# block 1

Fig. 1: block 1, signal wires on met3
(3 px per um)
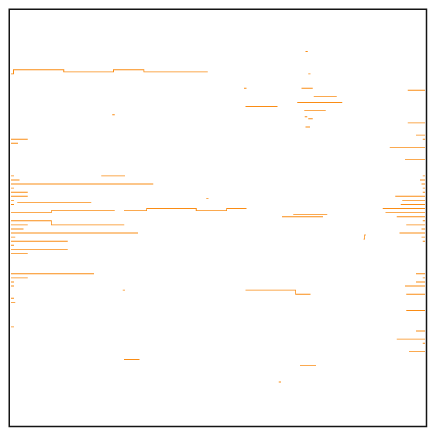

--- src/rtl/pc_ir.sv ---
// Program counter and instruction register for the multi-cycle CPU fetch stage.
// One-cycle PC-to-IR latency; no backpressure, the control unit owns all sequencing.
module pc_ir #(
  parameter int unsigned          PC_W   = 16,
  parameter logic [PC_W-1:0]      RST_PC = '0
) (
  input  logic            clk,
  input  logic            rst_n,
  input  logic            il_in,
  input  logic [1:0]      ps_in,
  input  logic [15:0]     imem_rdata_in,
  input  logic [PC_W-1:0] ra_in,
  output logic [PC_W-1:0] pc_out,
  output logic [15:0]     ins_out,
  output logic [31:0]     fetch_cnt_out,
  output logic [15:0]     br_cnt_out
);

  typedef enum logic [1:0] {
    PS_HOLD = 2'b00,
    PS_INC  = 2'b01,
    PS_BR   = 2'b10,
    PS_JMP  = 2'b11
  } ps_e;

  logic [PC_W-1:0] pc_q;
  logic [PC_W-1:0] pc_nxt;
  logic [15:0]     ir_q;
  logic [31:0]     fetch_cnt_q;
  logic [15:0]     br_cnt_q;
  logic [5:0]      off6;
  logic [PC_W-1:0] br_off;
  ps_e             ps_sel;

  assign ps_sel = ps_e'(ps_in);

  // Branch offset always comes from the registered IR, so a same-edge IR load
  // cannot affect the target.
  assign off6   = {ir_q[8:6], ir_q[2:0]};
  assign br_off = {{(PC_W-6){off6[5]}}, off6};

  always_comb begin
    pc_nxt = pc_q;
    unique case (ps_sel)
      PS_HOLD: pc_nxt = pc_q;
      PS_INC:  pc_nxt = pc_q + {{(PC_W-1){1'b0}}, 1'b1};
      PS_BR:   pc_nxt = pc_q + br_off;
      PS_JMP:  pc_nxt = ra_in;
      default: pc_nxt = pc_q;
    endcase
  end

  always_ff @(posedge clk or negedge rst_n) begin
    if (!rst_n) begin
      pc_q <= RST_PC;
    end else begin
      pc_q <= pc_nxt;
    end
  end

  always_ff @(posedge clk or negedge rst_n) begin
    if (!rst_n) begin
      ir_q <= 16'h0000;
    end else if (il_in) begin
      ir_q <= imem_rdata_in;
    end
  end

  // Debug counters stick at all-ones rather than wrapping.
  always_ff @(posedge clk or negedge rst_n) begin
    if (!rst_n) begin
      fetch_cnt_q <= '0;
      br_cnt_q    <= '0;
    end else begin
      if (il_in && (fetch_cnt_q != 32'hFFFF_FFFF)) begin
        fetch_cnt_q <= fetch_cnt_q + 32'd1;
      end
      if ((ps_sel == PS_BR) && (br_cnt_q != 16'hFFFF)) begin
        br_cnt_q <= br_cnt_q + 16'd1;
      end
    end
  end

  assign pc_out        = pc_q;
  assign ins_out       = ir_q;
  assign fetch_cnt_out = fetch_cnt_q;
  assign br_cnt_out    = br_cnt_q;

endmodule

--- config.mk ---
export PLATFORM = sky130hd
export DESIGN_NAME = pc_ir
export DESIGN_NICKNAME = d
export VERILOG_FILES = /design/src/rtl/pc_ir.sv
export SDC_FILE = /design/constraint.sdc
export NUM_CORES = 1
export LEC_CHECK = 0
export CORE_MARGIN = 2
export CORE_UTILIZATION = 25
export CTS_CLUSTER_SIZE = 25
export DETAILED_ROUTE_END_ITERATION = 7
export PLACE_DENSITY = 0.45
export SETUP_SLACK_MARGIN = 0.15
export SLEW_MARGIN = 20
export SYNTH_ARGS = -nofsm -noshare
export SYNTH_HDL_FRONTEND = slang
export SYNTH_SLANG_ARGS = --single-unit
--- constraint.sdc ---
create_clock -name clk -period 2.6 [get_ports clk]
set_clock_uncertainty 0.15 [all_clocks]
set_input_delay 0.52 -clock clk [delete_from_list [all_inputs] [get_ports clk]]
set_output_delay 0.52 -clock clk [all_outputs]
set_load 0.005 [all_outputs]
# block 2

$ cat config.mk
export PLATFORM = sky130hd
export DESIGN_NAME = serial_add_ctrl
export DESIGN_NICKNAME = d
export VERILOG_FILES = /design/src/rtl/serial_add_pkg.sv /design/src/rtl/serial_add_ctrl_fulladder.sv /design/src/rtl/serial_add_ctrl.sv
export SDC_FILE = /design/constraint.sdc
export NUM_CORES = 1
export LEC_CHECK = 0
export CAP_MARGIN = 30
export CORE_ASPECT_RATIO = 2
export CORE_MARGIN = 1.5
export CORE_UTILIZATION = 40
export CTS_BUF_LIST = sky130_fd_sc_hd__clkbuf_4
export CTS_CLUSTER_DIAMETER = 100
export DETAILED_ROUTE_END_ITERATION = 12
export HOLD_SLACK_MARGIN = 0.05
export PLACE_DENSITY_LB_ADDON = 0.1
export SYNTH_ARGS = -nofsm -noshare
export SYNTH_HDL_FRONTEND = slang
export SYNTH_HIERARCHICAL = 1
export SYNTH_SLANG_ARGS = --single-unit
$ cat constraint.sdc
create_clock -name clk -period 1.85 [get_ports clk]
set_input_delay 0.4625 -clock clk [delete_from_list [all_inputs] [get_ports clk]]
set_output_delay 0.4625 -clock clk [all_outputs]
set_load 0.05 [all_outputs]
$ cat src/rtl/serial_add_pkg.sv
// Shared types and defaults for the bit-serial add/subtract sequencer.
package serial_add_pkg;

  typedef enum logic [1:0] {
    S_IDLE,
    S_RUN,
    S_DONE
  } sa_state_t;

  localparam int SA_DEFAULT_WIDTH = 8;

endpackage

$ cat src/rtl/serial_add_ctrl_fulladder.sv
// One-bit full adder cell; the only arithmetic element of the serial adder.
module fulladder (
  input  logic a,
  input  logic b,
  input  logic c_in,
  output logic sum,
  output logic c_out
);

  // Classic sum/majority equations for a single bit position
  always_comb begin
    sum   = a ^ b ^ c_in;
    c_out = (a & b) | (a & c_in) | (b & c_in);
  end

endmodule

$ cat src/rtl/serial_add_ctrl.sv
// Bit-serial add/subtract sequencer: one operand pair is accepted, then one
// bit pair per cycle (LSB first) goes through a single full adder while the
// running carry lives in a flop. The result is returned over valid/ready.
module serial_add_ctrl
  import serial_add_pkg::*;
#(
  parameter int WIDTH = SA_DEFAULT_WIDTH
) (
  input  logic             clk,
  input  logic             rst,
  input  logic             start_valid,
  output logic             start_ready,
  input  logic [WIDTH-1:0] op_a,
  input  logic [WIDTH-1:0] op_b,
  input  logic             sub,
  output logic             res_valid,
  input  logic             res_ready,
  output logic [WIDTH-1:0] result,
  output logic             c_out,
  output logic             overflow,
  output logic             busy
);

  localparam int CNT_W = $clog2(WIDTH);
  localparam logic [CNT_W-1:0] CNT_LAST = CNT_W'(WIDTH - 1);

  sa_state_t        state_q, state_d;
  logic [WIDTH-1:0] aSh_q, aSh_d;
  logic [WIDTH-1:0] bSh_q, bSh_d;
  logic [WIDTH-1:0] result_q, result_d;
  logic [CNT_W-1:0] cnt_q, cnt_d;
  logic             carry_q, carry_d;
  logic             cOut_q, cOut_d;
  logic             ovf_q, ovf_d;

  logic             accept;
  logic             lastBit;
  logic             faSum;
  logic             faCout;

  fulladder uFa (
    .a    (aSh_q[0]),
    .b    (bSh_q[0]),
    .c_in (carry_q),
    .sum  (faSum),
    .c_out(faCout)
  );

  assign accept  = start_valid & start_ready;
  assign lastBit = (cnt_q == CNT_LAST);

  // State register plus datapath flops; reset clears everything visible
  always_ff @(posedge clk) begin
    if (rst) begin
      state_q  <= S_IDLE;
      aSh_q    <= '0;
      bSh_q    <= '0;
      result_q <= '0;
      cnt_q    <= '0;
      carry_q  <= 1'b0;
      cOut_q   <= 1'b0;
      ovf_q    <= 1'b0;
    end else begin
      state_q  <= state_d;
      aSh_q    <= aSh_d;
      bSh_q    <= bSh_d;
      result_q <= result_d;
      cnt_q    <= cnt_d;
      carry_q  <= carry_d;
      cOut_q   <= cOut_d;
      ovf_q    <= ovf_d;
    end
  end

  // Next-state logic: a done result either retires to idle or is replaced
  // immediately by a new operation in the same handshake cycle
  always_comb begin
    state_d = state_q;
    case (state_q)
      S_IDLE: if (accept) state_d = S_RUN;
      S_RUN:  if (lastBit) state_d = S_DONE;
      S_DONE: begin
        if (accept) state_d = S_RUN;
        else if (res_ready) state_d = S_IDLE;
      end
      default: state_d = S_IDLE;
    endcase
  end

  // Handshake and status outputs decoded from the current state; the
  // res_ready -> start_ready path lets back-to-back ops skip the idle cycle
  always_comb begin
    start_ready = 1'b0;
    res_valid   = 1'b0;
    busy        = 1'b0;
    case (state_q)
      S_IDLE: start_ready = !rst;
      S_RUN:  busy = 1'b1;
      S_DONE: begin
        res_valid   = 1'b1;
        start_ready = !rst & res_ready;
      end
      default: ;
    endcase
  end

  // Serial datapath: load on accept (subtract becomes A + ~B + 1 by
  // inverting B and seeding the carry), then shift one bit per RUN cycle
  always_comb begin
    aSh_d    = aSh_q;
    bSh_d    = bSh_q;
    result_d = result_q;
    cnt_d    = cnt_q;
    carry_d  = carry_q;
    cOut_d   = cOut_q;
    ovf_d    = ovf_q;
    if (accept) begin
      aSh_d   = op_a;
      bSh_d   = sub ? ~op_b : op_b;
      carry_d = sub;
      cnt_d   = '0;
    end else if (state_q == S_RUN) begin
      aSh_d    = aSh_q >> 1;
      bSh_d    = bSh_q >> 1;
      result_d = {faSum, result_q[WIDTH-1:1]};
      carry_d  = faCout;
      if (lastBit) begin
        cOut_d = faCout;
        ovf_d  = carry_q ^ faCout;
      end else begin
        cnt_d = cnt_q + CNT_W'(1);
      end
    end
  end

  assign result   = result_q;
  assign c_out    = cOut_q;
  assign overflow = ovf_q;

endmodule

Fig. 2: block 2, signal wires on met3
(6 px per um)
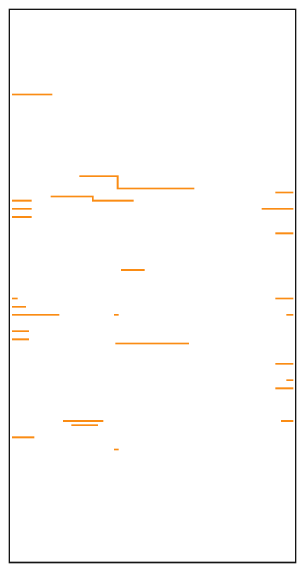
- main direction: horizontal
- wire length on this layer: 118 um
global-route met3 utilization: 0.0492
routed wire length: 3.94 mm
via count of the routed design: 1,473

Fig. 3: block 2, cell placement
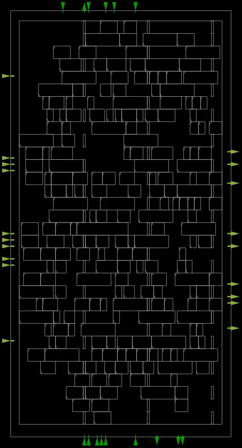
post-layout utilization of the core: 0.544
Seq cells: 32
fraction of standard cell area that is sequential: 0.310

==> flow_results.xml, block 2 <==
<?xml version="1.0" encoding="UTF-8"?>
<metrics>
  <group name="status">
    <metric name="outcome" unit="">finished clean</metric>
  </group>
  <group name="clocking">
    <metric name="clkSlewWorstSetupHoldPaths" unit="ps">100</metric>
    <metric name="post-cts-setup-buffers" unit="">1</metric>
    <metric name="htree_levels" unit="">2</metric>
    <metric name="numClockSinks" unit="">32</metric>
    <metric name="cts_root_buf" unit="">clkbuf_4</metric>
  </group>
  <group name="timing">
    <metric name="setup_tns" unit="ps">0</metric>
    <metric name="period_minus_slack" unit="ps">1750</metric>
    <metric name="timing.final.setup_violations" unit="">0</metric>
    <metric name="achievable-frequency" unit="MHz">572</metric>
    <metric name="maxSlewViolCount" unit="">0</metric>
    <metric name="whs" unit="ps">467</metric>
    <metric name="fin_crit_sh" unit="">0.945</metric>
  </group>
  <group name="job">
    <metric name="warning_count" unit="">26</metric>
  </group>
  <group name="pwr">
    <metric name="cellPowerDensity" unit="nW/um^2">776</metric>
    <metric name="vdd.ir_drop.worst" unit="mV">0.518</metric>
    <metric name="total_switching_power" unit="W">0.000443</metric>
    <metric name="power.share.combinational" unit="">0.196</metric>
    <metric name="power.share.clock" unit="">0.336</metric>
    <metric name="total_power" unit="W">0.00160</metric>
  </group>
  <group name="placement">
    <metric name="placed_cell_area" unit="um^2">1960</metric>
  </group>
  <group name="setup_path">
    <metric name="critical_path_cell_list" unit="">buf_4, nor2b_1, buf_12</metric>
    <metric name="timing.setup.critical_path_class" unit="">reg2out</metric>
  </group>
  <group name="finish">
    <metric name="layout_top_cells" unit="">45 x nand2_1, 31 x dfxtp_1, 27 x buf_4, 18 x clkdlybuf4s50_1, 13 x a21oi_1</metric>
    <metric name="stdcell_count" unit="">271</metric>
  </group>
  <group name="logic_synthesis">
    <metric name="yosys-top-cells-count" unit="">45 x nand2_1, 32 x dfxtp_1, 13 x a21oi_1</metric>
    <metric name="ys_sh_adder" unit="">0.0285</metric>
    <metric name="synth_simple_gate_area_share" unit="">0.262</metric>
    <metric name="yosys_warnings" unit="">6</metric>
    <metric name="area_leaders" unit="">dfxtp_1 40%, nand2_1 11%, a311oi_1 6.6%</metric>
  </group>
  <group name="global_routing">
    <metric name="wire_length_of_the_first_global_routing_pass" unit="mm">6.55</metric>
    <metric name="use_met1" unit="">0.220</metric>
  </group>
  <group name="floorplan">
    <metric name="num_tap_cells" unit="">51</metric>
  </group>
</metrics>
Fig. 4: block 1, cell placement
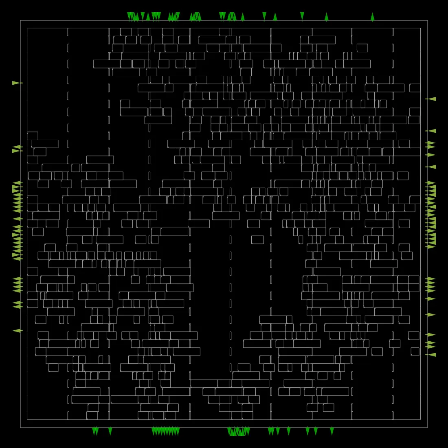
number of fill cells in the layout: 1,729
Seq cells: 80
fraction of standard cell area that is sequential: 0.288

About Fig. 1:
- share of all routed wire: 4.9%
- nets with wire on the layer: 73
- longest straight run: 47.1 um
- main direction: horizontal
routed wire length: 13.8 mm
global-route met3 utilization: 0.0369
via count of the routed design: 4,094

==> flow_results.xml, block 1 <==
<?xml version="1.0" encoding="UTF-8"?>
<metrics>
  <group name="finish">
    <metric name="post-route-cell-area" unit="um^2">6960</metric>
    <metric name="final_net_count" unit="">666</metric>
  </group>
  <group name="setup_path">
    <metric name="reg2reg_slack" unit="ps">-130</metric>
    <metric name="timing.setup.critical_path_class" unit="">in2reg</metric>
    <metric name="wp_depth" unit="">10</metric>
    <metric name="timing.critical_path.to" unit="">pc_out[8]</metric>
    <metric name="crit_path_drt" unit="ps">2730</metric>
  </group>
  <group name="status">
    <metric name="failed_checks" unit="">hold timing, setup timing</metric>
    <metric name="outcome" unit="">finished with violations</metric>
  </group>
  <group name="pwr">
    <metric name="p_comb" unit="W">0.00161</metric>
  </group>
  <group name="placement">
    <metric name="place_hpwl" unit="mm">9.81</metric>
    <metric name="place.gp.congestion" unit="">0.858</metric>
  </group>
  <group name="timing">
    <metric name="timing.final.setup_violations" unit="">11</metric>
    <metric name="whs" unit="ps">-12.8</metric>
    <metric name="layout_setup_ws" unit="ps">-138</metric>
    <metric name="max_slew_margin" unit="">0.657</metric>
    <metric name="timing.final.hold_violations" unit="">11</metric>
  </group>
  <group name="routing">
    <metric name="drt-met1-wl" unit="mm">6.29</metric>
    <metric name="met2WireLength" unit="mm">6.59</metric>
    <metric name="first_pass_iters" unit="">4</metric>
  </group>
  <group name="floorplan">
    <metric name="core_area" unit="um^2">17800</metric>
  </group>
  <group name="global_routing">
    <metric name="number_of_antenna_violations_at_the_first_check_in_global_routing" unit="">0</metric>
  </group>
  <group name="clocking">
    <metric name="cts_buffer_depth" unit="">2</metric>
  </group>
</metrics>

==> layout pictures side by side <==
M1 wires.
(a)
(3 px per um) Supply wires on this layer in grey.
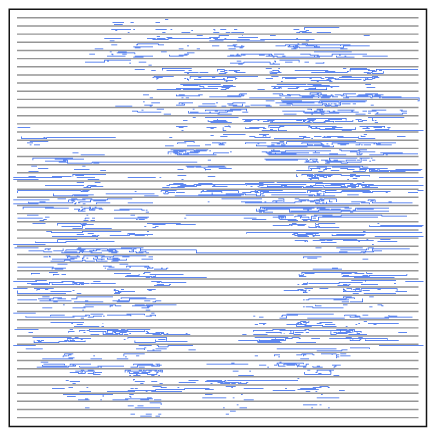
(b)
(6 px per um) Supply wires on this layer in grey.
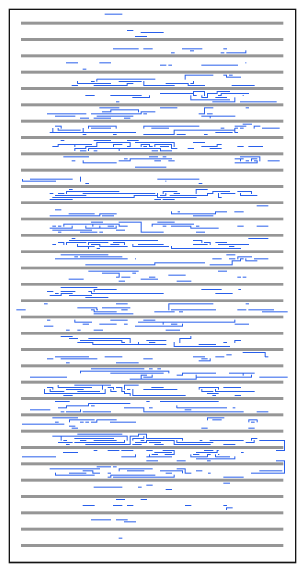
- largest die: (a)
- (b) = block 2
- (a) = block 1

Key to (a):
- share of all routed wire: 45%
- main direction: horizontal


# block 3

Fig. 5: block 3, ports around the boundary
(3 px per um) Pins as bars across the die edge, other pins in grey.
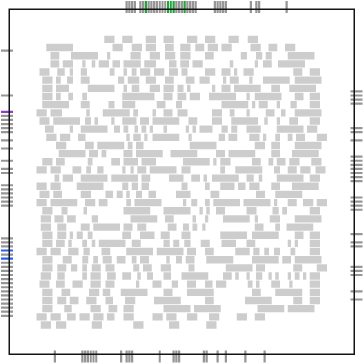

**config.mk**
```make
export PLATFORM = sky130hd
export DESIGN_NAME = hazard_stall_ctrl
export DESIGN_NICKNAME = d
export VERILOG_FILES = /design/src/rtl/mips_pkg.sv /design/src/rtl/muldiv_seq.sv /design/src/rtl/hazard_stall_ctrl.sv
export SDC_FILE = /design/constraint.sdc
export NUM_CORES = 1
export LEC_CHECK = 0
export CELL_PAD_IN_SITES_DETAIL_PLACEMENT = 1
export CELL_PAD_IN_SITES_GLOBAL_PLACEMENT = 1
export CORE_MARGIN = 8
export CORE_UTILIZATION = 37
export CTS_CLUSTER_SIZE = 28
export DETAILED_ROUTE_END_ITERATION = 16
export PLACE_DENSITY_LB_ADDON = 0.12
export SLEW_MARGIN = 20
export SYNTH_ARGS = -nofsm -noshare
export SYNTH_HDL_FRONTEND = slang
export SYNTH_SLANG_ARGS = --single-unit
```
**constraint.sdc**
```tcl
create_clock -name clk -period 5.3 [get_ports clk]
set_input_delay 0.795 -clock clk [delete_from_list [all_inputs] [get_ports clk]]
set_output_delay 0.795 -clock clk [all_outputs]
set_load 0.02 [all_outputs]
```
**src/rtl/mips_pkg.sv**
```systemverilog
// ---------------------------------------------------------------------------
// mips_pkg
// Shared definitions for the 5-stage MIPS pipeline control blocks.
//   REG_AW      : default register address width
//   FWD_*       : EX operand source selects driven onto fwd_a / fwd_b
//   CD_W        : width of the MULT/DIV countdown (covers MULDIV_LAT up to 15)
//   md_state_t  : MULT/DIV sequencer states
//   fwd_pick()  : turns MEM/WB hit flags into a forwarding select
// ---------------------------------------------------------------------------
package mips_pkg;

  localparam int REG_AW = 5;

  localparam logic [1:0] FWD_RF  = 2'b00;
  localparam logic [1:0] FWD_MEM = 2'b01;
  localparam logic [1:0] FWD_WB  = 2'b10;

  localparam int CD_W = 4;

  typedef enum logic {
    MD_IDLE = 1'b0,
    MD_BUSY = 1'b1
  } md_state_t;

  // The MEM-stage result is younger than the WB result, so it wins when both hit.
  function automatic logic [1:0] fwd_pick(input logic mem_hit, input logic wb_hit);
    logic [1:0] sel;
    sel = FWD_RF;
    if (mem_hit) begin
      sel = FWD_MEM;
    end else if (wb_hit) begin
      sel = FWD_WB;
    end
    return sel;
  endfunction

endpackage

```
**src/rtl/muldiv_seq.sv**
```systemverilog
// ---------------------------------------------------------------------------
// muldiv_seq
// IDLE/BUSY sequencer for the multi-cycle MULT/DIV unit.
//   clk          : pipeline clock, rising edge
//   rst          : asynchronous active-high reset
//   start_req    : a MULT/DIV in ID is allowed to issue this cycle
//   muldiv_start : one-cycle start pulse, asserted in the same cycle as the
//                  accepted request
//   muldiv_busy  : unit in progress; HI/LO is valid again once this drops
// ---------------------------------------------------------------------------
module muldiv_seq #(
  parameter int MULDIV_LAT = 4
) (
  input  logic clk,
  input  logic rst,
  input  logic start_req,
  output logic muldiv_start,
  output logic muldiv_busy
);
  import mips_pkg::*;

  // Countdown runs LAT-1 .. 0 so BUSY lasts exactly MULDIV_LAT cycles.
  localparam logic [CD_W-1:0] CD_LOAD = CD_W'(MULDIV_LAT - 1);

  md_state_t       state;
  logic [CD_W-1:0] countdown;

  // A request is only honoured from IDLE; while BUSY the top stalls the
  // requester instead. Reset masks the pulse so nothing issues while held.
  assign muldiv_start = !rst && (state == MD_IDLE) && start_req;
  assign muldiv_busy  = (state == MD_BUSY);

  always_ff @(posedge clk or posedge rst) begin
    if (rst) begin
      state     <= MD_IDLE;
      countdown <= '0;
    end else begin
      case (state)
        MD_IDLE: begin
          if (muldiv_start) begin
            state     <= MD_BUSY;
            countdown <= CD_LOAD;
          end
        end
        MD_BUSY: begin
          if (countdown == '0) begin
            state <= MD_IDLE;
          end else begin
            countdown <= countdown - CD_W'(1);
          end
        end
        default: begin
          state     <= MD_IDLE;
          countdown <= '0;
        end
      endcase
    end
  end

endmodule

```
**src/rtl/hazard_stall_ctrl.sv**
```systemverilog
// ---------------------------------------------------------------------------
// hazard_stall_ctrl
// Central hazard controller for the 5-stage MIPS pipeline.
//   clk, rst                   : clock / asynchronous active-high reset
//   id_rs, id_rt, id_uses_*    : source registers of the instruction in ID
//   id_is_muldiv, id_reads_hilo: ID holds MULT/DIV or MFHI/MFLO
//   ex_rs, ex_rt, ex_rd        : registers of the instruction in EX
//   ex_reg_write, ex_mem_read  : EX writes a register / is a load
//   mem_rd, mem_reg_write      : MEM-stage destination
//   wb_rd, wb_reg_write        : WB-stage destination
//   ex_branch_taken            : branch/jump resolved taken in EX
//   stall_pc, stall_ifid       : hold PC and IF/ID
//   flush_ifid, bubble_idex    : squash IF/ID, insert NOP into ID/EX
//   fwd_a, fwd_b               : EX operand sources (mips_pkg FWD_*)
//   muldiv_start, muldiv_busy  : MULT/DIV sequencing
//   stall_cycles, flush_count  : wrapping performance counters
// ---------------------------------------------------------------------------
module hazard_stall_ctrl #(
  parameter int REG_AW     = mips_pkg::REG_AW,
  parameter int MULDIV_LAT = 4,
  parameter int CNT_W      = 32
) (
  input  logic              clk,
  input  logic              rst,
  input  logic [REG_AW-1:0] id_rs,
  input  logic [REG_AW-1:0] id_rt,
  input  logic              id_uses_rs,
  input  logic              id_uses_rt,
  input  logic              id_is_muldiv,
  input  logic              id_reads_hilo,
  input  logic [REG_AW-1:0] ex_rs,
  input  logic [REG_AW-1:0] ex_rt,
  input  logic [REG_AW-1:0] ex_rd,
  input  logic              ex_reg_write,
  input  logic              ex_mem_read,
  input  logic [REG_AW-1:0] mem_rd,
  input  logic              mem_reg_write,
  input  logic [REG_AW-1:0] wb_rd,
  input  logic              wb_reg_write,
  input  logic              ex_branch_taken,
  output logic              stall_pc,
  output logic              stall_ifid,
  output logic              flush_ifid,
  output logic              bubble_idex,
  output logic [1:0]        fwd_a,
  output logic [1:0]        fwd_b,
  output logic              muldiv_start,
  output logic              muldiv_busy,
  output logic [CNT_W-1:0]  stall_cycles,
  output logic [CNT_W-1:0]  flush_count
);
  import mips_pkg::*;

  logic lu;
  logic md;
  logic branch;
  logic stall;
  logic start_req;

  // $0 is hardwired to zero, so a producer targeting it is never a hazard
  // and never a forwarding source.
  function automatic logic reg_hit(input logic [REG_AW-1:0] x,
                                   input logic [REG_AW-1:0] y);
    return (x == y) && (y != '0);
  endfunction

  // All hazard terms are masked by reset so every combinational output is 0
  // while rst is held, whatever the pipeline presents.
  always_comb begin
    lu     = 1'b0;
    md     = 1'b0;
    branch = 1'b0;
    if (!rst) begin
      lu = ex_mem_read && ex_reg_write &&
           ((id_uses_rs && reg_hit(id_rs, ex_rd)) ||
            (id_uses_rt && reg_hit(id_rt, ex_rd)));
      md     = muldiv_busy && (id_is_muldiv || id_reads_hilo);
      branch = ex_branch_taken;
    end
  end

  // A taken branch wins: the ID instruction is on the wrong path, so it is
  // flushed rather than held, and it must not launch a MULT/DIV.
  assign stall     = (lu || md) && !branch;
  assign start_req = id_is_muldiv && !lu && !branch;

  assign stall_pc    = stall;
  assign stall_ifid  = stall;
  assign bubble_idex = stall || branch;
  assign flush_ifid  = branch;

  muldiv_seq #(
    .MULDIV_LAT (MULDIV_LAT)
  ) u_muldiv_seq (
    .clk          (clk),
    .rst          (rst),
    .start_req    (start_req),
    .muldiv_start (muldiv_start),
    .muldiv_busy  (muldiv_busy)
  );

  // Forwarding selects are purely combinational so EX sees them in the same
  // cycle the operands are consumed.
  always_comb begin
    fwd_a = FWD_RF;
    fwd_b = FWD_RF;
    if (!rst) begin
      fwd_a = fwd_pick(mem_reg_write && reg_hit(ex_rs, mem_rd),
                       wb_reg_write  && reg_hit(ex_rs, wb_rd));
      fwd_b = fwd_pick(mem_reg_write && reg_hit(ex_rt, mem_rd),
                       wb_reg_write  && reg_hit(ex_rt, wb_rd));
    end
  end

  // Counters wrap naturally at 2^CNT_W; a cycle with both lu and md counts once.
  always_ff @(posedge clk or posedge rst) begin
    if (rst) begin
      stall_cycles <= '0;
      flush_count  <= '0;
    end else begin
      if (stall) begin
        stall_cycles <= stall_cycles + CNT_W'(1);
      end
      if (branch) begin
        flush_count <= flush_count + CNT_W'(1);
      end
    end
  end

endmodule

```
# block 4

**src/rtl/cdc_fifo_pkg.sv**
```systemverilog
// rtl/cdc_fifo_pkg.sv - shared depth default, byte type and width helpers for the endpoint FIFOs
package cdc_fifo_pkg;

  typedef logic [7:0] byte_t;

  localparam int DEPTH_DEF = 8;

  // Pointer width: pointers wrap naturally because DEPTH is a power of two
  function automatic int ptr_w(input int depth);
    return $clog2(depth);
  endfunction

  // Level width: one extra bit so the counter can hold DEPTH itself
  function automatic int lvl_w(input int depth);
    return $clog2(depth) + 1;
  endfunction

endpackage

```
**src/rtl/cdc_fifo_ep_if.sv**
```systemverilog
// rtl/cdc_fifo_ep_if.sv - MCU-side and host-side byte handshakes of the FIFO endpoint
interface cdc_fifo_ep_if;
  import cdc_fifo_pkg::*;

  byte_t in_data_i;
  logic  in_valid_i;
  logic  in_ready_o;
  byte_t out_data_o;
  logic  out_valid_o;
  logic  out_ready_i;
  byte_t tx_data_o;
  logic  tx_valid_o;
  logic  tx_ready_i;
  byte_t rx_data_i;
  logic  rx_valid_i;
  logic  rx_ready_o;

  modport master (
    output in_data_i, in_valid_i, out_ready_i, tx_ready_i, rx_data_i, rx_valid_i,
    input  in_ready_o, out_data_o, out_valid_o, tx_data_o, tx_valid_o, rx_ready_o
  );

  modport slave (
    input  in_data_i, in_valid_i, out_ready_i, tx_ready_i, rx_data_i, rx_valid_i,
    output in_ready_o, out_data_o, out_valid_o, tx_data_o, tx_valid_o, rx_ready_o
  );

endinterface

```
**src/rtl/byte_fifo.sv**
```systemverilog
// rtl/byte_fifo.sv - single-clock DEPTH x 8 FIFO with registered level and flush
module byte_fifo
  import cdc_fifo_pkg::*;
#(
  parameter int DEPTH = DEPTH_DEF
) (
  input  logic                    clk_i,
  input  logic                    rst_i,
  input  logic                    flush_i,
  input  byte_t                   push_data_i,
  input  logic                    push_valid_i,
  output logic                    push_ready_o,
  output byte_t                   pop_data_o,
  output logic                    pop_valid_o,
  input  logic                    pop_ready_i,
  output logic [lvl_w(DEPTH)-1:0] level_o
);

  localparam int PTR_W = ptr_w(DEPTH);
  localparam int LVL_W = lvl_w(DEPTH);

  byte_t              mem [DEPTH];
  logic [PTR_W-1:0]   wr_ptr_q;
  logic [PTR_W-1:0]   rd_ptr_q;
  logic [LVL_W-1:0]   level_q;
  logic               push;
  logic               pop;

  // Handshake flags come only from the registered level, so ready never depends on an input
  always_comb begin
    push_ready_o = (level_q != LVL_W'(DEPTH));
    pop_valid_o  = (level_q != '0);
    pop_data_o   = mem[rd_ptr_q];
    push         = push_valid_i && push_ready_o;
    pop          = pop_ready_i && pop_valid_o;
    level_o      = level_q;
  end

  // Pointer and level bookkeeping; reset beats flush, flush beats any handshake
  always_ff @(posedge clk_i) begin
    if (rst_i || flush_i) begin
      wr_ptr_q <= '0;
      rd_ptr_q <= '0;
      level_q  <= '0;
    end else begin
      if (push) wr_ptr_q <= wr_ptr_q + PTR_W'(1);
      if (pop)  rd_ptr_q <= rd_ptr_q + PTR_W'(1);
      case ({push, pop})
        2'b10:   level_q <= level_q + LVL_W'(1);
        2'b01:   level_q <= level_q - LVL_W'(1);
        default: level_q <= level_q;
      endcase
    end
  end

  // Storage is not reset; a write while flushing lands in a slot the pointers have already abandoned
  always_ff @(posedge clk_i) begin
    if (push) mem[wr_ptr_q] <= push_data_i;
  end

endmodule

```
**src/rtl/cdc_fifo_ep.sv**
```systemverilog
// rtl/cdc_fifo_ep.sv - endpoint with independent TX (MCU to host) and RX (host to MCU) byte FIFOs
module cdc_fifo_ep
  import cdc_fifo_pkg::*;
#(
  parameter int DEPTH = DEPTH_DEF
) (
  input  logic                    clk_i,
  input  logic                    rst_i,
  input  logic                    flush_i,
  cdc_fifo_ep_if.slave            bus,
  output logic [lvl_w(DEPTH)-1:0] tx_level_o,
  output logic [lvl_w(DEPTH)-1:0] rx_level_o
);

  byte_fifo #(.DEPTH(DEPTH)) u_tx_fifo (
    .clk_i        (clk_i),
    .rst_i        (rst_i),
    .flush_i      (flush_i),
    .push_data_i  (bus.in_data_i),
    .push_valid_i (bus.in_valid_i),
    .push_ready_o (bus.in_ready_o),
    .pop_data_o   (bus.tx_data_o),
    .pop_valid_o  (bus.tx_valid_o),
    .pop_ready_i  (bus.tx_ready_i),
    .level_o      (tx_level_o)
  );

  byte_fifo #(.DEPTH(DEPTH)) u_rx_fifo (
    .clk_i        (clk_i),
    .rst_i        (rst_i),
    .flush_i      (flush_i),
    .push_data_i  (bus.rx_data_i),
    .push_valid_i (bus.rx_valid_i),
    .push_ready_o (bus.rx_ready_o),
    .pop_data_o   (bus.out_data_o),
    .pop_valid_o  (bus.out_valid_o),
    .pop_ready_i  (bus.out_ready_i),
    .level_o      (rx_level_o)
  );

endmodule

```
**src/flat_wrapper.sv**
```systemverilog
// flat-port wrapper written by rule: the top's interface ports become plain ports
module cdc_fifo_ep_flat import cdc_fifo_pkg::*;
#(
  parameter int DEPTH = DEPTH_DEF
)
  (clk_i, rst_i, flush_i, tx_level_o, rx_level_o, bus_in_data_i, bus_in_valid_i, bus_out_ready_i, bus_tx_ready_i, bus_rx_data_i, bus_rx_valid_i, bus_in_ready_o, bus_out_data_o, bus_out_valid_o, bus_tx_data_o, bus_tx_valid_o, bus_rx_ready_o);
  cdc_fifo_ep_if bus_i ();
  input  logic clk_i;
  input  logic rst_i;
  input  logic flush_i;
  output logic [lvl_w(DEPTH)-1:0] tx_level_o;
  output logic [lvl_w(DEPTH)-1:0] rx_level_o;
  input wire logic [$bits(bus_i.in_data_i)-1:0] bus_in_data_i;
  input wire logic [$bits(bus_i.in_valid_i)-1:0] bus_in_valid_i;
  input wire logic [$bits(bus_i.out_ready_i)-1:0] bus_out_ready_i;
  input wire logic [$bits(bus_i.tx_ready_i)-1:0] bus_tx_ready_i;
  input wire logic [$bits(bus_i.rx_data_i)-1:0] bus_rx_data_i;
  input wire logic [$bits(bus_i.rx_valid_i)-1:0] bus_rx_valid_i;
  output wire logic [$bits(bus_i.in_ready_o)-1:0] bus_in_ready_o;
  output wire logic [$bits(bus_i.out_data_o)-1:0] bus_out_data_o;
  output wire logic [$bits(bus_i.out_valid_o)-1:0] bus_out_valid_o;
  output wire logic [$bits(bus_i.tx_data_o)-1:0] bus_tx_data_o;
  output wire logic [$bits(bus_i.tx_valid_o)-1:0] bus_tx_valid_o;
  output wire logic [$bits(bus_i.rx_ready_o)-1:0] bus_rx_ready_o;
  assign bus_i.in_data_i = bus_in_data_i;
  assign bus_i.in_valid_i = bus_in_valid_i;
  assign bus_i.out_ready_i = bus_out_ready_i;
  assign bus_i.tx_ready_i = bus_tx_ready_i;
  assign bus_i.rx_data_i = bus_rx_data_i;
  assign bus_i.rx_valid_i = bus_rx_valid_i;
  assign bus_in_ready_o = bus_i.in_ready_o;
  assign bus_out_data_o = bus_i.out_data_o;
  assign bus_out_valid_o = bus_i.out_valid_o;
  assign bus_tx_data_o = bus_i.tx_data_o;
  assign bus_tx_valid_o = bus_i.tx_valid_o;
  assign bus_rx_ready_o = bus_i.rx_ready_o;
  cdc_fifo_ep #(.DEPTH(DEPTH)) u_core (.clk_i(clk_i), .rst_i(rst_i), .flush_i(flush_i), .bus(bus_i), .tx_level_o(tx_level_o), .rx_level_o(rx_level_o));
endmodule
```
**config.mk**
```make
export PLATFORM = sky130hd
export DESIGN_NAME = cdc_fifo_ep_flat
export DESIGN_NICKNAME = d
export VERILOG_FILES = /design/src/rtl/cdc_fifo_pkg.sv /design/src/rtl/cdc_fifo_ep_if.sv /design/src/rtl/byte_fifo.sv /design/src/rtl/cdc_fifo_ep.sv /design/src/flat_wrapper.sv
export SDC_FILE = /design/constraint.sdc
export NUM_CORES = 1
export LEC_CHECK = 0
export ABC_AREA = 1
export CAP_MARGIN = 20
export CORE_MARGIN = 4
export CORE_UTILIZATION = 35
export CTS_BUF_LIST = sky130_fd_sc_hd__clkbuf_4 sky130_fd_sc_hd__clkbuf_8 sky130_fd_sc_hd__clkbuf_16
export CTS_CLUSTER_SIZE = 8
export DETAILED_ROUTE_END_ITERATION = 16
export HOLD_SLACK_MARGIN = 0.03
export PLACE_DENSITY_LB_ADDON = 0.3
export SLEW_MARGIN = 20
export SYNTH_ARGS = -nofsm -noshare
export SYNTH_HDL_FRONTEND = slang
export SYNTH_SLANG_ARGS = --single-unit
```
**constraint.sdc**
```tcl
create_clock -name clk_i -period 4.35 [get_ports clk_i]
set_clock_uncertainty 0.05 [all_clocks]
set_input_delay 0.6525 -clock clk_i [delete_from_list [all_inputs] [get_ports clk_i]]
set_output_delay 0.6525 -clock clk_i [all_outputs]
set_load 0.02 [all_outputs]
```
# block 5

[src/rtl/tmds_decoder.sv]
// Receive side of one TMDS lane. It finds the 10-bit word boundary by slipping the
// alignment until control tokens repeat, then decodes each word as pixel data or a control value.
module tmds_decoder #(
  parameter int LOCK_COUNT     = 8,
  parameter int SEARCH_TIMEOUT = 2048,
  parameter int LOSS_TIMEOUT   = 4096
) (
  input  logic       clk_pixel,
  input  logic       rst_sync_n,
  input  logic [9:0] tmds_in,
  output logic [7:0] data_out,
  output logic [1:0] ctrl,
  output logic       data_en,
  output logic       locked,
  output logic       lock_lost,
  output logic [3:0] slip_offset
);

  localparam int TIMER_MAX = (SEARCH_TIMEOUT > LOSS_TIMEOUT) ? SEARCH_TIMEOUT : LOSS_TIMEOUT;
  localparam int TIMER_W   = $clog2(TIMER_MAX);
  localparam int CNT_W     = $clog2(LOCK_COUNT + 1);

  localparam logic [TIMER_W-1:0] SEARCH_LAST = TIMER_W'(SEARCH_TIMEOUT - 1);
  localparam logic [TIMER_W-1:0] LOSS_LAST   = TIMER_W'(LOSS_TIMEOUT - 1);
  localparam logic [CNT_W-1:0]   CNT_FULL    = CNT_W'(LOCK_COUNT);

  localparam logic [9:0] TOK_00 = 10'b1101010100;
  localparam logic [9:0] TOK_01 = 10'b0010101011;
  localparam logic [9:0] TOK_10 = 10'b0101010100;
  localparam logic [9:0] TOK_11 = 10'b1010101011;

  typedef enum logic {
    ST_SEARCH,
    ST_LOCKED
  } state_t;

  state_t             state_q, state_d;
  logic [9:0]         cur_q, cur_d;
  logic [9:0]         prev_q, prev_d;
  logic [3:0]         offset_q, offset_d;
  logic [TIMER_W-1:0] timer_q, timer_d;
  logic [CNT_W-1:0]   tok_cnt_q, tok_cnt_d;
  logic [7:0]         data_out_q, data_out_d;
  logic [1:0]         ctrl_q, ctrl_d;
  logic               data_en_q, data_en_d;
  logic               lock_lost_q, lock_lost_d;

  logic [9:0] aligned;
  logic       is_token;
  logic [1:0] tok_val;
  logic [3:0] offset_next;

  // The offset picks a 10-bit window out of {cur, prev}; bit 0 of prev is the oldest serial bit.
  assign aligned     = 10'({cur_q, prev_q} >> offset_q);
  assign offset_next = (offset_q == 4'd9) ? 4'd0 : offset_q + 4'd1;

  function automatic logic [7:0] decode_word(input logic [9:0] w);
    logic [7:0] d;
    logic [7:0] b;
    d    = w[9] ? ~w[7:0] : w[7:0];
    b[0] = d[0];
    for (int i = 1; i < 8; i++) begin
      b[i] = w[8] ? (d[i] ^ d[i-1]) : ~(d[i] ^ d[i-1]);
    end
    return b;
  endfunction

  // NOTE: every signal assigned in always_comb gets a default first, so no path leaves it unassigned and no latch is inferred.
  always_comb begin
    is_token = 1'b1;
    tok_val  = 2'b00;
    case (aligned)
      TOK_00:  tok_val = 2'b00;
      TOK_01:  tok_val = 2'b01;
      TOK_10:  tok_val = 2'b10;
      TOK_11:  tok_val = 2'b11;
      default: is_token = 1'b0;
    endcase
  end

  always_comb begin
    cur_d       = tmds_in;
    prev_d      = cur_q;
    state_d     = state_q;
    offset_d    = offset_q;
    timer_d     = timer_q + TIMER_W'(1);
    data_out_d  = 8'h00;
    data_en_d   = 1'b0;
    ctrl_d      = ctrl_q;
    lock_lost_d = 1'b0;
    if (!is_token) begin
      tok_cnt_d = '0;
    end else if (tok_cnt_q == CNT_FULL) begin
      tok_cnt_d = tok_cnt_q;
    end else begin
      tok_cnt_d = tok_cnt_q + CNT_W'(1);
    end

    case (state_q)
      ST_SEARCH: begin
        // Lock takes priority over a slip due in the same cycle.
        if (tok_cnt_q == CNT_FULL) begin
          state_d = ST_LOCKED;
          timer_d = '0;
        end else if (timer_q == SEARCH_LAST) begin
          offset_d  = offset_next;
          timer_d   = '0;
          tok_cnt_d = '0;
        end
      end
      ST_LOCKED: begin
        if (is_token) begin
          timer_d = '0;
          ctrl_d  = tok_val;
        end else if (timer_q == LOSS_LAST) begin
          state_d     = ST_SEARCH;
          offset_d    = offset_next;
          timer_d     = '0;
          tok_cnt_d   = '0;
          lock_lost_d = 1'b1;
        end else begin
          data_en_d  = 1'b1;
          data_out_d = decode_word(aligned);
        end
      end
      default: state_d = ST_SEARCH;
    endcase
  end

  // NOTE: sequential state uses non-blocking assignments so every flop samples its pre-edge value.
  always_ff @(posedge clk_pixel or negedge rst_sync_n) begin
    if (!rst_sync_n) begin
      state_q     <= ST_SEARCH;
      cur_q       <= '0;
      prev_q      <= '0;
      offset_q    <= '0;
      timer_q     <= '0;
      tok_cnt_q   <= '0;
      data_out_q  <= '0;
      ctrl_q      <= '0;
      data_en_q   <= 1'b0;
      lock_lost_q <= 1'b0;
    end else begin
      state_q     <= state_d;
      cur_q       <= cur_d;
      prev_q      <= prev_d;
      offset_q    <= offset_d;
      timer_q     <= timer_d;
      tok_cnt_q   <= tok_cnt_d;
      data_out_q  <= data_out_d;
      ctrl_q      <= ctrl_d;
      data_en_q   <= data_en_d;
      lock_lost_q <= lock_lost_d;
    end
  end

  assign data_out    = data_out_q;
  assign ctrl        = ctrl_q;
  assign data_en     = data_en_q;
  assign locked      = (state_q == ST_LOCKED);
  assign lock_lost   = lock_lost_q;
  assign slip_offset = offset_q;

endmodule
[config.mk]
export PLATFORM = sky130hd
export DESIGN_NAME = tmds_decoder
export DESIGN_NICKNAME = d
export VERILOG_FILES = /design/src/rtl/tmds_decoder.sv
export SDC_FILE = /design/constraint.sdc
export NUM_CORES = 1
export LEC_CHECK = 0
export CORE_MARGIN = 4
export CORE_UTILIZATION = 60
export CTS_CLUSTER_SIZE = 12
export DETAILED_ROUTE_END_ITERATION = 10
export GPL_ROUTABILITY_DRIVEN = 0
export PLACE_DENSITY = 0.91
export SKIP_LAST_GASP = 1
export SLEW_MARGIN = 20
export SYNTH_ARGS = -nofsm -noshare
export SYNTH_HDL_FRONTEND = slang
export SYNTH_SLANG_ARGS = --single-unit
[constraint.sdc]
create_clock -name clk_pixel -period 10 [get_ports clk_pixel]
set_input_delay 2 -clock clk_pixel [delete_from_list [all_inputs] [get_ports clk_pixel]]
set_output_delay 2 -clock clk_pixel [all_outputs]
set_load 0.03 [all_outputs]
Fig. 6: block 4, signal wires on met2
(2 px per um)
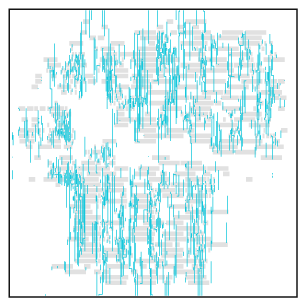
- wire length on this layer: 5,890 um
- nets with wire on the layer: 497
- share of all routed wire: 46%
- longest straight run: 53.7 um
- main direction: vertical
met2 capacity usage during global routing: 0.204
via count of the routed design: 4,115
routed wire length: 12.8 mm

==> flow_results.xml, block 4 <==
<?xml version="1.0" encoding="UTF-8"?>
<metrics>
  <group name="status">
    <metric name="outcome" unit="">finished clean</metric>
  </group>
  <group name="finish">
    <metric name="clock_area_frac" unit="">0.0775</metric>
    <metric name="design.seq.count" unit="">154</metric>
    <metric name="clkbuf_count" unit="">17</metric>
    <metric name="sequential_cell_area" unit="um^2">4360</metric>
    <metric name="layout_top_cells" unit="">128 x edfxtp_1, 88 x nor2_1, 82 x nand2_1, 50 x clkdlybuf4s50_1, 42 x o21ai_1</metric>
    <metric name="seq_share" unit="">0.572</metric>
  </group>
  <group name="pwr">
    <metric name="sw_frac_of_total" unit="">0.242</metric>
    <metric name="seq_power" unit="W">0.00165</metric>
    <metric name="vdd.ir_drop.worst" unit="mV">0.269</metric>
    <metric name="power.share.combinational" unit="">0.099</metric>
    <metric name="leakage" unit="nW">2.67</metric>
    <metric name="cellPowerDensity" unit="nW/um^2">454</metric>
    <metric name="total_switching_power" unit="W">0.000839</metric>
  </group>
  <group name="logic_synthesis">
    <metric name="postSynth.asyncResetShare" unit="">0</metric>
    <metric name="postSynthRegisterBits" unit="">154</metric>
    <metric name="synth.cell_area" unit="um^2">6390</metric>
    <metric name="yosys_warnings" unit="">0</metric>
    <metric name="synthCells" unit="">549</metric>
    <metric name="ys_seq_frac" unit="">0.683</metric>
  </group>
  <group name="timing">
    <metric name="period_minus_slack" unit="ps">3320</metric>
    <metric name="fin_crit_sh" unit="">0.764</metric>
    <metric name="achievable-frequency" unit="MHz">301</metric>
    <metric name="grt_setup_unrepaired" unit="">no</metric>
  </group>
  <group name="global_routing">
    <metric name="globalRouteTotalUtil" unit="">0.133</metric>
    <metric name="busiest_layer" unit="">met2</metric>
  </group>
  <group name="floorplan">
    <metric name="core_area" unit="um^2">18000</metric>
    <metric name="floorplan.rows" unit="">49</metric>
  </group>
  <group name="setup_path">
    <metric name="slowest_stage" unit="">dfxtp_1</metric>
    <metric name="timing.setup.critical_path_class" unit="">reg2out</metric>
  </group>
  <group name="routing">
    <metric name="drt_first_iter_violations" unit="">278</metric>
  </group>
  <group name="hold_path">
    <metric name="hold-path-cell-count" unit="">2</metric>
  </group>
  <group name="clocking">
    <metric name="count_of_hold_buffers_inserted_by_post_cts_repair" unit="">0</metric>
  </group>
</metrics>
Fig. 7: block 5, signal wires on met3
(4 px per um)
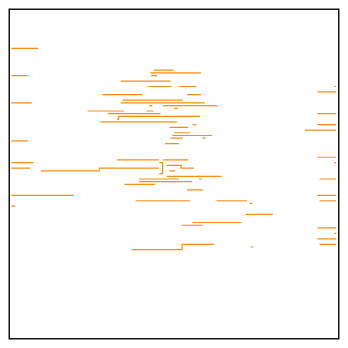
- nets with wire on the layer: 53
- share of all routed wire: 7.0%
- wire length on this layer: 457 um
- main direction: horizontal
via count of the routed design: 2,375
routed wire length: 6.53 mm

==> flow_results.xml, block 5 <==
<?xml version="1.0" encoding="UTF-8"?>
<metrics>
  <group name="status">
    <metric name="outcome" unit="">finished clean</metric>
  </group>
  <group name="placement">
    <metric name="placed_cell_area" unit="um^2">3560</metric>
  </group>
  <group name="finish">
    <metric name="clkbuf_count" unit="">6</metric>
    <metric name="stdcell_count" unit="">388</metric>
    <metric name="fill_cells" unit="">374</metric>
    <metric name="seq_share" unit="">0.363</metric>
    <metric name="number_of_flip_flops_under_the_largest_register_name" unit="">12</metric>
    <metric name="sequential_cell_area" unit="um^2">1330</metric>
    <metric name="biggestCellCategory" unit="">logic gates</metric>
  </group>
  <group name="routing">
    <metric name="first_pass_iters" unit="">4</metric>
    <metric name="met2WireLength" unit="mm">3.29</metric>
  </group>
  <group name="floorplan">
    <metric name="ios" unit="">29</metric>
  </group>
  <group name="hold_path">
    <metric name="hold_path.class" unit="">reg2reg</metric>
  </group>
  <group name="logic_synthesis">
    <metric name="area_leaders" unit="">dfrtp_1 40%, mux4_2 11%, ha_1 4.2%</metric>
  </group>
  <group name="job">
    <metric name="cap_viol_max_count" unit="">0</metric>
  </group>
  <group name="global_routing">
    <metric name="wire_length_of_the_first_global_routing_pass" unit="mm">11.1</metric>
  </group>
  <group name="setup_path">
    <metric name="cp.arrival" unit="ps">4400</metric>
  </group>
  <group name="timing">
    <metric name="fin_skew" unit="ps">11.5</metric>
  </group>
</metrics>
Fig. 8: block 3, signal wires on met2
(2 px per um)
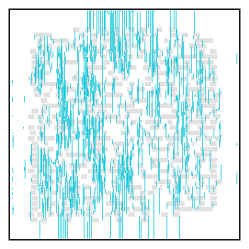
- main direction: vertical
- nets with wire on the layer: 476
routed wire length: 10.3 mm
via count of the routed design: 3,059
met2 capacity usage during global routing: 0.269

About Fig. 5:
- id_rs: green (pins 5; direction input; edge north)
- fwd_b: blue (pins 2; direction output; edge west)
- flush_ifid: purple (pins 1; direction output; edge west)
buffers added on ports: 119
chip height: 115 um

==> flow_results.xml, block 3 <==
<?xml version="1.0" encoding="UTF-8"?>
<metrics>
  <group name="setup_path">
    <metric name="highest_net_fanout_along_the_worst_path" unit="">23</metric>
    <metric name="timing.critical_path.max_delay_family" unit="">buffers and inverters</metric>
    <metric name="crit_path_drt" unit="ps">4510</metric>
    <metric name="crit_path_start_kind" unit="">input port</metric>
    <metric name="reg2reg_slack" unit="ps">2940</metric>
    <metric name="worst_r2r_path_depth" unit="">7</metric>
  </group>
  <group name="routing">
    <metric name="drt-met1-wl" unit="mm">4.49</metric>
    <metric name="first_pass_iters" unit="">4</metric>
    <metric name="detail_route.drc_violations" unit="">0</metric>
  </group>
  <group name="global_routing">
    <metric name="grt_max_degree" unit="">40</metric>
    <metric name="globalRoute.totalOverflow" unit="">0</metric>
    <metric name="use_met1" unit="">0.196</metric>
    <metric name="number_of_global_route_vias_before_repair" unit="">3313</metric>
    <metric name="globalRouteTotalUtil" unit="">0.161</metric>
  </group>
  <group name="finish">
    <metric name="comb.multi_input.count" unit="">261</metric>
    <metric name="clkbuf_count" unit="">9</metric>
    <metric name="layout_top_cell" unit="">clkdlybuf4s50_1</metric>
    <metric name="design.seq.count" unit="">69</metric>
    <metric name="final_net_count" unit="">521</metric>
  </group>
  <group name="timing">
    <metric name="setup_tns" unit="ps">0</metric>
    <metric name="maxSlewViolCount" unit="">0</metric>
    <metric name="fin_crit_sh" unit="">0.766</metric>
    <metric name="fin_skew" unit="ps">14.6</metric>
  </group>
  <group name="logic_synthesis">
    <metric name="yosys-dominant-comb-family" unit="">simple AND/OR/NAND/NOR gates</metric>
    <metric name="postSynth.asyncResetShare" unit="">1.00</metric>
    <metric name="synthesized_chip_area_reported_by_yosys" unit="um^2">3590</metric>
    <metric name="yosys_warnings" unit="">0</metric>
    <metric name="yosys-top-cells-count" unit="">69 x dfrtp_1, 48 x xor2_1, 46 x xnor2_1</metric>
    <metric name="synth_simple_gate_area_share" unit="">0.231</metric>
  </group>
  <group name="floorplan">
    <metric name="num_tap_cells" unit="">133</metric>
    <metric name="ios" unit="">120</metric>
  </group>
  <group name="clocking">
    <metric name="worst_skew_pair.late_latency" unit="ps">340</metric>
  </group>
  <group name="pwr">
    <metric name="power.share.clock" unit="">0.297</metric>
    <metric name="sw_frac_of_total" unit="">0.331</metric>
    <metric name="total_power" unit="W">0.00148</metric>
    <metric name="leakage" unit="nW">2.18</metric>
    <metric name="power_leader" unit="">sequential cells</metric>
  </group>
  <group name="placement">
    <metric name="placed_cell_area" unit="um^2">4930</metric>
  </group>
  <group name="hold_path">
    <metric name="min_delay_worst_endpoint" unit="">flush_count[31]</metric>
    <metric name="min-delay-start" unit="">flush_count[31]</metric>
  </group>
  <group name="status">
    <metric name="outcome" unit="">finished clean</metric>
  </group>
</metrics>

# block 6

File: config.mk
export PLATFORM = sky130hd
export DESIGN_NAME = line_fifo
export DESIGN_NICKNAME = d
export VERILOG_FILES = /design/src/rtl/line_fifo_pkg.sv /design/src/rtl/line_fifo_dp_ram.sv /design/src/rtl/line_fifo.sv
export SDC_FILE = /design/constraint.sdc
export NUM_CORES = 1
export LEC_CHECK = 0
export CELL_PAD_IN_SITES_DETAIL_PLACEMENT = 1
export CELL_PAD_IN_SITES_GLOBAL_PLACEMENT = 1
export CORE_UTILIZATION = 51
export CTS_CLUSTER_DIAMETER = 40
export CTS_CLUSTER_SIZE = 25
export DETAILED_ROUTE_END_ITERATION = 8
export PLACE_DENSITY = 0.76
export REMOVE_ABC_BUFFERS = 1
export SETUP_SLACK_MARGIN = 0.4
export SKIP_LAST_GASP = 1
export SYNTH_ARGS = -nofsm -noshare
export SYNTH_HDL_FRONTEND = slang
export SYNTH_SLANG_ARGS = --single-unit
File: constraint.sdc
create_clock -name clk -period 4.2 [get_ports clk]
set_input_delay 0.84 -clock clk [delete_from_list [all_inputs] [get_ports clk]]
set_output_delay 0.84 -clock clk [all_outputs]
set_load 0.03 [all_outputs]
File: src/rtl/line_fifo_pkg.sv
// Shared constants for the pixel/line FIFO: default data path sizing, flag thresholds
// and the depth derivation used by the FIFO and its RAM.
package line_fifo_pkg;

    localparam int unsigned DEF_WIDTH      = 8;
    localparam int unsigned DEF_ADDR_WIDTH = 4;
    localparam int unsigned DEF_AF_THRESH  = 14;
    localparam int unsigned DEF_AE_THRESH  = 2;

    // Only power-of-two depths are supported, so depth follows directly from pointer width.
    function automatic int unsigned fifo_depth(input int unsigned addr_width);
        return 32'd1 << addr_width;
    endfunction

endpackage

File: src/rtl/line_fifo_dp_ram.sv
// Simple dual-port RAM: one write port, one registered read port, no reset.
// A read and write to the same address in one cycle returns the old word.
module line_fifo_dp_ram #(
    parameter int unsigned WIDTH      = 8,
    parameter int unsigned ADDR_WIDTH = 4
) (
    input  logic                  clk,
    input  logic                  w_en,
    input  logic [ADDR_WIDTH-1:0] w_addr,
    input  logic [WIDTH-1:0]      w_data,
    input  logic                  r_en,
    input  logic [ADDR_WIDTH-1:0] r_addr,
    output logic [WIDTH-1:0]      r_data
);

    logic [WIDTH-1:0] mem [2**ADDR_WIDTH];

    always_ff @(posedge clk) begin
        if (w_en) begin
            mem[w_addr] <= w_data;
        end
        if (r_en) begin
            r_data <= mem[r_addr];
        end
    end

endmodule

File: src/rtl/line_fifo.sv
// Synchronous FIFO between GPU draw side and VGA scan-out: pointers, occupancy count,
// full/empty/almost flags, sticky error flags and synchronous flush around a dual-port RAM.
module line_fifo
    import line_fifo_pkg::*;
#(
    parameter int unsigned WIDTH      = DEF_WIDTH,
    parameter int unsigned ADDR_WIDTH = DEF_ADDR_WIDTH,
    parameter int unsigned AF_THRESH  = DEF_AF_THRESH,
    parameter int unsigned AE_THRESH  = DEF_AE_THRESH
) (
    input  logic                  clk,
    input  logic                  rst,
    input  logic                  clear,
    input  logic                  w_ena,
    input  logic [WIDTH-1:0]      w_data,
    input  logic                  r_ena,
    output logic [WIDTH-1:0]      r_data,
    output logic                  r_valid,
    output logic                  full,
    output logic                  empty,
    output logic                  almost_full,
    output logic                  almost_empty,
    output logic [ADDR_WIDTH:0]   count,
    output logic                  overflow,
    output logic                  underflow
);

    localparam int unsigned         DEPTH   = fifo_depth(ADDR_WIDTH);
    localparam logic [ADDR_WIDTH:0] DEPTH_C = (ADDR_WIDTH+1)'(DEPTH);
    localparam logic [ADDR_WIDTH:0] AF_C    = (ADDR_WIDTH+1)'(AF_THRESH);
    localparam logic [ADDR_WIDTH:0] AE_C    = (ADDR_WIDTH+1)'(AE_THRESH);

    logic [ADDR_WIDTH-1:0] w_ptr_q, r_ptr_q;
    logic [ADDR_WIDTH:0]   count_q, count_d;
    logic                  r_valid_q, overflow_q, underflow_q;
    logic                  seen_q;
    logic                  rd_acc, wr_acc, ram_w_en, ram_r_en;
    logic [WIDTH-1:0]      ram_r_data;

    assign full         = (count_q == DEPTH_C);
    assign empty        = (count_q == '0);
    assign almost_full  = (count_q >= AF_C);
    assign almost_empty = (count_q <= AE_C);
    assign count        = count_q;
    assign r_valid      = r_valid_q;
    assign overflow     = overflow_q;
    assign underflow    = underflow_q;

    assign rd_acc   = r_ena & ~empty;
    assign wr_acc   = w_ena & (~full | rd_acc);
    assign ram_w_en = wr_acc & ~rst & ~clear;
    assign ram_r_en = rd_acc & ~rst & ~clear;

    always_comb begin
        count_d = count_q;
        if (wr_acc && !rd_acc) begin
            count_d = count_q + 1'b1;
        end else if (rd_acc && !wr_acc) begin
            count_d = count_q - 1'b1;
        end
    end

    // The RAM read register has no reset; seen_q masks it to zero until the first pop
    // after rst. clear leaves seen_q alone so r_data holds across a flush.
    assign r_data = seen_q ? ram_r_data : '0;

    always_ff @(posedge clk) begin
        if (rst) begin
            w_ptr_q     <= '0;
            r_ptr_q     <= '0;
            count_q     <= '0;
            r_valid_q   <= 1'b0;
            overflow_q  <= 1'b0;
            underflow_q <= 1'b0;
            seen_q      <= 1'b0;
        end else if (clear) begin
            w_ptr_q     <= '0;
            r_ptr_q     <= '0;
            count_q     <= '0;
            r_valid_q   <= 1'b0;
            overflow_q  <= 1'b0;
            underflow_q <= 1'b0;
        end else begin
            if (wr_acc) begin
                w_ptr_q <= w_ptr_q + 1'b1;
            end
            if (rd_acc) begin
                r_ptr_q <= r_ptr_q + 1'b1;
                seen_q  <= 1'b1;
            end
            count_q   <= count_d;
            r_valid_q <= rd_acc;
            if (w_ena && full && !rd_acc) begin
                overflow_q <= 1'b1;
            end
            if (r_ena && empty) begin
                underflow_q <= 1'b1;
            end
        end
    end

    line_fifo_dp_ram #(
        .WIDTH      (WIDTH),
        .ADDR_WIDTH (ADDR_WIDTH)
    ) u_ram (
        .clk    (clk),
        .w_en   (ram_w_en),
        .w_addr (w_ptr_q),
        .w_data (w_data),
        .r_en   (ram_r_en),
        .r_addr (r_ptr_q),
        .r_data (ram_r_data)
    );

endmodule

# block 7

[config.mk]
export PLATFORM = sky130hd
export DESIGN_NAME = id_ex_reg
export DESIGN_NICKNAME = d
export VERILOG_FILES = /design/src/rtl/mips_pkg.sv /design/src/rtl/wb_bypass_mux.sv /design/src/rtl/id_ex_reg.sv
export SDC_FILE = /design/constraint.sdc
export NUM_CORES = 1
export LEC_CHECK = 0
export CORE_AREA = 2 2 148 150
export DETAILED_ROUTE_END_ITERATION = 6
export DIE_AREA = 0 0 150 152
export PLACE_DENSITY = 0.73
export SETUP_SLACK_MARGIN = 0.5
export SYNTH_ARGS = -nofsm -noshare
export SYNTH_HDL_FRONTEND = slang
export SYNTH_HIERARCHICAL = 1
export SYNTH_SLANG_ARGS = --single-unit
[constraint.sdc]
create_clock -name clk -period 2.3 [get_ports clk]
set_input_delay 0.46 -clock clk [delete_from_list [all_inputs] [get_ports clk]]
set_output_delay 0.46 -clock clk [all_outputs]
set_load 0.03 [all_outputs]
[src/rtl/mips_pkg.sv]
// Shared definitions for the MIPS_32 core: datapath widths, control-bit
// positions inside the 7-bit decoded control word, and ALU op encodings.
package mips_pkg;

    localparam int DATA_W     = 32;
    localparam int REG_ADDR_W = 5;
    localparam int CTRL_W     = 7;
    localparam int SHAMT_W    = 5;

    localparam int CTRL_REG_WRITE = 6;
    localparam int CTRL_MEM_READ  = 5;
    localparam int CTRL_MEM_WRITE = 4;
    localparam int CTRL_MEM_TO_REG = 3;
    localparam int CTRL_ALU_SRC   = 2;
    localparam int CTRL_REG_DST   = 1;
    localparam int CTRL_BRANCH    = 0;

    localparam logic [CTRL_W-1:0] CTRL_NOP = 7'b0;

    typedef enum logic [3:0] {
        ALU_ADD = 4'h0,
        ALU_SUB = 4'h1,
        ALU_AND = 4'h2,
        ALU_OR  = 4'h3,
        ALU_XOR = 4'h4,
        ALU_NOR = 4'h5,
        ALU_SLT = 4'h6,
        ALU_SLL = 4'h7,
        ALU_SRL = 4'h8,
        ALU_SRA = 4'h9,
        ALU_LUI = 4'hA
    } alu_op_e;

endpackage

[src/rtl/wb_bypass_mux.sv]
// Selects the write-back result over the register-file read data when the
// WB stage is writing the very register this operand reads (never $zero).
module wb_bypass_mux #(
    parameter int DATA_W     = mips_pkg::DATA_W,
    parameter int REG_ADDR_W = mips_pkg::REG_ADDR_W
) (
    input  logic [DATA_W-1:0]     rf_data,
    input  logic [REG_ADDR_W-1:0] src_addr,
    input  logic                  wb_we,
    input  logic [REG_ADDR_W-1:0] wb_addr,
    input  logic [DATA_W-1:0]     wb_data,
    output logic [DATA_W-1:0]     op_data
);
    import mips_pkg::*;

    logic hit;

    always_comb begin
        hit     = wb_we && (wb_addr != '0) && (wb_addr == src_addr);
        op_data = hit ? wb_data : rf_data;
    end

endmodule

[src/rtl/id_ex_reg.sv]
// ID/EX pipeline register: captures ID operands, immediate and decoded control
// for EX, with stall/flush handling, WB bypass on capture and a bubble counter.
module id_ex_reg #(
    parameter int DATA_W     = mips_pkg::DATA_W,
    parameter int REG_ADDR_W = mips_pkg::REG_ADDR_W,
    parameter int ALU_OP_W   = 4,
    parameter int CNT_W      = 16
) (
    input  logic                  clk,
    input  logic                  rst,
    input  logic                  stall,
    input  logic                  flush,
    input  logic                  id_valid,
    input  logic [DATA_W-1:0]     id_pc,
    input  logic [DATA_W-1:0]     id_rs_data,
    input  logic [DATA_W-1:0]     id_rt_data,
    input  logic [DATA_W-1:0]     id_imm,
    input  logic [REG_ADDR_W-1:0] id_rs,
    input  logic [REG_ADDR_W-1:0] id_rt,
    input  logic [REG_ADDR_W-1:0] id_rd,
    input  logic [4:0]            id_shamt,
    input  logic [6:0]            id_ctrl,
    input  logic [ALU_OP_W-1:0]   id_alu_op,
    input  logic                  wb_we,
    input  logic [REG_ADDR_W-1:0] wb_addr,
    input  logic [DATA_W-1:0]     wb_data,
    output logic                  ex_valid,
    output logic [DATA_W-1:0]     ex_pc,
    output logic [DATA_W-1:0]     ex_rs_data,
    output logic [DATA_W-1:0]     ex_rt_data,
    output logic [DATA_W-1:0]     ex_imm,
    output logic [REG_ADDR_W-1:0] ex_rs,
    output logic [REG_ADDR_W-1:0] ex_rt,
    output logic [REG_ADDR_W-1:0] ex_rd,
    output logic [4:0]            ex_shamt,
    output logic [6:0]            ex_ctrl,
    output logic [ALU_OP_W-1:0]   ex_alu_op,
    output logic [CNT_W-1:0]      bubble_cnt
);
    import mips_pkg::*;

    function automatic logic [CNT_W-1:0] sat_inc(input logic [CNT_W-1:0] c);
        return (&c) ? c : c + CNT_W'(1);
    endfunction

    logic [DATA_W-1:0] rs_fwd, rt_fwd;

    wb_bypass_mux #(.DATA_W(DATA_W), .REG_ADDR_W(REG_ADDR_W)) u_rs_byp (
        .rf_data (id_rs_data),
        .src_addr(id_rs),
        .wb_we   (wb_we),
        .wb_addr (wb_addr),
        .wb_data (wb_data),
        .op_data (rs_fwd)
    );

    wb_bypass_mux #(.DATA_W(DATA_W), .REG_ADDR_W(REG_ADDR_W)) u_rt_byp (
        .rf_data (id_rt_data),
        .src_addr(id_rt),
        .wb_we   (wb_we),
        .wb_addr (wb_addr),
        .wb_data (wb_data),
        .op_data (rt_fwd)
    );

    logic                  valid_d, valid_q;
    logic [DATA_W-1:0]     pc_d, pc_q, rs_data_d, rs_data_q, rt_data_d, rt_data_q;
    logic [DATA_W-1:0]     imm_d, imm_q;
    logic [REG_ADDR_W-1:0] rs_d, rs_q, rt_d, rt_q, rd_d, rd_q;
    logic [4:0]            shamt_d, shamt_q;
    logic [6:0]            ctrl_d, ctrl_q;
    logic [ALU_OP_W-1:0]   alu_op_d, alu_op_q;
    logic [CNT_W-1:0]      cnt_d, cnt_q;

    always_comb begin
        valid_d   = valid_q;
        pc_d      = pc_q;
        rs_data_d = rs_data_q;
        rt_data_d = rt_data_q;
        imm_d     = imm_q;
        rs_d      = rs_q;
        rt_d      = rt_q;
        rd_d      = rd_q;
        shamt_d   = shamt_q;
        ctrl_d    = ctrl_q;
        alu_op_d  = alu_op_q;
        cnt_d     = cnt_q;
        if (flush) begin
            valid_d   = 1'b0;
            pc_d      = '0;
            rs_data_d = '0;
            rt_data_d = '0;
            imm_d     = '0;
            rs_d      = '0;
            rt_d      = '0;
            rd_d      = '0;
            shamt_d   = '0;
            ctrl_d    = CTRL_NOP;
            alu_op_d  = '0;
            cnt_d     = sat_inc(cnt_q);
        end else if (!stall) begin
            // An invalid ID slot still carries its data, but must not act in EX.
            valid_d   = id_valid;
            pc_d      = id_pc;
            rs_data_d = rs_fwd;
            rt_data_d = rt_fwd;
            imm_d     = id_imm;
            rs_d      = id_rs;
            rt_d      = id_rt;
            rd_d      = id_rd;
            shamt_d   = id_shamt;
            ctrl_d    = id_valid ? id_ctrl : CTRL_NOP;
            alu_op_d  = id_valid ? id_alu_op : '0;
        end
    end

    always_ff @(posedge clk) begin
        if (rst) begin
            valid_q   <= 1'b0;
            pc_q      <= '0;
            rs_data_q <= '0;
            rt_data_q <= '0;
            imm_q     <= '0;
            rs_q      <= '0;
            rt_q      <= '0;
            rd_q      <= '0;
            shamt_q   <= '0;
            ctrl_q    <= '0;
            alu_op_q  <= '0;
            cnt_q     <= '0;
        end else begin
            valid_q   <= valid_d;
            pc_q      <= pc_d;
            rs_data_q <= rs_data_d;
            rt_data_q <= rt_data_d;
            imm_q     <= imm_d;
            rs_q      <= rs_d;
            rt_q      <= rt_d;
            rd_q      <= rd_d;
            shamt_q   <= shamt_d;
            ctrl_q    <= ctrl_d;
            alu_op_q  <= alu_op_d;
            cnt_q     <= cnt_d;
        end
    end

    assign ex_valid   = valid_q;
    assign ex_pc      = pc_q;
    assign ex_rs_data = rs_data_q;
    assign ex_rt_data = rt_data_q;
    assign ex_imm     = imm_q;
    assign ex_rs      = rs_q;
    assign ex_rt      = rt_q;
    assign ex_rd      = rd_q;
    assign ex_shamt   = shamt_q;
    assign ex_ctrl    = ctrl_q;
    assign ex_alu_op  = alu_op_q;
    assign bubble_cnt = cnt_q;

endmodule

# block 8

`src/rtl/instr_fetch_pkg.sv`:
```
// rtl/instr_fetch_pkg.sv - shared cpu constants and fetch state enum
package instr_fetch_pkg;

  localparam logic [31:0] RESET_VECTOR = 32'hBFC0_0000;
  localparam logic [31:0] HALT_ADDR    = 32'h0000_0000;

  typedef enum logic [1:0] {
    IDLE = 2'd0,
    REQ  = 2'd1,
    HOLD = 2'd2,
    HALT = 2'd3
  } fetch_state_t;

  // Redirect targets may carry junk in the byte-offset bits; fetches are word aligned.
  function automatic logic [31:0] word_align(input logic [31:0] addr);
    return {addr[31:2], 2'b00};
  endfunction

endpackage

```
`src/rtl/instr_fetch_if.sv`:
```
// rtl/instr_fetch_if.sv - memory read bus and decoder handshake of the fetch stage
interface instr_fetch_if;

  logic [31:0] avm_address;
  logic        avm_read;
  logic        avm_waitrequest;
  logic [31:0] avm_readdata;
  logic [31:0] instr_word;
  logic        instr_valid;
  logic        instr_ready;
  logic [31:0] pc;
  logic        redirect;
  logic [31:0] redirect_target;
  logic        active;

  // Fetch unit side.
  modport master (
    output avm_address, avm_read, instr_word, instr_valid, pc, active,
    input  avm_waitrequest, avm_readdata, instr_ready, redirect, redirect_target
  );

  // Memory / decoder side.
  modport slave (
    input  avm_address, avm_read, instr_word, instr_valid, pc, active,
    output avm_waitrequest, avm_readdata, instr_ready, redirect, redirect_target
  );

endinterface

```
`src/rtl/instr_fetch.sv`:
```
// rtl/instr_fetch.sv - instruction fetch FSM with delayed-branch redirect and halt on jr $0
module instr_fetch
  import instr_fetch_pkg::*;
(
  input  logic          clk,
  input  logic          reset,
  instr_fetch_if.master bus
);

  fetch_state_t state_q;
  logic [31:0]  fetch_pc_q;
  logic [31:0]  pc_q;
  logic [31:0]  instr_word_q;
  logic         pending_q;
  logic [31:0]  pend_target_q;
  logic         avm_read_q;
  logic         instr_valid_q;
  logic         active_q;
  logic [31:0]  fetch_pc_d;

  // Address of the fetch after the current accept: a pending redirect wins over the sequential pc.
  always_comb begin
    fetch_pc_d = fetch_pc_q + 32'd4;
    if (pending_q) begin
      fetch_pc_d = pend_target_q;
    end
  end

  // Fetch FSM; every bus-facing output is a register so reset drops them immediately.
  always_ff @(posedge clk or posedge reset) begin
    if (reset) begin
      state_q       <= IDLE;
      fetch_pc_q    <= RESET_VECTOR;
      pc_q          <= RESET_VECTOR;
      instr_word_q  <= 32'h0;
      pending_q     <= 1'b0;
      pend_target_q <= 32'h0;
      avm_read_q    <= 1'b0;
      instr_valid_q <= 1'b0;
      active_q      <= 1'b1;
    end else begin
      unique case (state_q)
        IDLE: begin
          state_q    <= REQ;
          avm_read_q <= 1'b1;
        end
        REQ: begin
          if (!bus.avm_waitrequest) begin
            instr_word_q  <= bus.avm_readdata;
            pc_q          <= fetch_pc_q;
            fetch_pc_q    <= fetch_pc_d;
            pending_q     <= 1'b0;
            avm_read_q    <= 1'b0;
            instr_valid_q <= 1'b1;
            state_q       <= HOLD;
          end
        end
        HOLD: begin
          if (bus.instr_ready) begin
            instr_valid_q <= 1'b0;
            if (bus.redirect) begin
              pending_q     <= 1'b1;
              pend_target_q <= word_align(bus.redirect_target);
            end
            // fetch_pc already reflects any earlier redirect, so jr $0 halts after its delay slot.
            if (fetch_pc_q == HALT_ADDR) begin
              active_q <= 1'b0;
              state_q  <= HALT;
            end else begin
              avm_read_q <= 1'b1;
              state_q    <= REQ;
            end
          end
        end
        HALT: begin
          state_q <= HALT;
        end
        default: begin
          state_q <= HALT;
        end
      endcase
    end
  end

  assign bus.avm_address = fetch_pc_q;
  assign bus.avm_read    = avm_read_q;
  assign bus.instr_word  = instr_word_q;
  assign bus.instr_valid = instr_valid_q;
  assign bus.pc          = pc_q;
  assign bus.active      = active_q;

endmodule
```
`src/flat_wrapper.sv`:
```
// flat-port wrapper written by rule: the top's interface ports become plain ports
module instr_fetch_flat import instr_fetch_pkg::*;
  (clk, reset, bus_avm_address, bus_avm_read, bus_instr_word, bus_instr_valid, bus_pc, bus_active, bus_avm_waitrequest, bus_avm_readdata, bus_instr_ready, bus_redirect, bus_redirect_target);
  instr_fetch_if bus_i ();
  input  logic clk;
  input  logic reset;
  output wire logic [$bits(bus_i.avm_address)-1:0] bus_avm_address;
  output wire logic [$bits(bus_i.avm_read)-1:0] bus_avm_read;
  output wire logic [$bits(bus_i.instr_word)-1:0] bus_instr_word;
  output wire logic [$bits(bus_i.instr_valid)-1:0] bus_instr_valid;
  output wire logic [$bits(bus_i.pc)-1:0] bus_pc;
  output wire logic [$bits(bus_i.active)-1:0] bus_active;
  input wire logic [$bits(bus_i.avm_waitrequest)-1:0] bus_avm_waitrequest;
  input wire logic [$bits(bus_i.avm_readdata)-1:0] bus_avm_readdata;
  input wire logic [$bits(bus_i.instr_ready)-1:0] bus_instr_ready;
  input wire logic [$bits(bus_i.redirect)-1:0] bus_redirect;
  input wire logic [$bits(bus_i.redirect_target)-1:0] bus_redirect_target;
  assign bus_avm_address = bus_i.avm_address;
  assign bus_avm_read = bus_i.avm_read;
  assign bus_instr_word = bus_i.instr_word;
  assign bus_instr_valid = bus_i.instr_valid;
  assign bus_pc = bus_i.pc;
  assign bus_active = bus_i.active;
  assign bus_i.avm_waitrequest = bus_avm_waitrequest;
  assign bus_i.avm_readdata = bus_avm_readdata;
  assign bus_i.instr_ready = bus_instr_ready;
  assign bus_i.redirect = bus_redirect;
  assign bus_i.redirect_target = bus_redirect_target;
  instr_fetch u_core (.clk(clk), .reset(reset), .bus(bus_i));
endmodule
```
`config.mk`:
```
export PLATFORM = sky130hd
export DESIGN_NAME = instr_fetch_flat
export DESIGN_NICKNAME = d
export VERILOG_FILES = /design/src/rtl/instr_fetch_pkg.sv /design/src/rtl/instr_fetch_if.sv /design/src/rtl/instr_fetch.sv /design/src/flat_wrapper.sv
export SDC_FILE = /design/constraint.sdc
export NUM_CORES = 1
export LEC_CHECK = 0
export CAP_MARGIN = 20
export CORE_MARGIN = 2
export CORE_UTILIZATION = 48
export CTS_CLUSTER_SIZE = 12
export DETAILED_ROUTE_END_ITERATION = 10
export MAX_ROUTING_LAYER = met4
export PLACE_DENSITY_LB_ADDON = 0.15
export SYNTH_ARGS = -nofsm -noshare
export SYNTH_HDL_FRONTEND = slang
export SYNTH_SLANG_ARGS = --single-unit
```
`constraint.sdc`:
```
create_clock -name clk -period 5.2 [get_ports clk]
set_clock_uncertainty 0.05 [all_clocks]
set_input_delay 0.52 -clock clk [delete_from_list [all_inputs] [get_ports clk]]
set_output_delay 0.52 -clock clk [all_outputs]
set_load 0.01 [all_outputs]
```
# block 9

## src/rtl/stage_classifier_fetch.sv

```systemverilog
// Stage classifier ROM reader: streams one stage's records out of ROM, hides the read latency
// and packs each record into one wide word. Optional XOR record check: CLASSIFIER_FETCH_CHECKSUM_EN.
module stage_classifier_fetch #(
  parameter int ADDR_WIDTH           = 12,
  parameter int DATA_WIDTH           = 8,
  parameter int WORDS_PER_CLASSIFIER = 18,
  parameter int ROM_LATENCY          = 1
) (
  input  logic                                         clk,
  input  logic                                         reset,
  input  logic                                         i_start,
  input  logic [ADDR_WIDTH-1:0]                        i_base_addr,
  input  logic [DATA_WIDTH-1:0]                        i_num_classifiers,
  output logic [ADDR_WIDTH-1:0]                        o_rom_address,
  input  logic [DATA_WIDTH-1:0]                        i_rom_q,
  output logic [WORDS_PER_CLASSIFIER*DATA_WIDTH-1:0]   o_record,
  output logic                                         o_record_valid,
  input  logic                                         i_record_ready,
  output logic [DATA_WIDTH-1:0]                        o_classifier_index,
  output logic                                         o_last_classifier,
  output logic                                         o_busy,
  output logic                                         o_done,
  output logic                                         o_checksum_err
);

  localparam int W  = WORDS_PER_CLASSIFIER;
  localparam int CW = $clog2(W + 1);
  localparam logic [CW-1:0] W_CNT     = CW'(W);
  localparam logic [CW-1:0] LAST_WORD = CW'(W - 1);

  typedef enum logic [1:0] {IDLE, FETCH, HOLD, DONE} state_t;

  state_t                state;
  logic [ADDR_WIDTH-1:0] ptr;
  logic [DATA_WIDTH-1:0] num;
  logic [CW-1:0]         issue_cnt;
  logic [CW-1:0]         word_cnt;
  logic [ROM_LATENCY:0]  tags;
  logic                  handshake;
  logic                  capture;
  logic                  issue;
  logic [ADDR_WIDTH-1:0] issue_addr;

  assign handshake = o_record_valid && i_record_ready;
  // tags[0] marks a cycle carrying a fresh address; its data arrives ROM_LATENCY cycles later
  assign capture   = tags[ROM_LATENCY];

  always_comb begin
    issue      = 1'b0;
    issue_addr = ptr;
    case (state)
      IDLE: begin
        issue      = i_start && (i_num_classifiers != '0);
        issue_addr = i_base_addr;
      end
      FETCH:   issue = (issue_cnt != W_CNT);
      HOLD:    issue = handshake && !o_last_classifier;
      default: issue = 1'b0;
    endcase
  end

  always_ff @(posedge clk) begin
    if (reset) begin
      state              <= IDLE;
      ptr                <= '0;
      num                <= '0;
      issue_cnt          <= '0;
      word_cnt           <= '0;
      tags               <= '0;
      o_rom_address      <= '0;
      o_record           <= '0;
      o_record_valid     <= 1'b0;
      o_classifier_index <= '0;
      o_last_classifier  <= 1'b0;
      o_busy             <= 1'b0;
      o_done             <= 1'b0;
    end else begin
      tags   <= {tags[ROM_LATENCY-1:0], issue};
      o_done <= 1'b0;
      if (issue) begin
        o_rom_address <= issue_addr;
        ptr           <= issue_addr + 1'b1;
        issue_cnt     <= (state == FETCH) ? issue_cnt + 1'b1 : CW'(1);
      end
      case (state)
        IDLE: begin
          if (i_start) begin
            num                <= i_num_classifiers;
            o_classifier_index <= '0;
            word_cnt           <= '0;
            o_busy             <= 1'b1;
            state              <= (i_num_classifiers != '0) ? FETCH : DONE;
          end
        end
        FETCH: begin
          if (capture) begin
            o_record[word_cnt*DATA_WIDTH +: DATA_WIDTH] <= i_rom_q;
            if (word_cnt == LAST_WORD) begin
              word_cnt          <= '0;
              o_record_valid    <= 1'b1;
              o_last_classifier <= (o_classifier_index == num - 1'b1);
              state             <= HOLD;
            end else begin
              word_cnt <= word_cnt + 1'b1;
            end
          end
        end
        HOLD: begin
          if (handshake) begin
            o_record_valid    <= 1'b0;
            o_last_classifier <= 1'b0;
            if (o_last_classifier) begin
              state <= DONE;
            end else begin
              o_classifier_index <= o_classifier_index + 1'b1;
              state              <= FETCH;
            end
          end
        end
        DONE: begin
          o_done <= 1'b1;
          o_busy <= 1'b0;
          state  <= IDLE;
        end
        default: state <= IDLE;
      endcase
    end
  end

`ifdef CLASSIFIER_FETCH_CHECKSUM_EN
  logic [DATA_WIDTH-1:0] xor_acc;

  // Accumulator idles at zero outside FETCH, so every record starts from a clean value
  always_ff @(posedge clk) begin
    if (reset) begin
      xor_acc        <= '0;
      o_checksum_err <= 1'b0;
    end else begin
      if (state != FETCH) begin
        xor_acc <= '0;
      end else if (capture) begin
        xor_acc <= xor_acc ^ i_rom_q;
      end
      if ((state == FETCH) && capture && (word_cnt == LAST_WORD)) begin
        o_checksum_err <= ((xor_acc ^ i_rom_q) != '0);
      end else if (handshake) begin
        o_checksum_err <= 1'b0;
      end
    end
  end
`else
  assign o_checksum_err = 1'b0;
`endif

endmodule

```

## config.mk

```make
export PLATFORM = sky130hd
export DESIGN_NAME = stage_classifier_fetch
export DESIGN_NICKNAME = d
export VERILOG_FILES = /design/src/rtl/stage_classifier_fetch.sv
export SDC_FILE = /design/constraint.sdc
export NUM_CORES = 1
export LEC_CHECK = 0
export CAP_MARGIN = 20
export CORE_MARGIN = 2
export CORE_UTILIZATION = 50
export CTS_BUF_LIST = sky130_fd_sc_hd__clkbuf_8
export CTS_CLUSTER_DIAMETER = 30
export DETAILED_ROUTE_END_ITERATION = 12
export MAX_ROUTING_LAYER = met4
export PLACE_DENSITY_LB_ADDON = 0.25
export RECOVER_POWER = 100
export SLEW_MARGIN = 10
export SYNTH_ARGS = -nofsm -noshare
export SYNTH_HDL_FRONTEND = slang
export SYNTH_SLANG_ARGS = --single-unit
```

## constraint.sdc

```tcl
create_clock -name clk -period 6.4 [get_ports clk]
set_input_delay 1.6 -clock clk [delete_from_list [all_inputs] [get_ports clk]]
set_output_delay 1.6 -clock clk [all_outputs]
set_load 0.005 [all_outputs]
```

Fig. 9: block 6, signal wires on met3
(3 px per um)
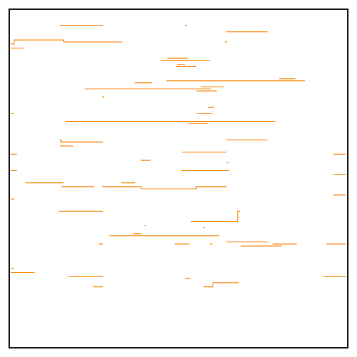
- longest straight run: 69.5 um
- wire length on this layer: 614 um
- nets with wire on the layer: 34
- main direction: horizontal
- share of all routed wire: 4.3%

==> flow_results.xml, block 6 <==
<?xml version="1.0" encoding="UTF-8"?>
<metrics>
  <group name="timing">
    <metric name="layout_setup_ws" unit="ps">942</metric>
    <metric name="maxSlewViolCount" unit="">0</metric>
  </group>
  <group name="hold_path">
    <metric name="hold-path-cell-count" unit="">2</metric>
    <metric name="hold_path.class" unit="">reg2reg</metric>
    <metric name="min-delay-start" unit="">underflow</metric>
  </group>
  <group name="placement">
    <metric name="place.gp.congestion" unit="">0.770</metric>
  </group>
  <group name="logic_synthesis">
    <metric name="syn_avg_cell_area" unit="um^2">16.1</metric>
    <metric name="yosysUniqueCellTypes" unit="">40</metric>
    <metric name="yosys_warnings" unit="">0</metric>
    <metric name="synth-compound-area-share" unit="">0.0560</metric>
    <metric name="area_leaders" unit="">edfxtp_1 66%, mux4_2 5.8%, dfxtp_1 5.5%</metric>
    <metric name="postSynth.asyncResetShare" unit="">0</metric>
    <metric name="synth_top_area_share" unit="">0.658</metric>
  </group>
  <group name="finish">
    <metric name="layout_top_cells" unit="">136 x edfxtp_1, 36 x nor2_1, 32 x clkdlybuf4s50_1, 25 x mux2i_1, 18 x o21ai_0</metric>
    <metric name="final_core_utilization" unit="">0.627</metric>
    <metric name="fill_cells" unit="">1053</metric>
    <metric name="final_net_count" unit="">450</metric>
    <metric name="layout.buffer.nonclock.area_share" unit="">0.0531</metric>
    <metric name="drive_above_1_share" unit="">0.164</metric>
  </group>
  <group name="status">
    <metric name="outcome" unit="">finished clean</metric>
  </group>
  <group name="clocking">
    <metric name="post-cts-setup-buffers" unit="">0</metric>
    <metric name="cts_root_buf" unit="">clkbuf_16</metric>
  </group>
  <group name="routing">
    <metric name="met2WireLength" unit="mm">7.09</metric>
    <metric name="first_pass_iters" unit="">4</metric>
    <metric name="wire_per_inst" unit="um">24.8</metric>
  </group>
  <group name="pwr">
    <metric name="pwr-share-seq" unit="">0.461</metric>
    <metric name="total_power" unit="W">0.00371</metric>
    <metric name="power.share.combinational" unit="">0.106</metric>
    <metric name="seq_power" unit="W">0.00171</metric>
    <metric name="vdd.ir_drop.worst" unit="mV">0.309</metric>
  </group>
  <group name="global_routing">
    <metric name="busiest_layer" unit="">met2</metric>
    <metric name="number_of_antenna_violations_at_the_first_check_in_global_routing" unit="">0</metric>
    <metric name="globalRouteTotalUtil" unit="">0.250</metric>
  </group>
  <group name="job">
    <metric name="warning_count" unit="">29</metric>
  </group>
  <group name="floorplan">
    <metric name="core_area" unit="um^2">11700</metric>
    <metric name="die_height" unit="um">112</metric>
  </group>
  <group name="setup_path">
    <metric name="timing.critical_path.max_delay_family" unit="">simple AND/OR/NAND/NOR gates</metric>
    <metric name="highest_net_fanout_along_the_worst_path" unit="">8</metric>
    <metric name="cp.arrival" unit="ps">3620</metric>
    <metric name="worst_r2r_path_depth" unit="">10</metric>
    <metric name="startpoint" unit="">count[0]</metric>
  </group>
</metrics>
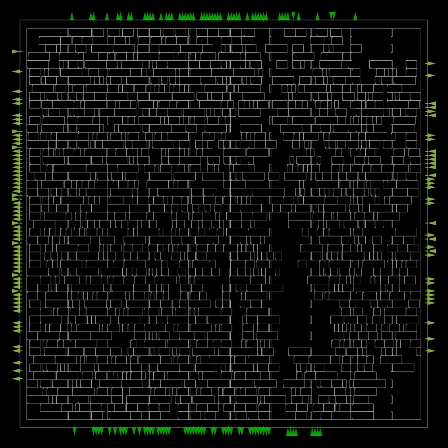
Fig. 10. Cell placement (block 9).
inserted tap cell count: 229
Seq cells: 202
# rows: 49
post-layout utilization of the core: 0.664
core area: 17,900 um^2

==> flow_results.xml, block 9 <==
<?xml version="1.0" encoding="UTF-8"?>
<metrics>
  <group name="clocking">
    <metric name="worst_skew_pair.late_latency" unit="ps">530</metric>
    <metric name="htree_levels" unit="">2</metric>
    <metric name="tritoncts" unit="">yes</metric>
    <metric name="cts_buffer_depth" unit="">3</metric>
  </group>
  <group name="finish">
    <metric name="final-comb-area" unit="um^2">4590</metric>
    <metric name="biggestRegsByFlops" unit="">o_record x144, o_rom_address x12, ptr x12</metric>
    <metric name="number_of_flip_flops_under_the_largest_register_name" unit="">144</metric>
    <metric name="post-route-cell-area" unit="um^2">11900</metric>
    <metric name="stdcell_count" unit="">1449</metric>
  </group>
  <group name="job">
    <metric name="warning_count" unit="">29</metric>
    <metric name="cap_viol_max_count" unit="">8</metric>
  </group>
  <group name="logic_synthesis">
    <metric name="syn_avg_cell_area" unit="um^2">8.97</metric>
    <metric name="yosys-dominant-comb-family" unit="">simple AND/OR/NAND/NOR gates</metric>
    <metric name="netlist.top_cell.by_instances" unit="">dfxtp_1</metric>
    <metric name="synth_top_area_share" unit="">0.444</metric>
    <metric name="synth.yosys.num_cells" unit="">1015</metric>
    <metric name="yosys-top-cells-count" unit="">202 x dfxtp_1, 146 x nor2_1, 102 x mux2i_1</metric>
  </group>
  <group name="pwr">
    <metric name="seq_power" unit="W">0.00132</metric>
    <metric name="leakage" unit="nW">5.09</metric>
    <metric name="vdd.ir_drop.worst" unit="mV">0.222</metric>
    <metric name="total_switching_power" unit="W">0.000745</metric>
    <metric name="total_power" unit="W">0.00303</metric>
  </group>
  <group name="status">
    <metric name="failed_checks" unit="">capacitance limit, slew limit</metric>
    <metric name="outcome" unit="">finished with violations</metric>
  </group>
  <group name="timing">
    <metric name="timing.final.hold_violations" unit="">0</metric>
    <metric name="period_minus_slack" unit="ps">5020</metric>
    <metric name="maxSlewViolCount" unit="">135</metric>
  </group>
  <group name="setup_path">
    <metric name="startpoint" unit="">i_start</metric>
    <metric name="worst_r2r_path_depth" unit="">8</metric>
    <metric name="wp_depth" unit="">6</metric>
  </group>
  <group name="floorplan">
    <metric name="ios" unit="">201</metric>
    <metric name="die_width" unit="um">139</metric>
  </group>
  <group name="routing">
    <metric name="drt_first_iter_violations" unit="">484</metric>
    <metric name="drt-met1-wl" unit="mm">10.2</metric>
  </group>
</metrics>
Fig. 11: block 8, signal wires on met2
(2 px per um)
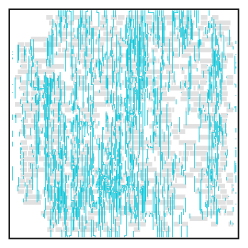
- wire length on this layer: 6,930 um
- main direction: vertical
- nets with wire on the layer: 661
via count of the routed design: 4,956
met2 capacity usage during global routing: 0.371
routed wire length: 14.9 mm

==> flow_results.xml, block 8 <==
<?xml version="1.0" encoding="UTF-8"?>
<metrics>
  <group name="clocking">
    <metric name="htree_levels" unit="">4</metric>
  </group>
  <group name="pwr">
    <metric name="seq_power" unit="W">0.00189</metric>
    <metric name="sw_frac_of_total" unit="">0.342</metric>
    <metric name="vdd.ir_drop.worst" unit="mV">0.324</metric>
    <metric name="internal-power" unit="W">0.00313</metric>
    <metric name="power.share.clock" unit="">0.239</metric>
  </group>
  <group name="finish">
    <metric name="drive_above_1_share" unit="">0.118</metric>
    <metric name="comb.multi_input.count" unit="">428</metric>
    <metric name="final_core_utilization" unit="">0.675</metric>
    <metric name="layout.buffer.nonclock.area_share" unit="">0.207</metric>
    <metric name="number_of_flip_flops_under_the_largest_register_name" unit="">32</metric>
    <metric name="comb_area_frac" unit="">0.291</metric>
    <metric name="post-route-cell-area" unit="um^2">8040</metric>
  </group>
  <group name="timing">
    <metric name="achievable-frequency" unit="MHz">406</metric>
    <metric name="grt_setup_unrepaired" unit="">no</metric>
    <metric name="timing_worst_slew_pin_value" unit="ps">941</metric>
  </group>
  <group name="global_routing">
    <metric name="wire_length_of_the_first_global_routing_pass" unit="mm">24.2</metric>
  </group>
  <group name="logic_synthesis">
    <metric name="yosysUniqueCellTypes" unit="">51</metric>
    <metric name="synth_simple_gate_area_share" unit="">0.230</metric>
    <metric name="area_leaders" unit="">dfrtp_1 47%, nand2_1 12%, dfstp_2 8.6%</metric>
  </group>
  <group name="routing">
    <metric name="met2WireLength" unit="mm">6.93</metric>
    <metric name="detail_route.vias_per_cell" unit="">5.41</metric>
    <metric name="wl_met3" unit="mm">1.14</metric>
  </group>
  <group name="placement">
    <metric name="place.gp.congestion" unit="">0.875</metric>
  </group>
  <group name="status">
    <metric name="outcome" unit="">finished clean</metric>
  </group>
  <group name="setup_path">
    <metric name="timing.setup.critical_path_class" unit="">reg2reg</metric>
    <metric name="critPathMaxStageDelay" unit="ps">850</metric>
  </group>
  <group name="floorplan">
    <metric name="core_area" unit="um^2">11900</metric>
  </group>
</metrics>
Fig. 12: block 7, M1 wires
(2 px per um) Supply wires on this layer in grey.
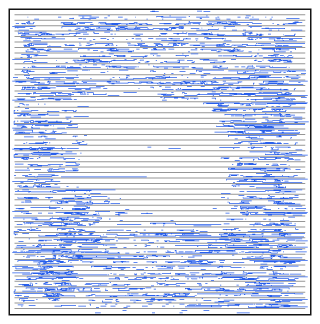
- longest straight run: 42.8 um
- main direction: horizontal
- nets with wire on the layer: 1,106
- share of all routed wire: 39%

Fig. 13: block 7, metal 4
(2 px per um) Supply wires on this layer in grey.
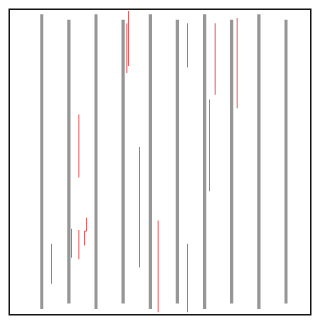
- share of all routed wire: 1.8%
- wire length on this layer: 433 um
- nets with wire on the layer: 12
- main direction: vertical
routed wire length: 23.8 mm
via count of the routed design: 6,535

==> flow_results.xml, block 7 <==
<?xml version="1.0" encoding="UTF-8"?>
<metrics>
  <group name="status">
    <metric name="outcome" unit="">finished clean</metric>
  </group>
  <group name="finish">
    <metric name="fill_cells" unit="">1911</metric>
    <metric name="biggestCellCategory" unit="">non-clock buffers</metric>
    <metric name="post-route-cell-area" unit="um^2">12400</metric>
    <metric name="seq_share" unit="">0.283</metric>
    <metric name="nonClockInverterCount" unit="">3</metric>
    <metric name="clock_area_frac" unit="">0.0488</metric>
  </group>
  <group name="pwr">
    <metric name="vdd.ir_drop.worst" unit="mV">0.442</metric>
    <metric name="total_power" unit="W">0.00751</metric>
    <metric name="sw_frac_of_total" unit="">0.260</metric>
  </group>
  <group name="logic_synthesis">
    <metric name="yosys-dominant-comb-family" unit="">multiplexers</metric>
    <metric name="netlist.top_cell.by_instances" unit="">dfxtp_1</metric>
    <metric name="yosysUniqueCellTypes" unit="">43</metric>
    <metric name="synthCells" unit="">705</metric>
    <metric name="yosys.area_share.xor_xnor" unit="">0.0115</metric>
    <metric name="syn_avg_cell_area" unit="um^2">10.8</metric>
    <metric name="postSynth.asyncResetShare" unit="">0</metric>
    <metric name="ys_sh_adder" unit="">0.00165</metric>
  </group>
  <group name="hold_path">
    <metric name="min_delay_worst_endpoint" unit="">ex_rt[0]</metric>
    <metric name="min-delay-start" unit="">id_rt[0]</metric>
  </group>
  <group name="setup_path">
    <metric name="timing.critical_path.max_delay_family" unit="">flip-flops</metric>
    <metric name="r2r_start" unit="">bubble_cnt[1]</metric>
  </group>
  <group name="placement">
    <metric name="io_buffers" unit="">377</metric>
    <metric name="post-place-cells" unit="">1341</metric>
    <metric name="place.gp.congestion" unit="">0.853</metric>
  </group>
  <group name="clocking">
    <metric name="cts_repair_resize_count" unit="">264</metric>
    <metric name="post-cts-setup-buffers" unit="">3</metric>
  </group>
  <group name="timing">
    <metric name="fin_skew" unit="ps">8.55</metric>
  </group>
  <group name="global_routing">
    <metric name="globalRoute.totalOverflow" unit="">0</metric>
  </group>
  <group name="routing">
    <metric name="postRouteAntennaNets" unit="">0</metric>
    <metric name="wl_met3" unit="mm">2.34</metric>
  </group>
  <group name="floorplan">
    <metric name="ios" unit="">378</metric>
  </group>
</metrics>


==> screenshots <==
Cell placement.
shot_01.png
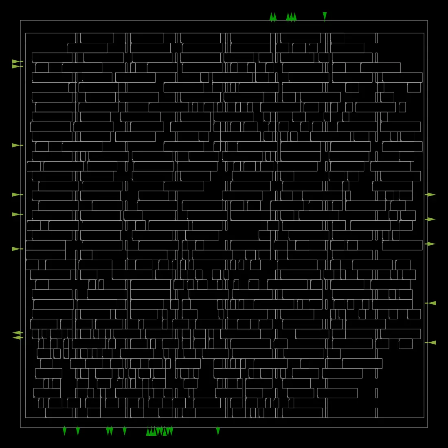
shot_02.png
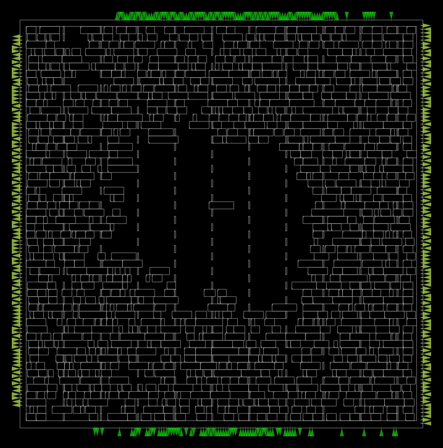
shot_03.png
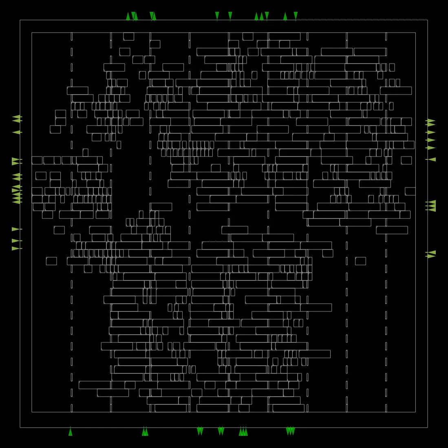
shot_04.png
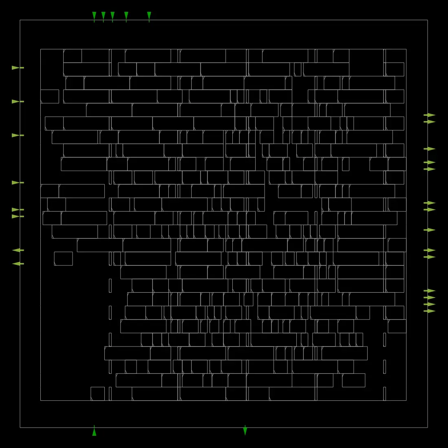
shot_05.png
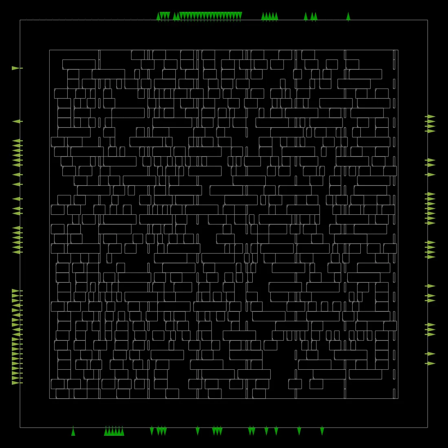
shot_06.png
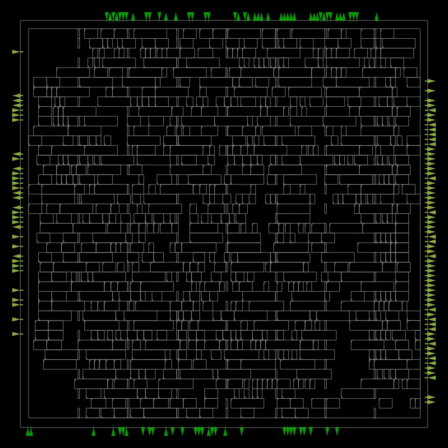
shot_05.png comes from block 3.
shot_01.png comes from block 6.
shot_04.png comes from block 5.
shot_03.png comes from block 4.
shot_06.png comes from block 8.
shot_02.png comes from block 7.


==> gallery <==
Signal wires on met3.
panel A
(2 px per um)
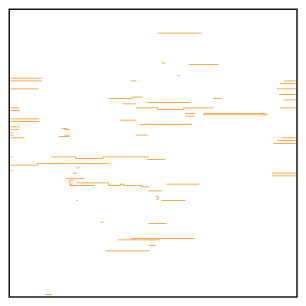
panel B
(3 px per um)
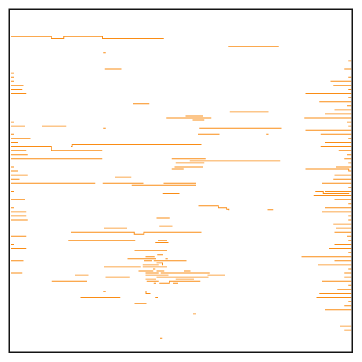
panel C
(3 px per um)
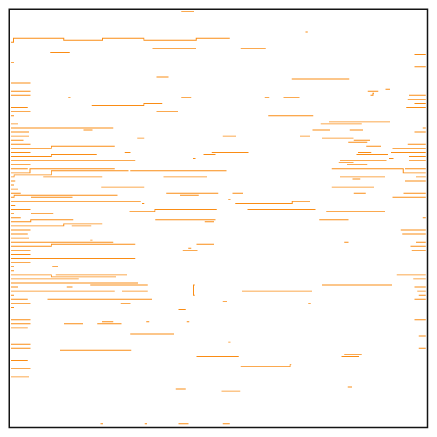
panel D
(2 px per um)
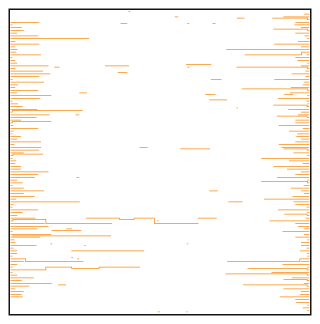
panel E
(3 px per um)
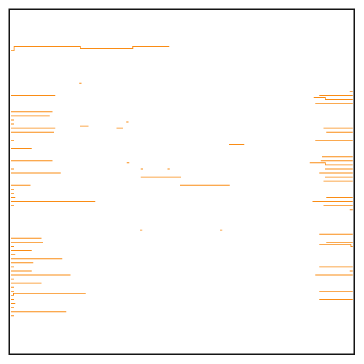
panel C: block 9
panel E: block 3
panel A: block 4
panel D: block 7
panel B: block 8

Key to panel D:
- main direction: horizontal
- wire length on this layer: 2,340 um
- nets with wire on the layer: 227
- longest straight run: 49.2 um

No activity file was given, so power comes from the tool's default toggle rates.
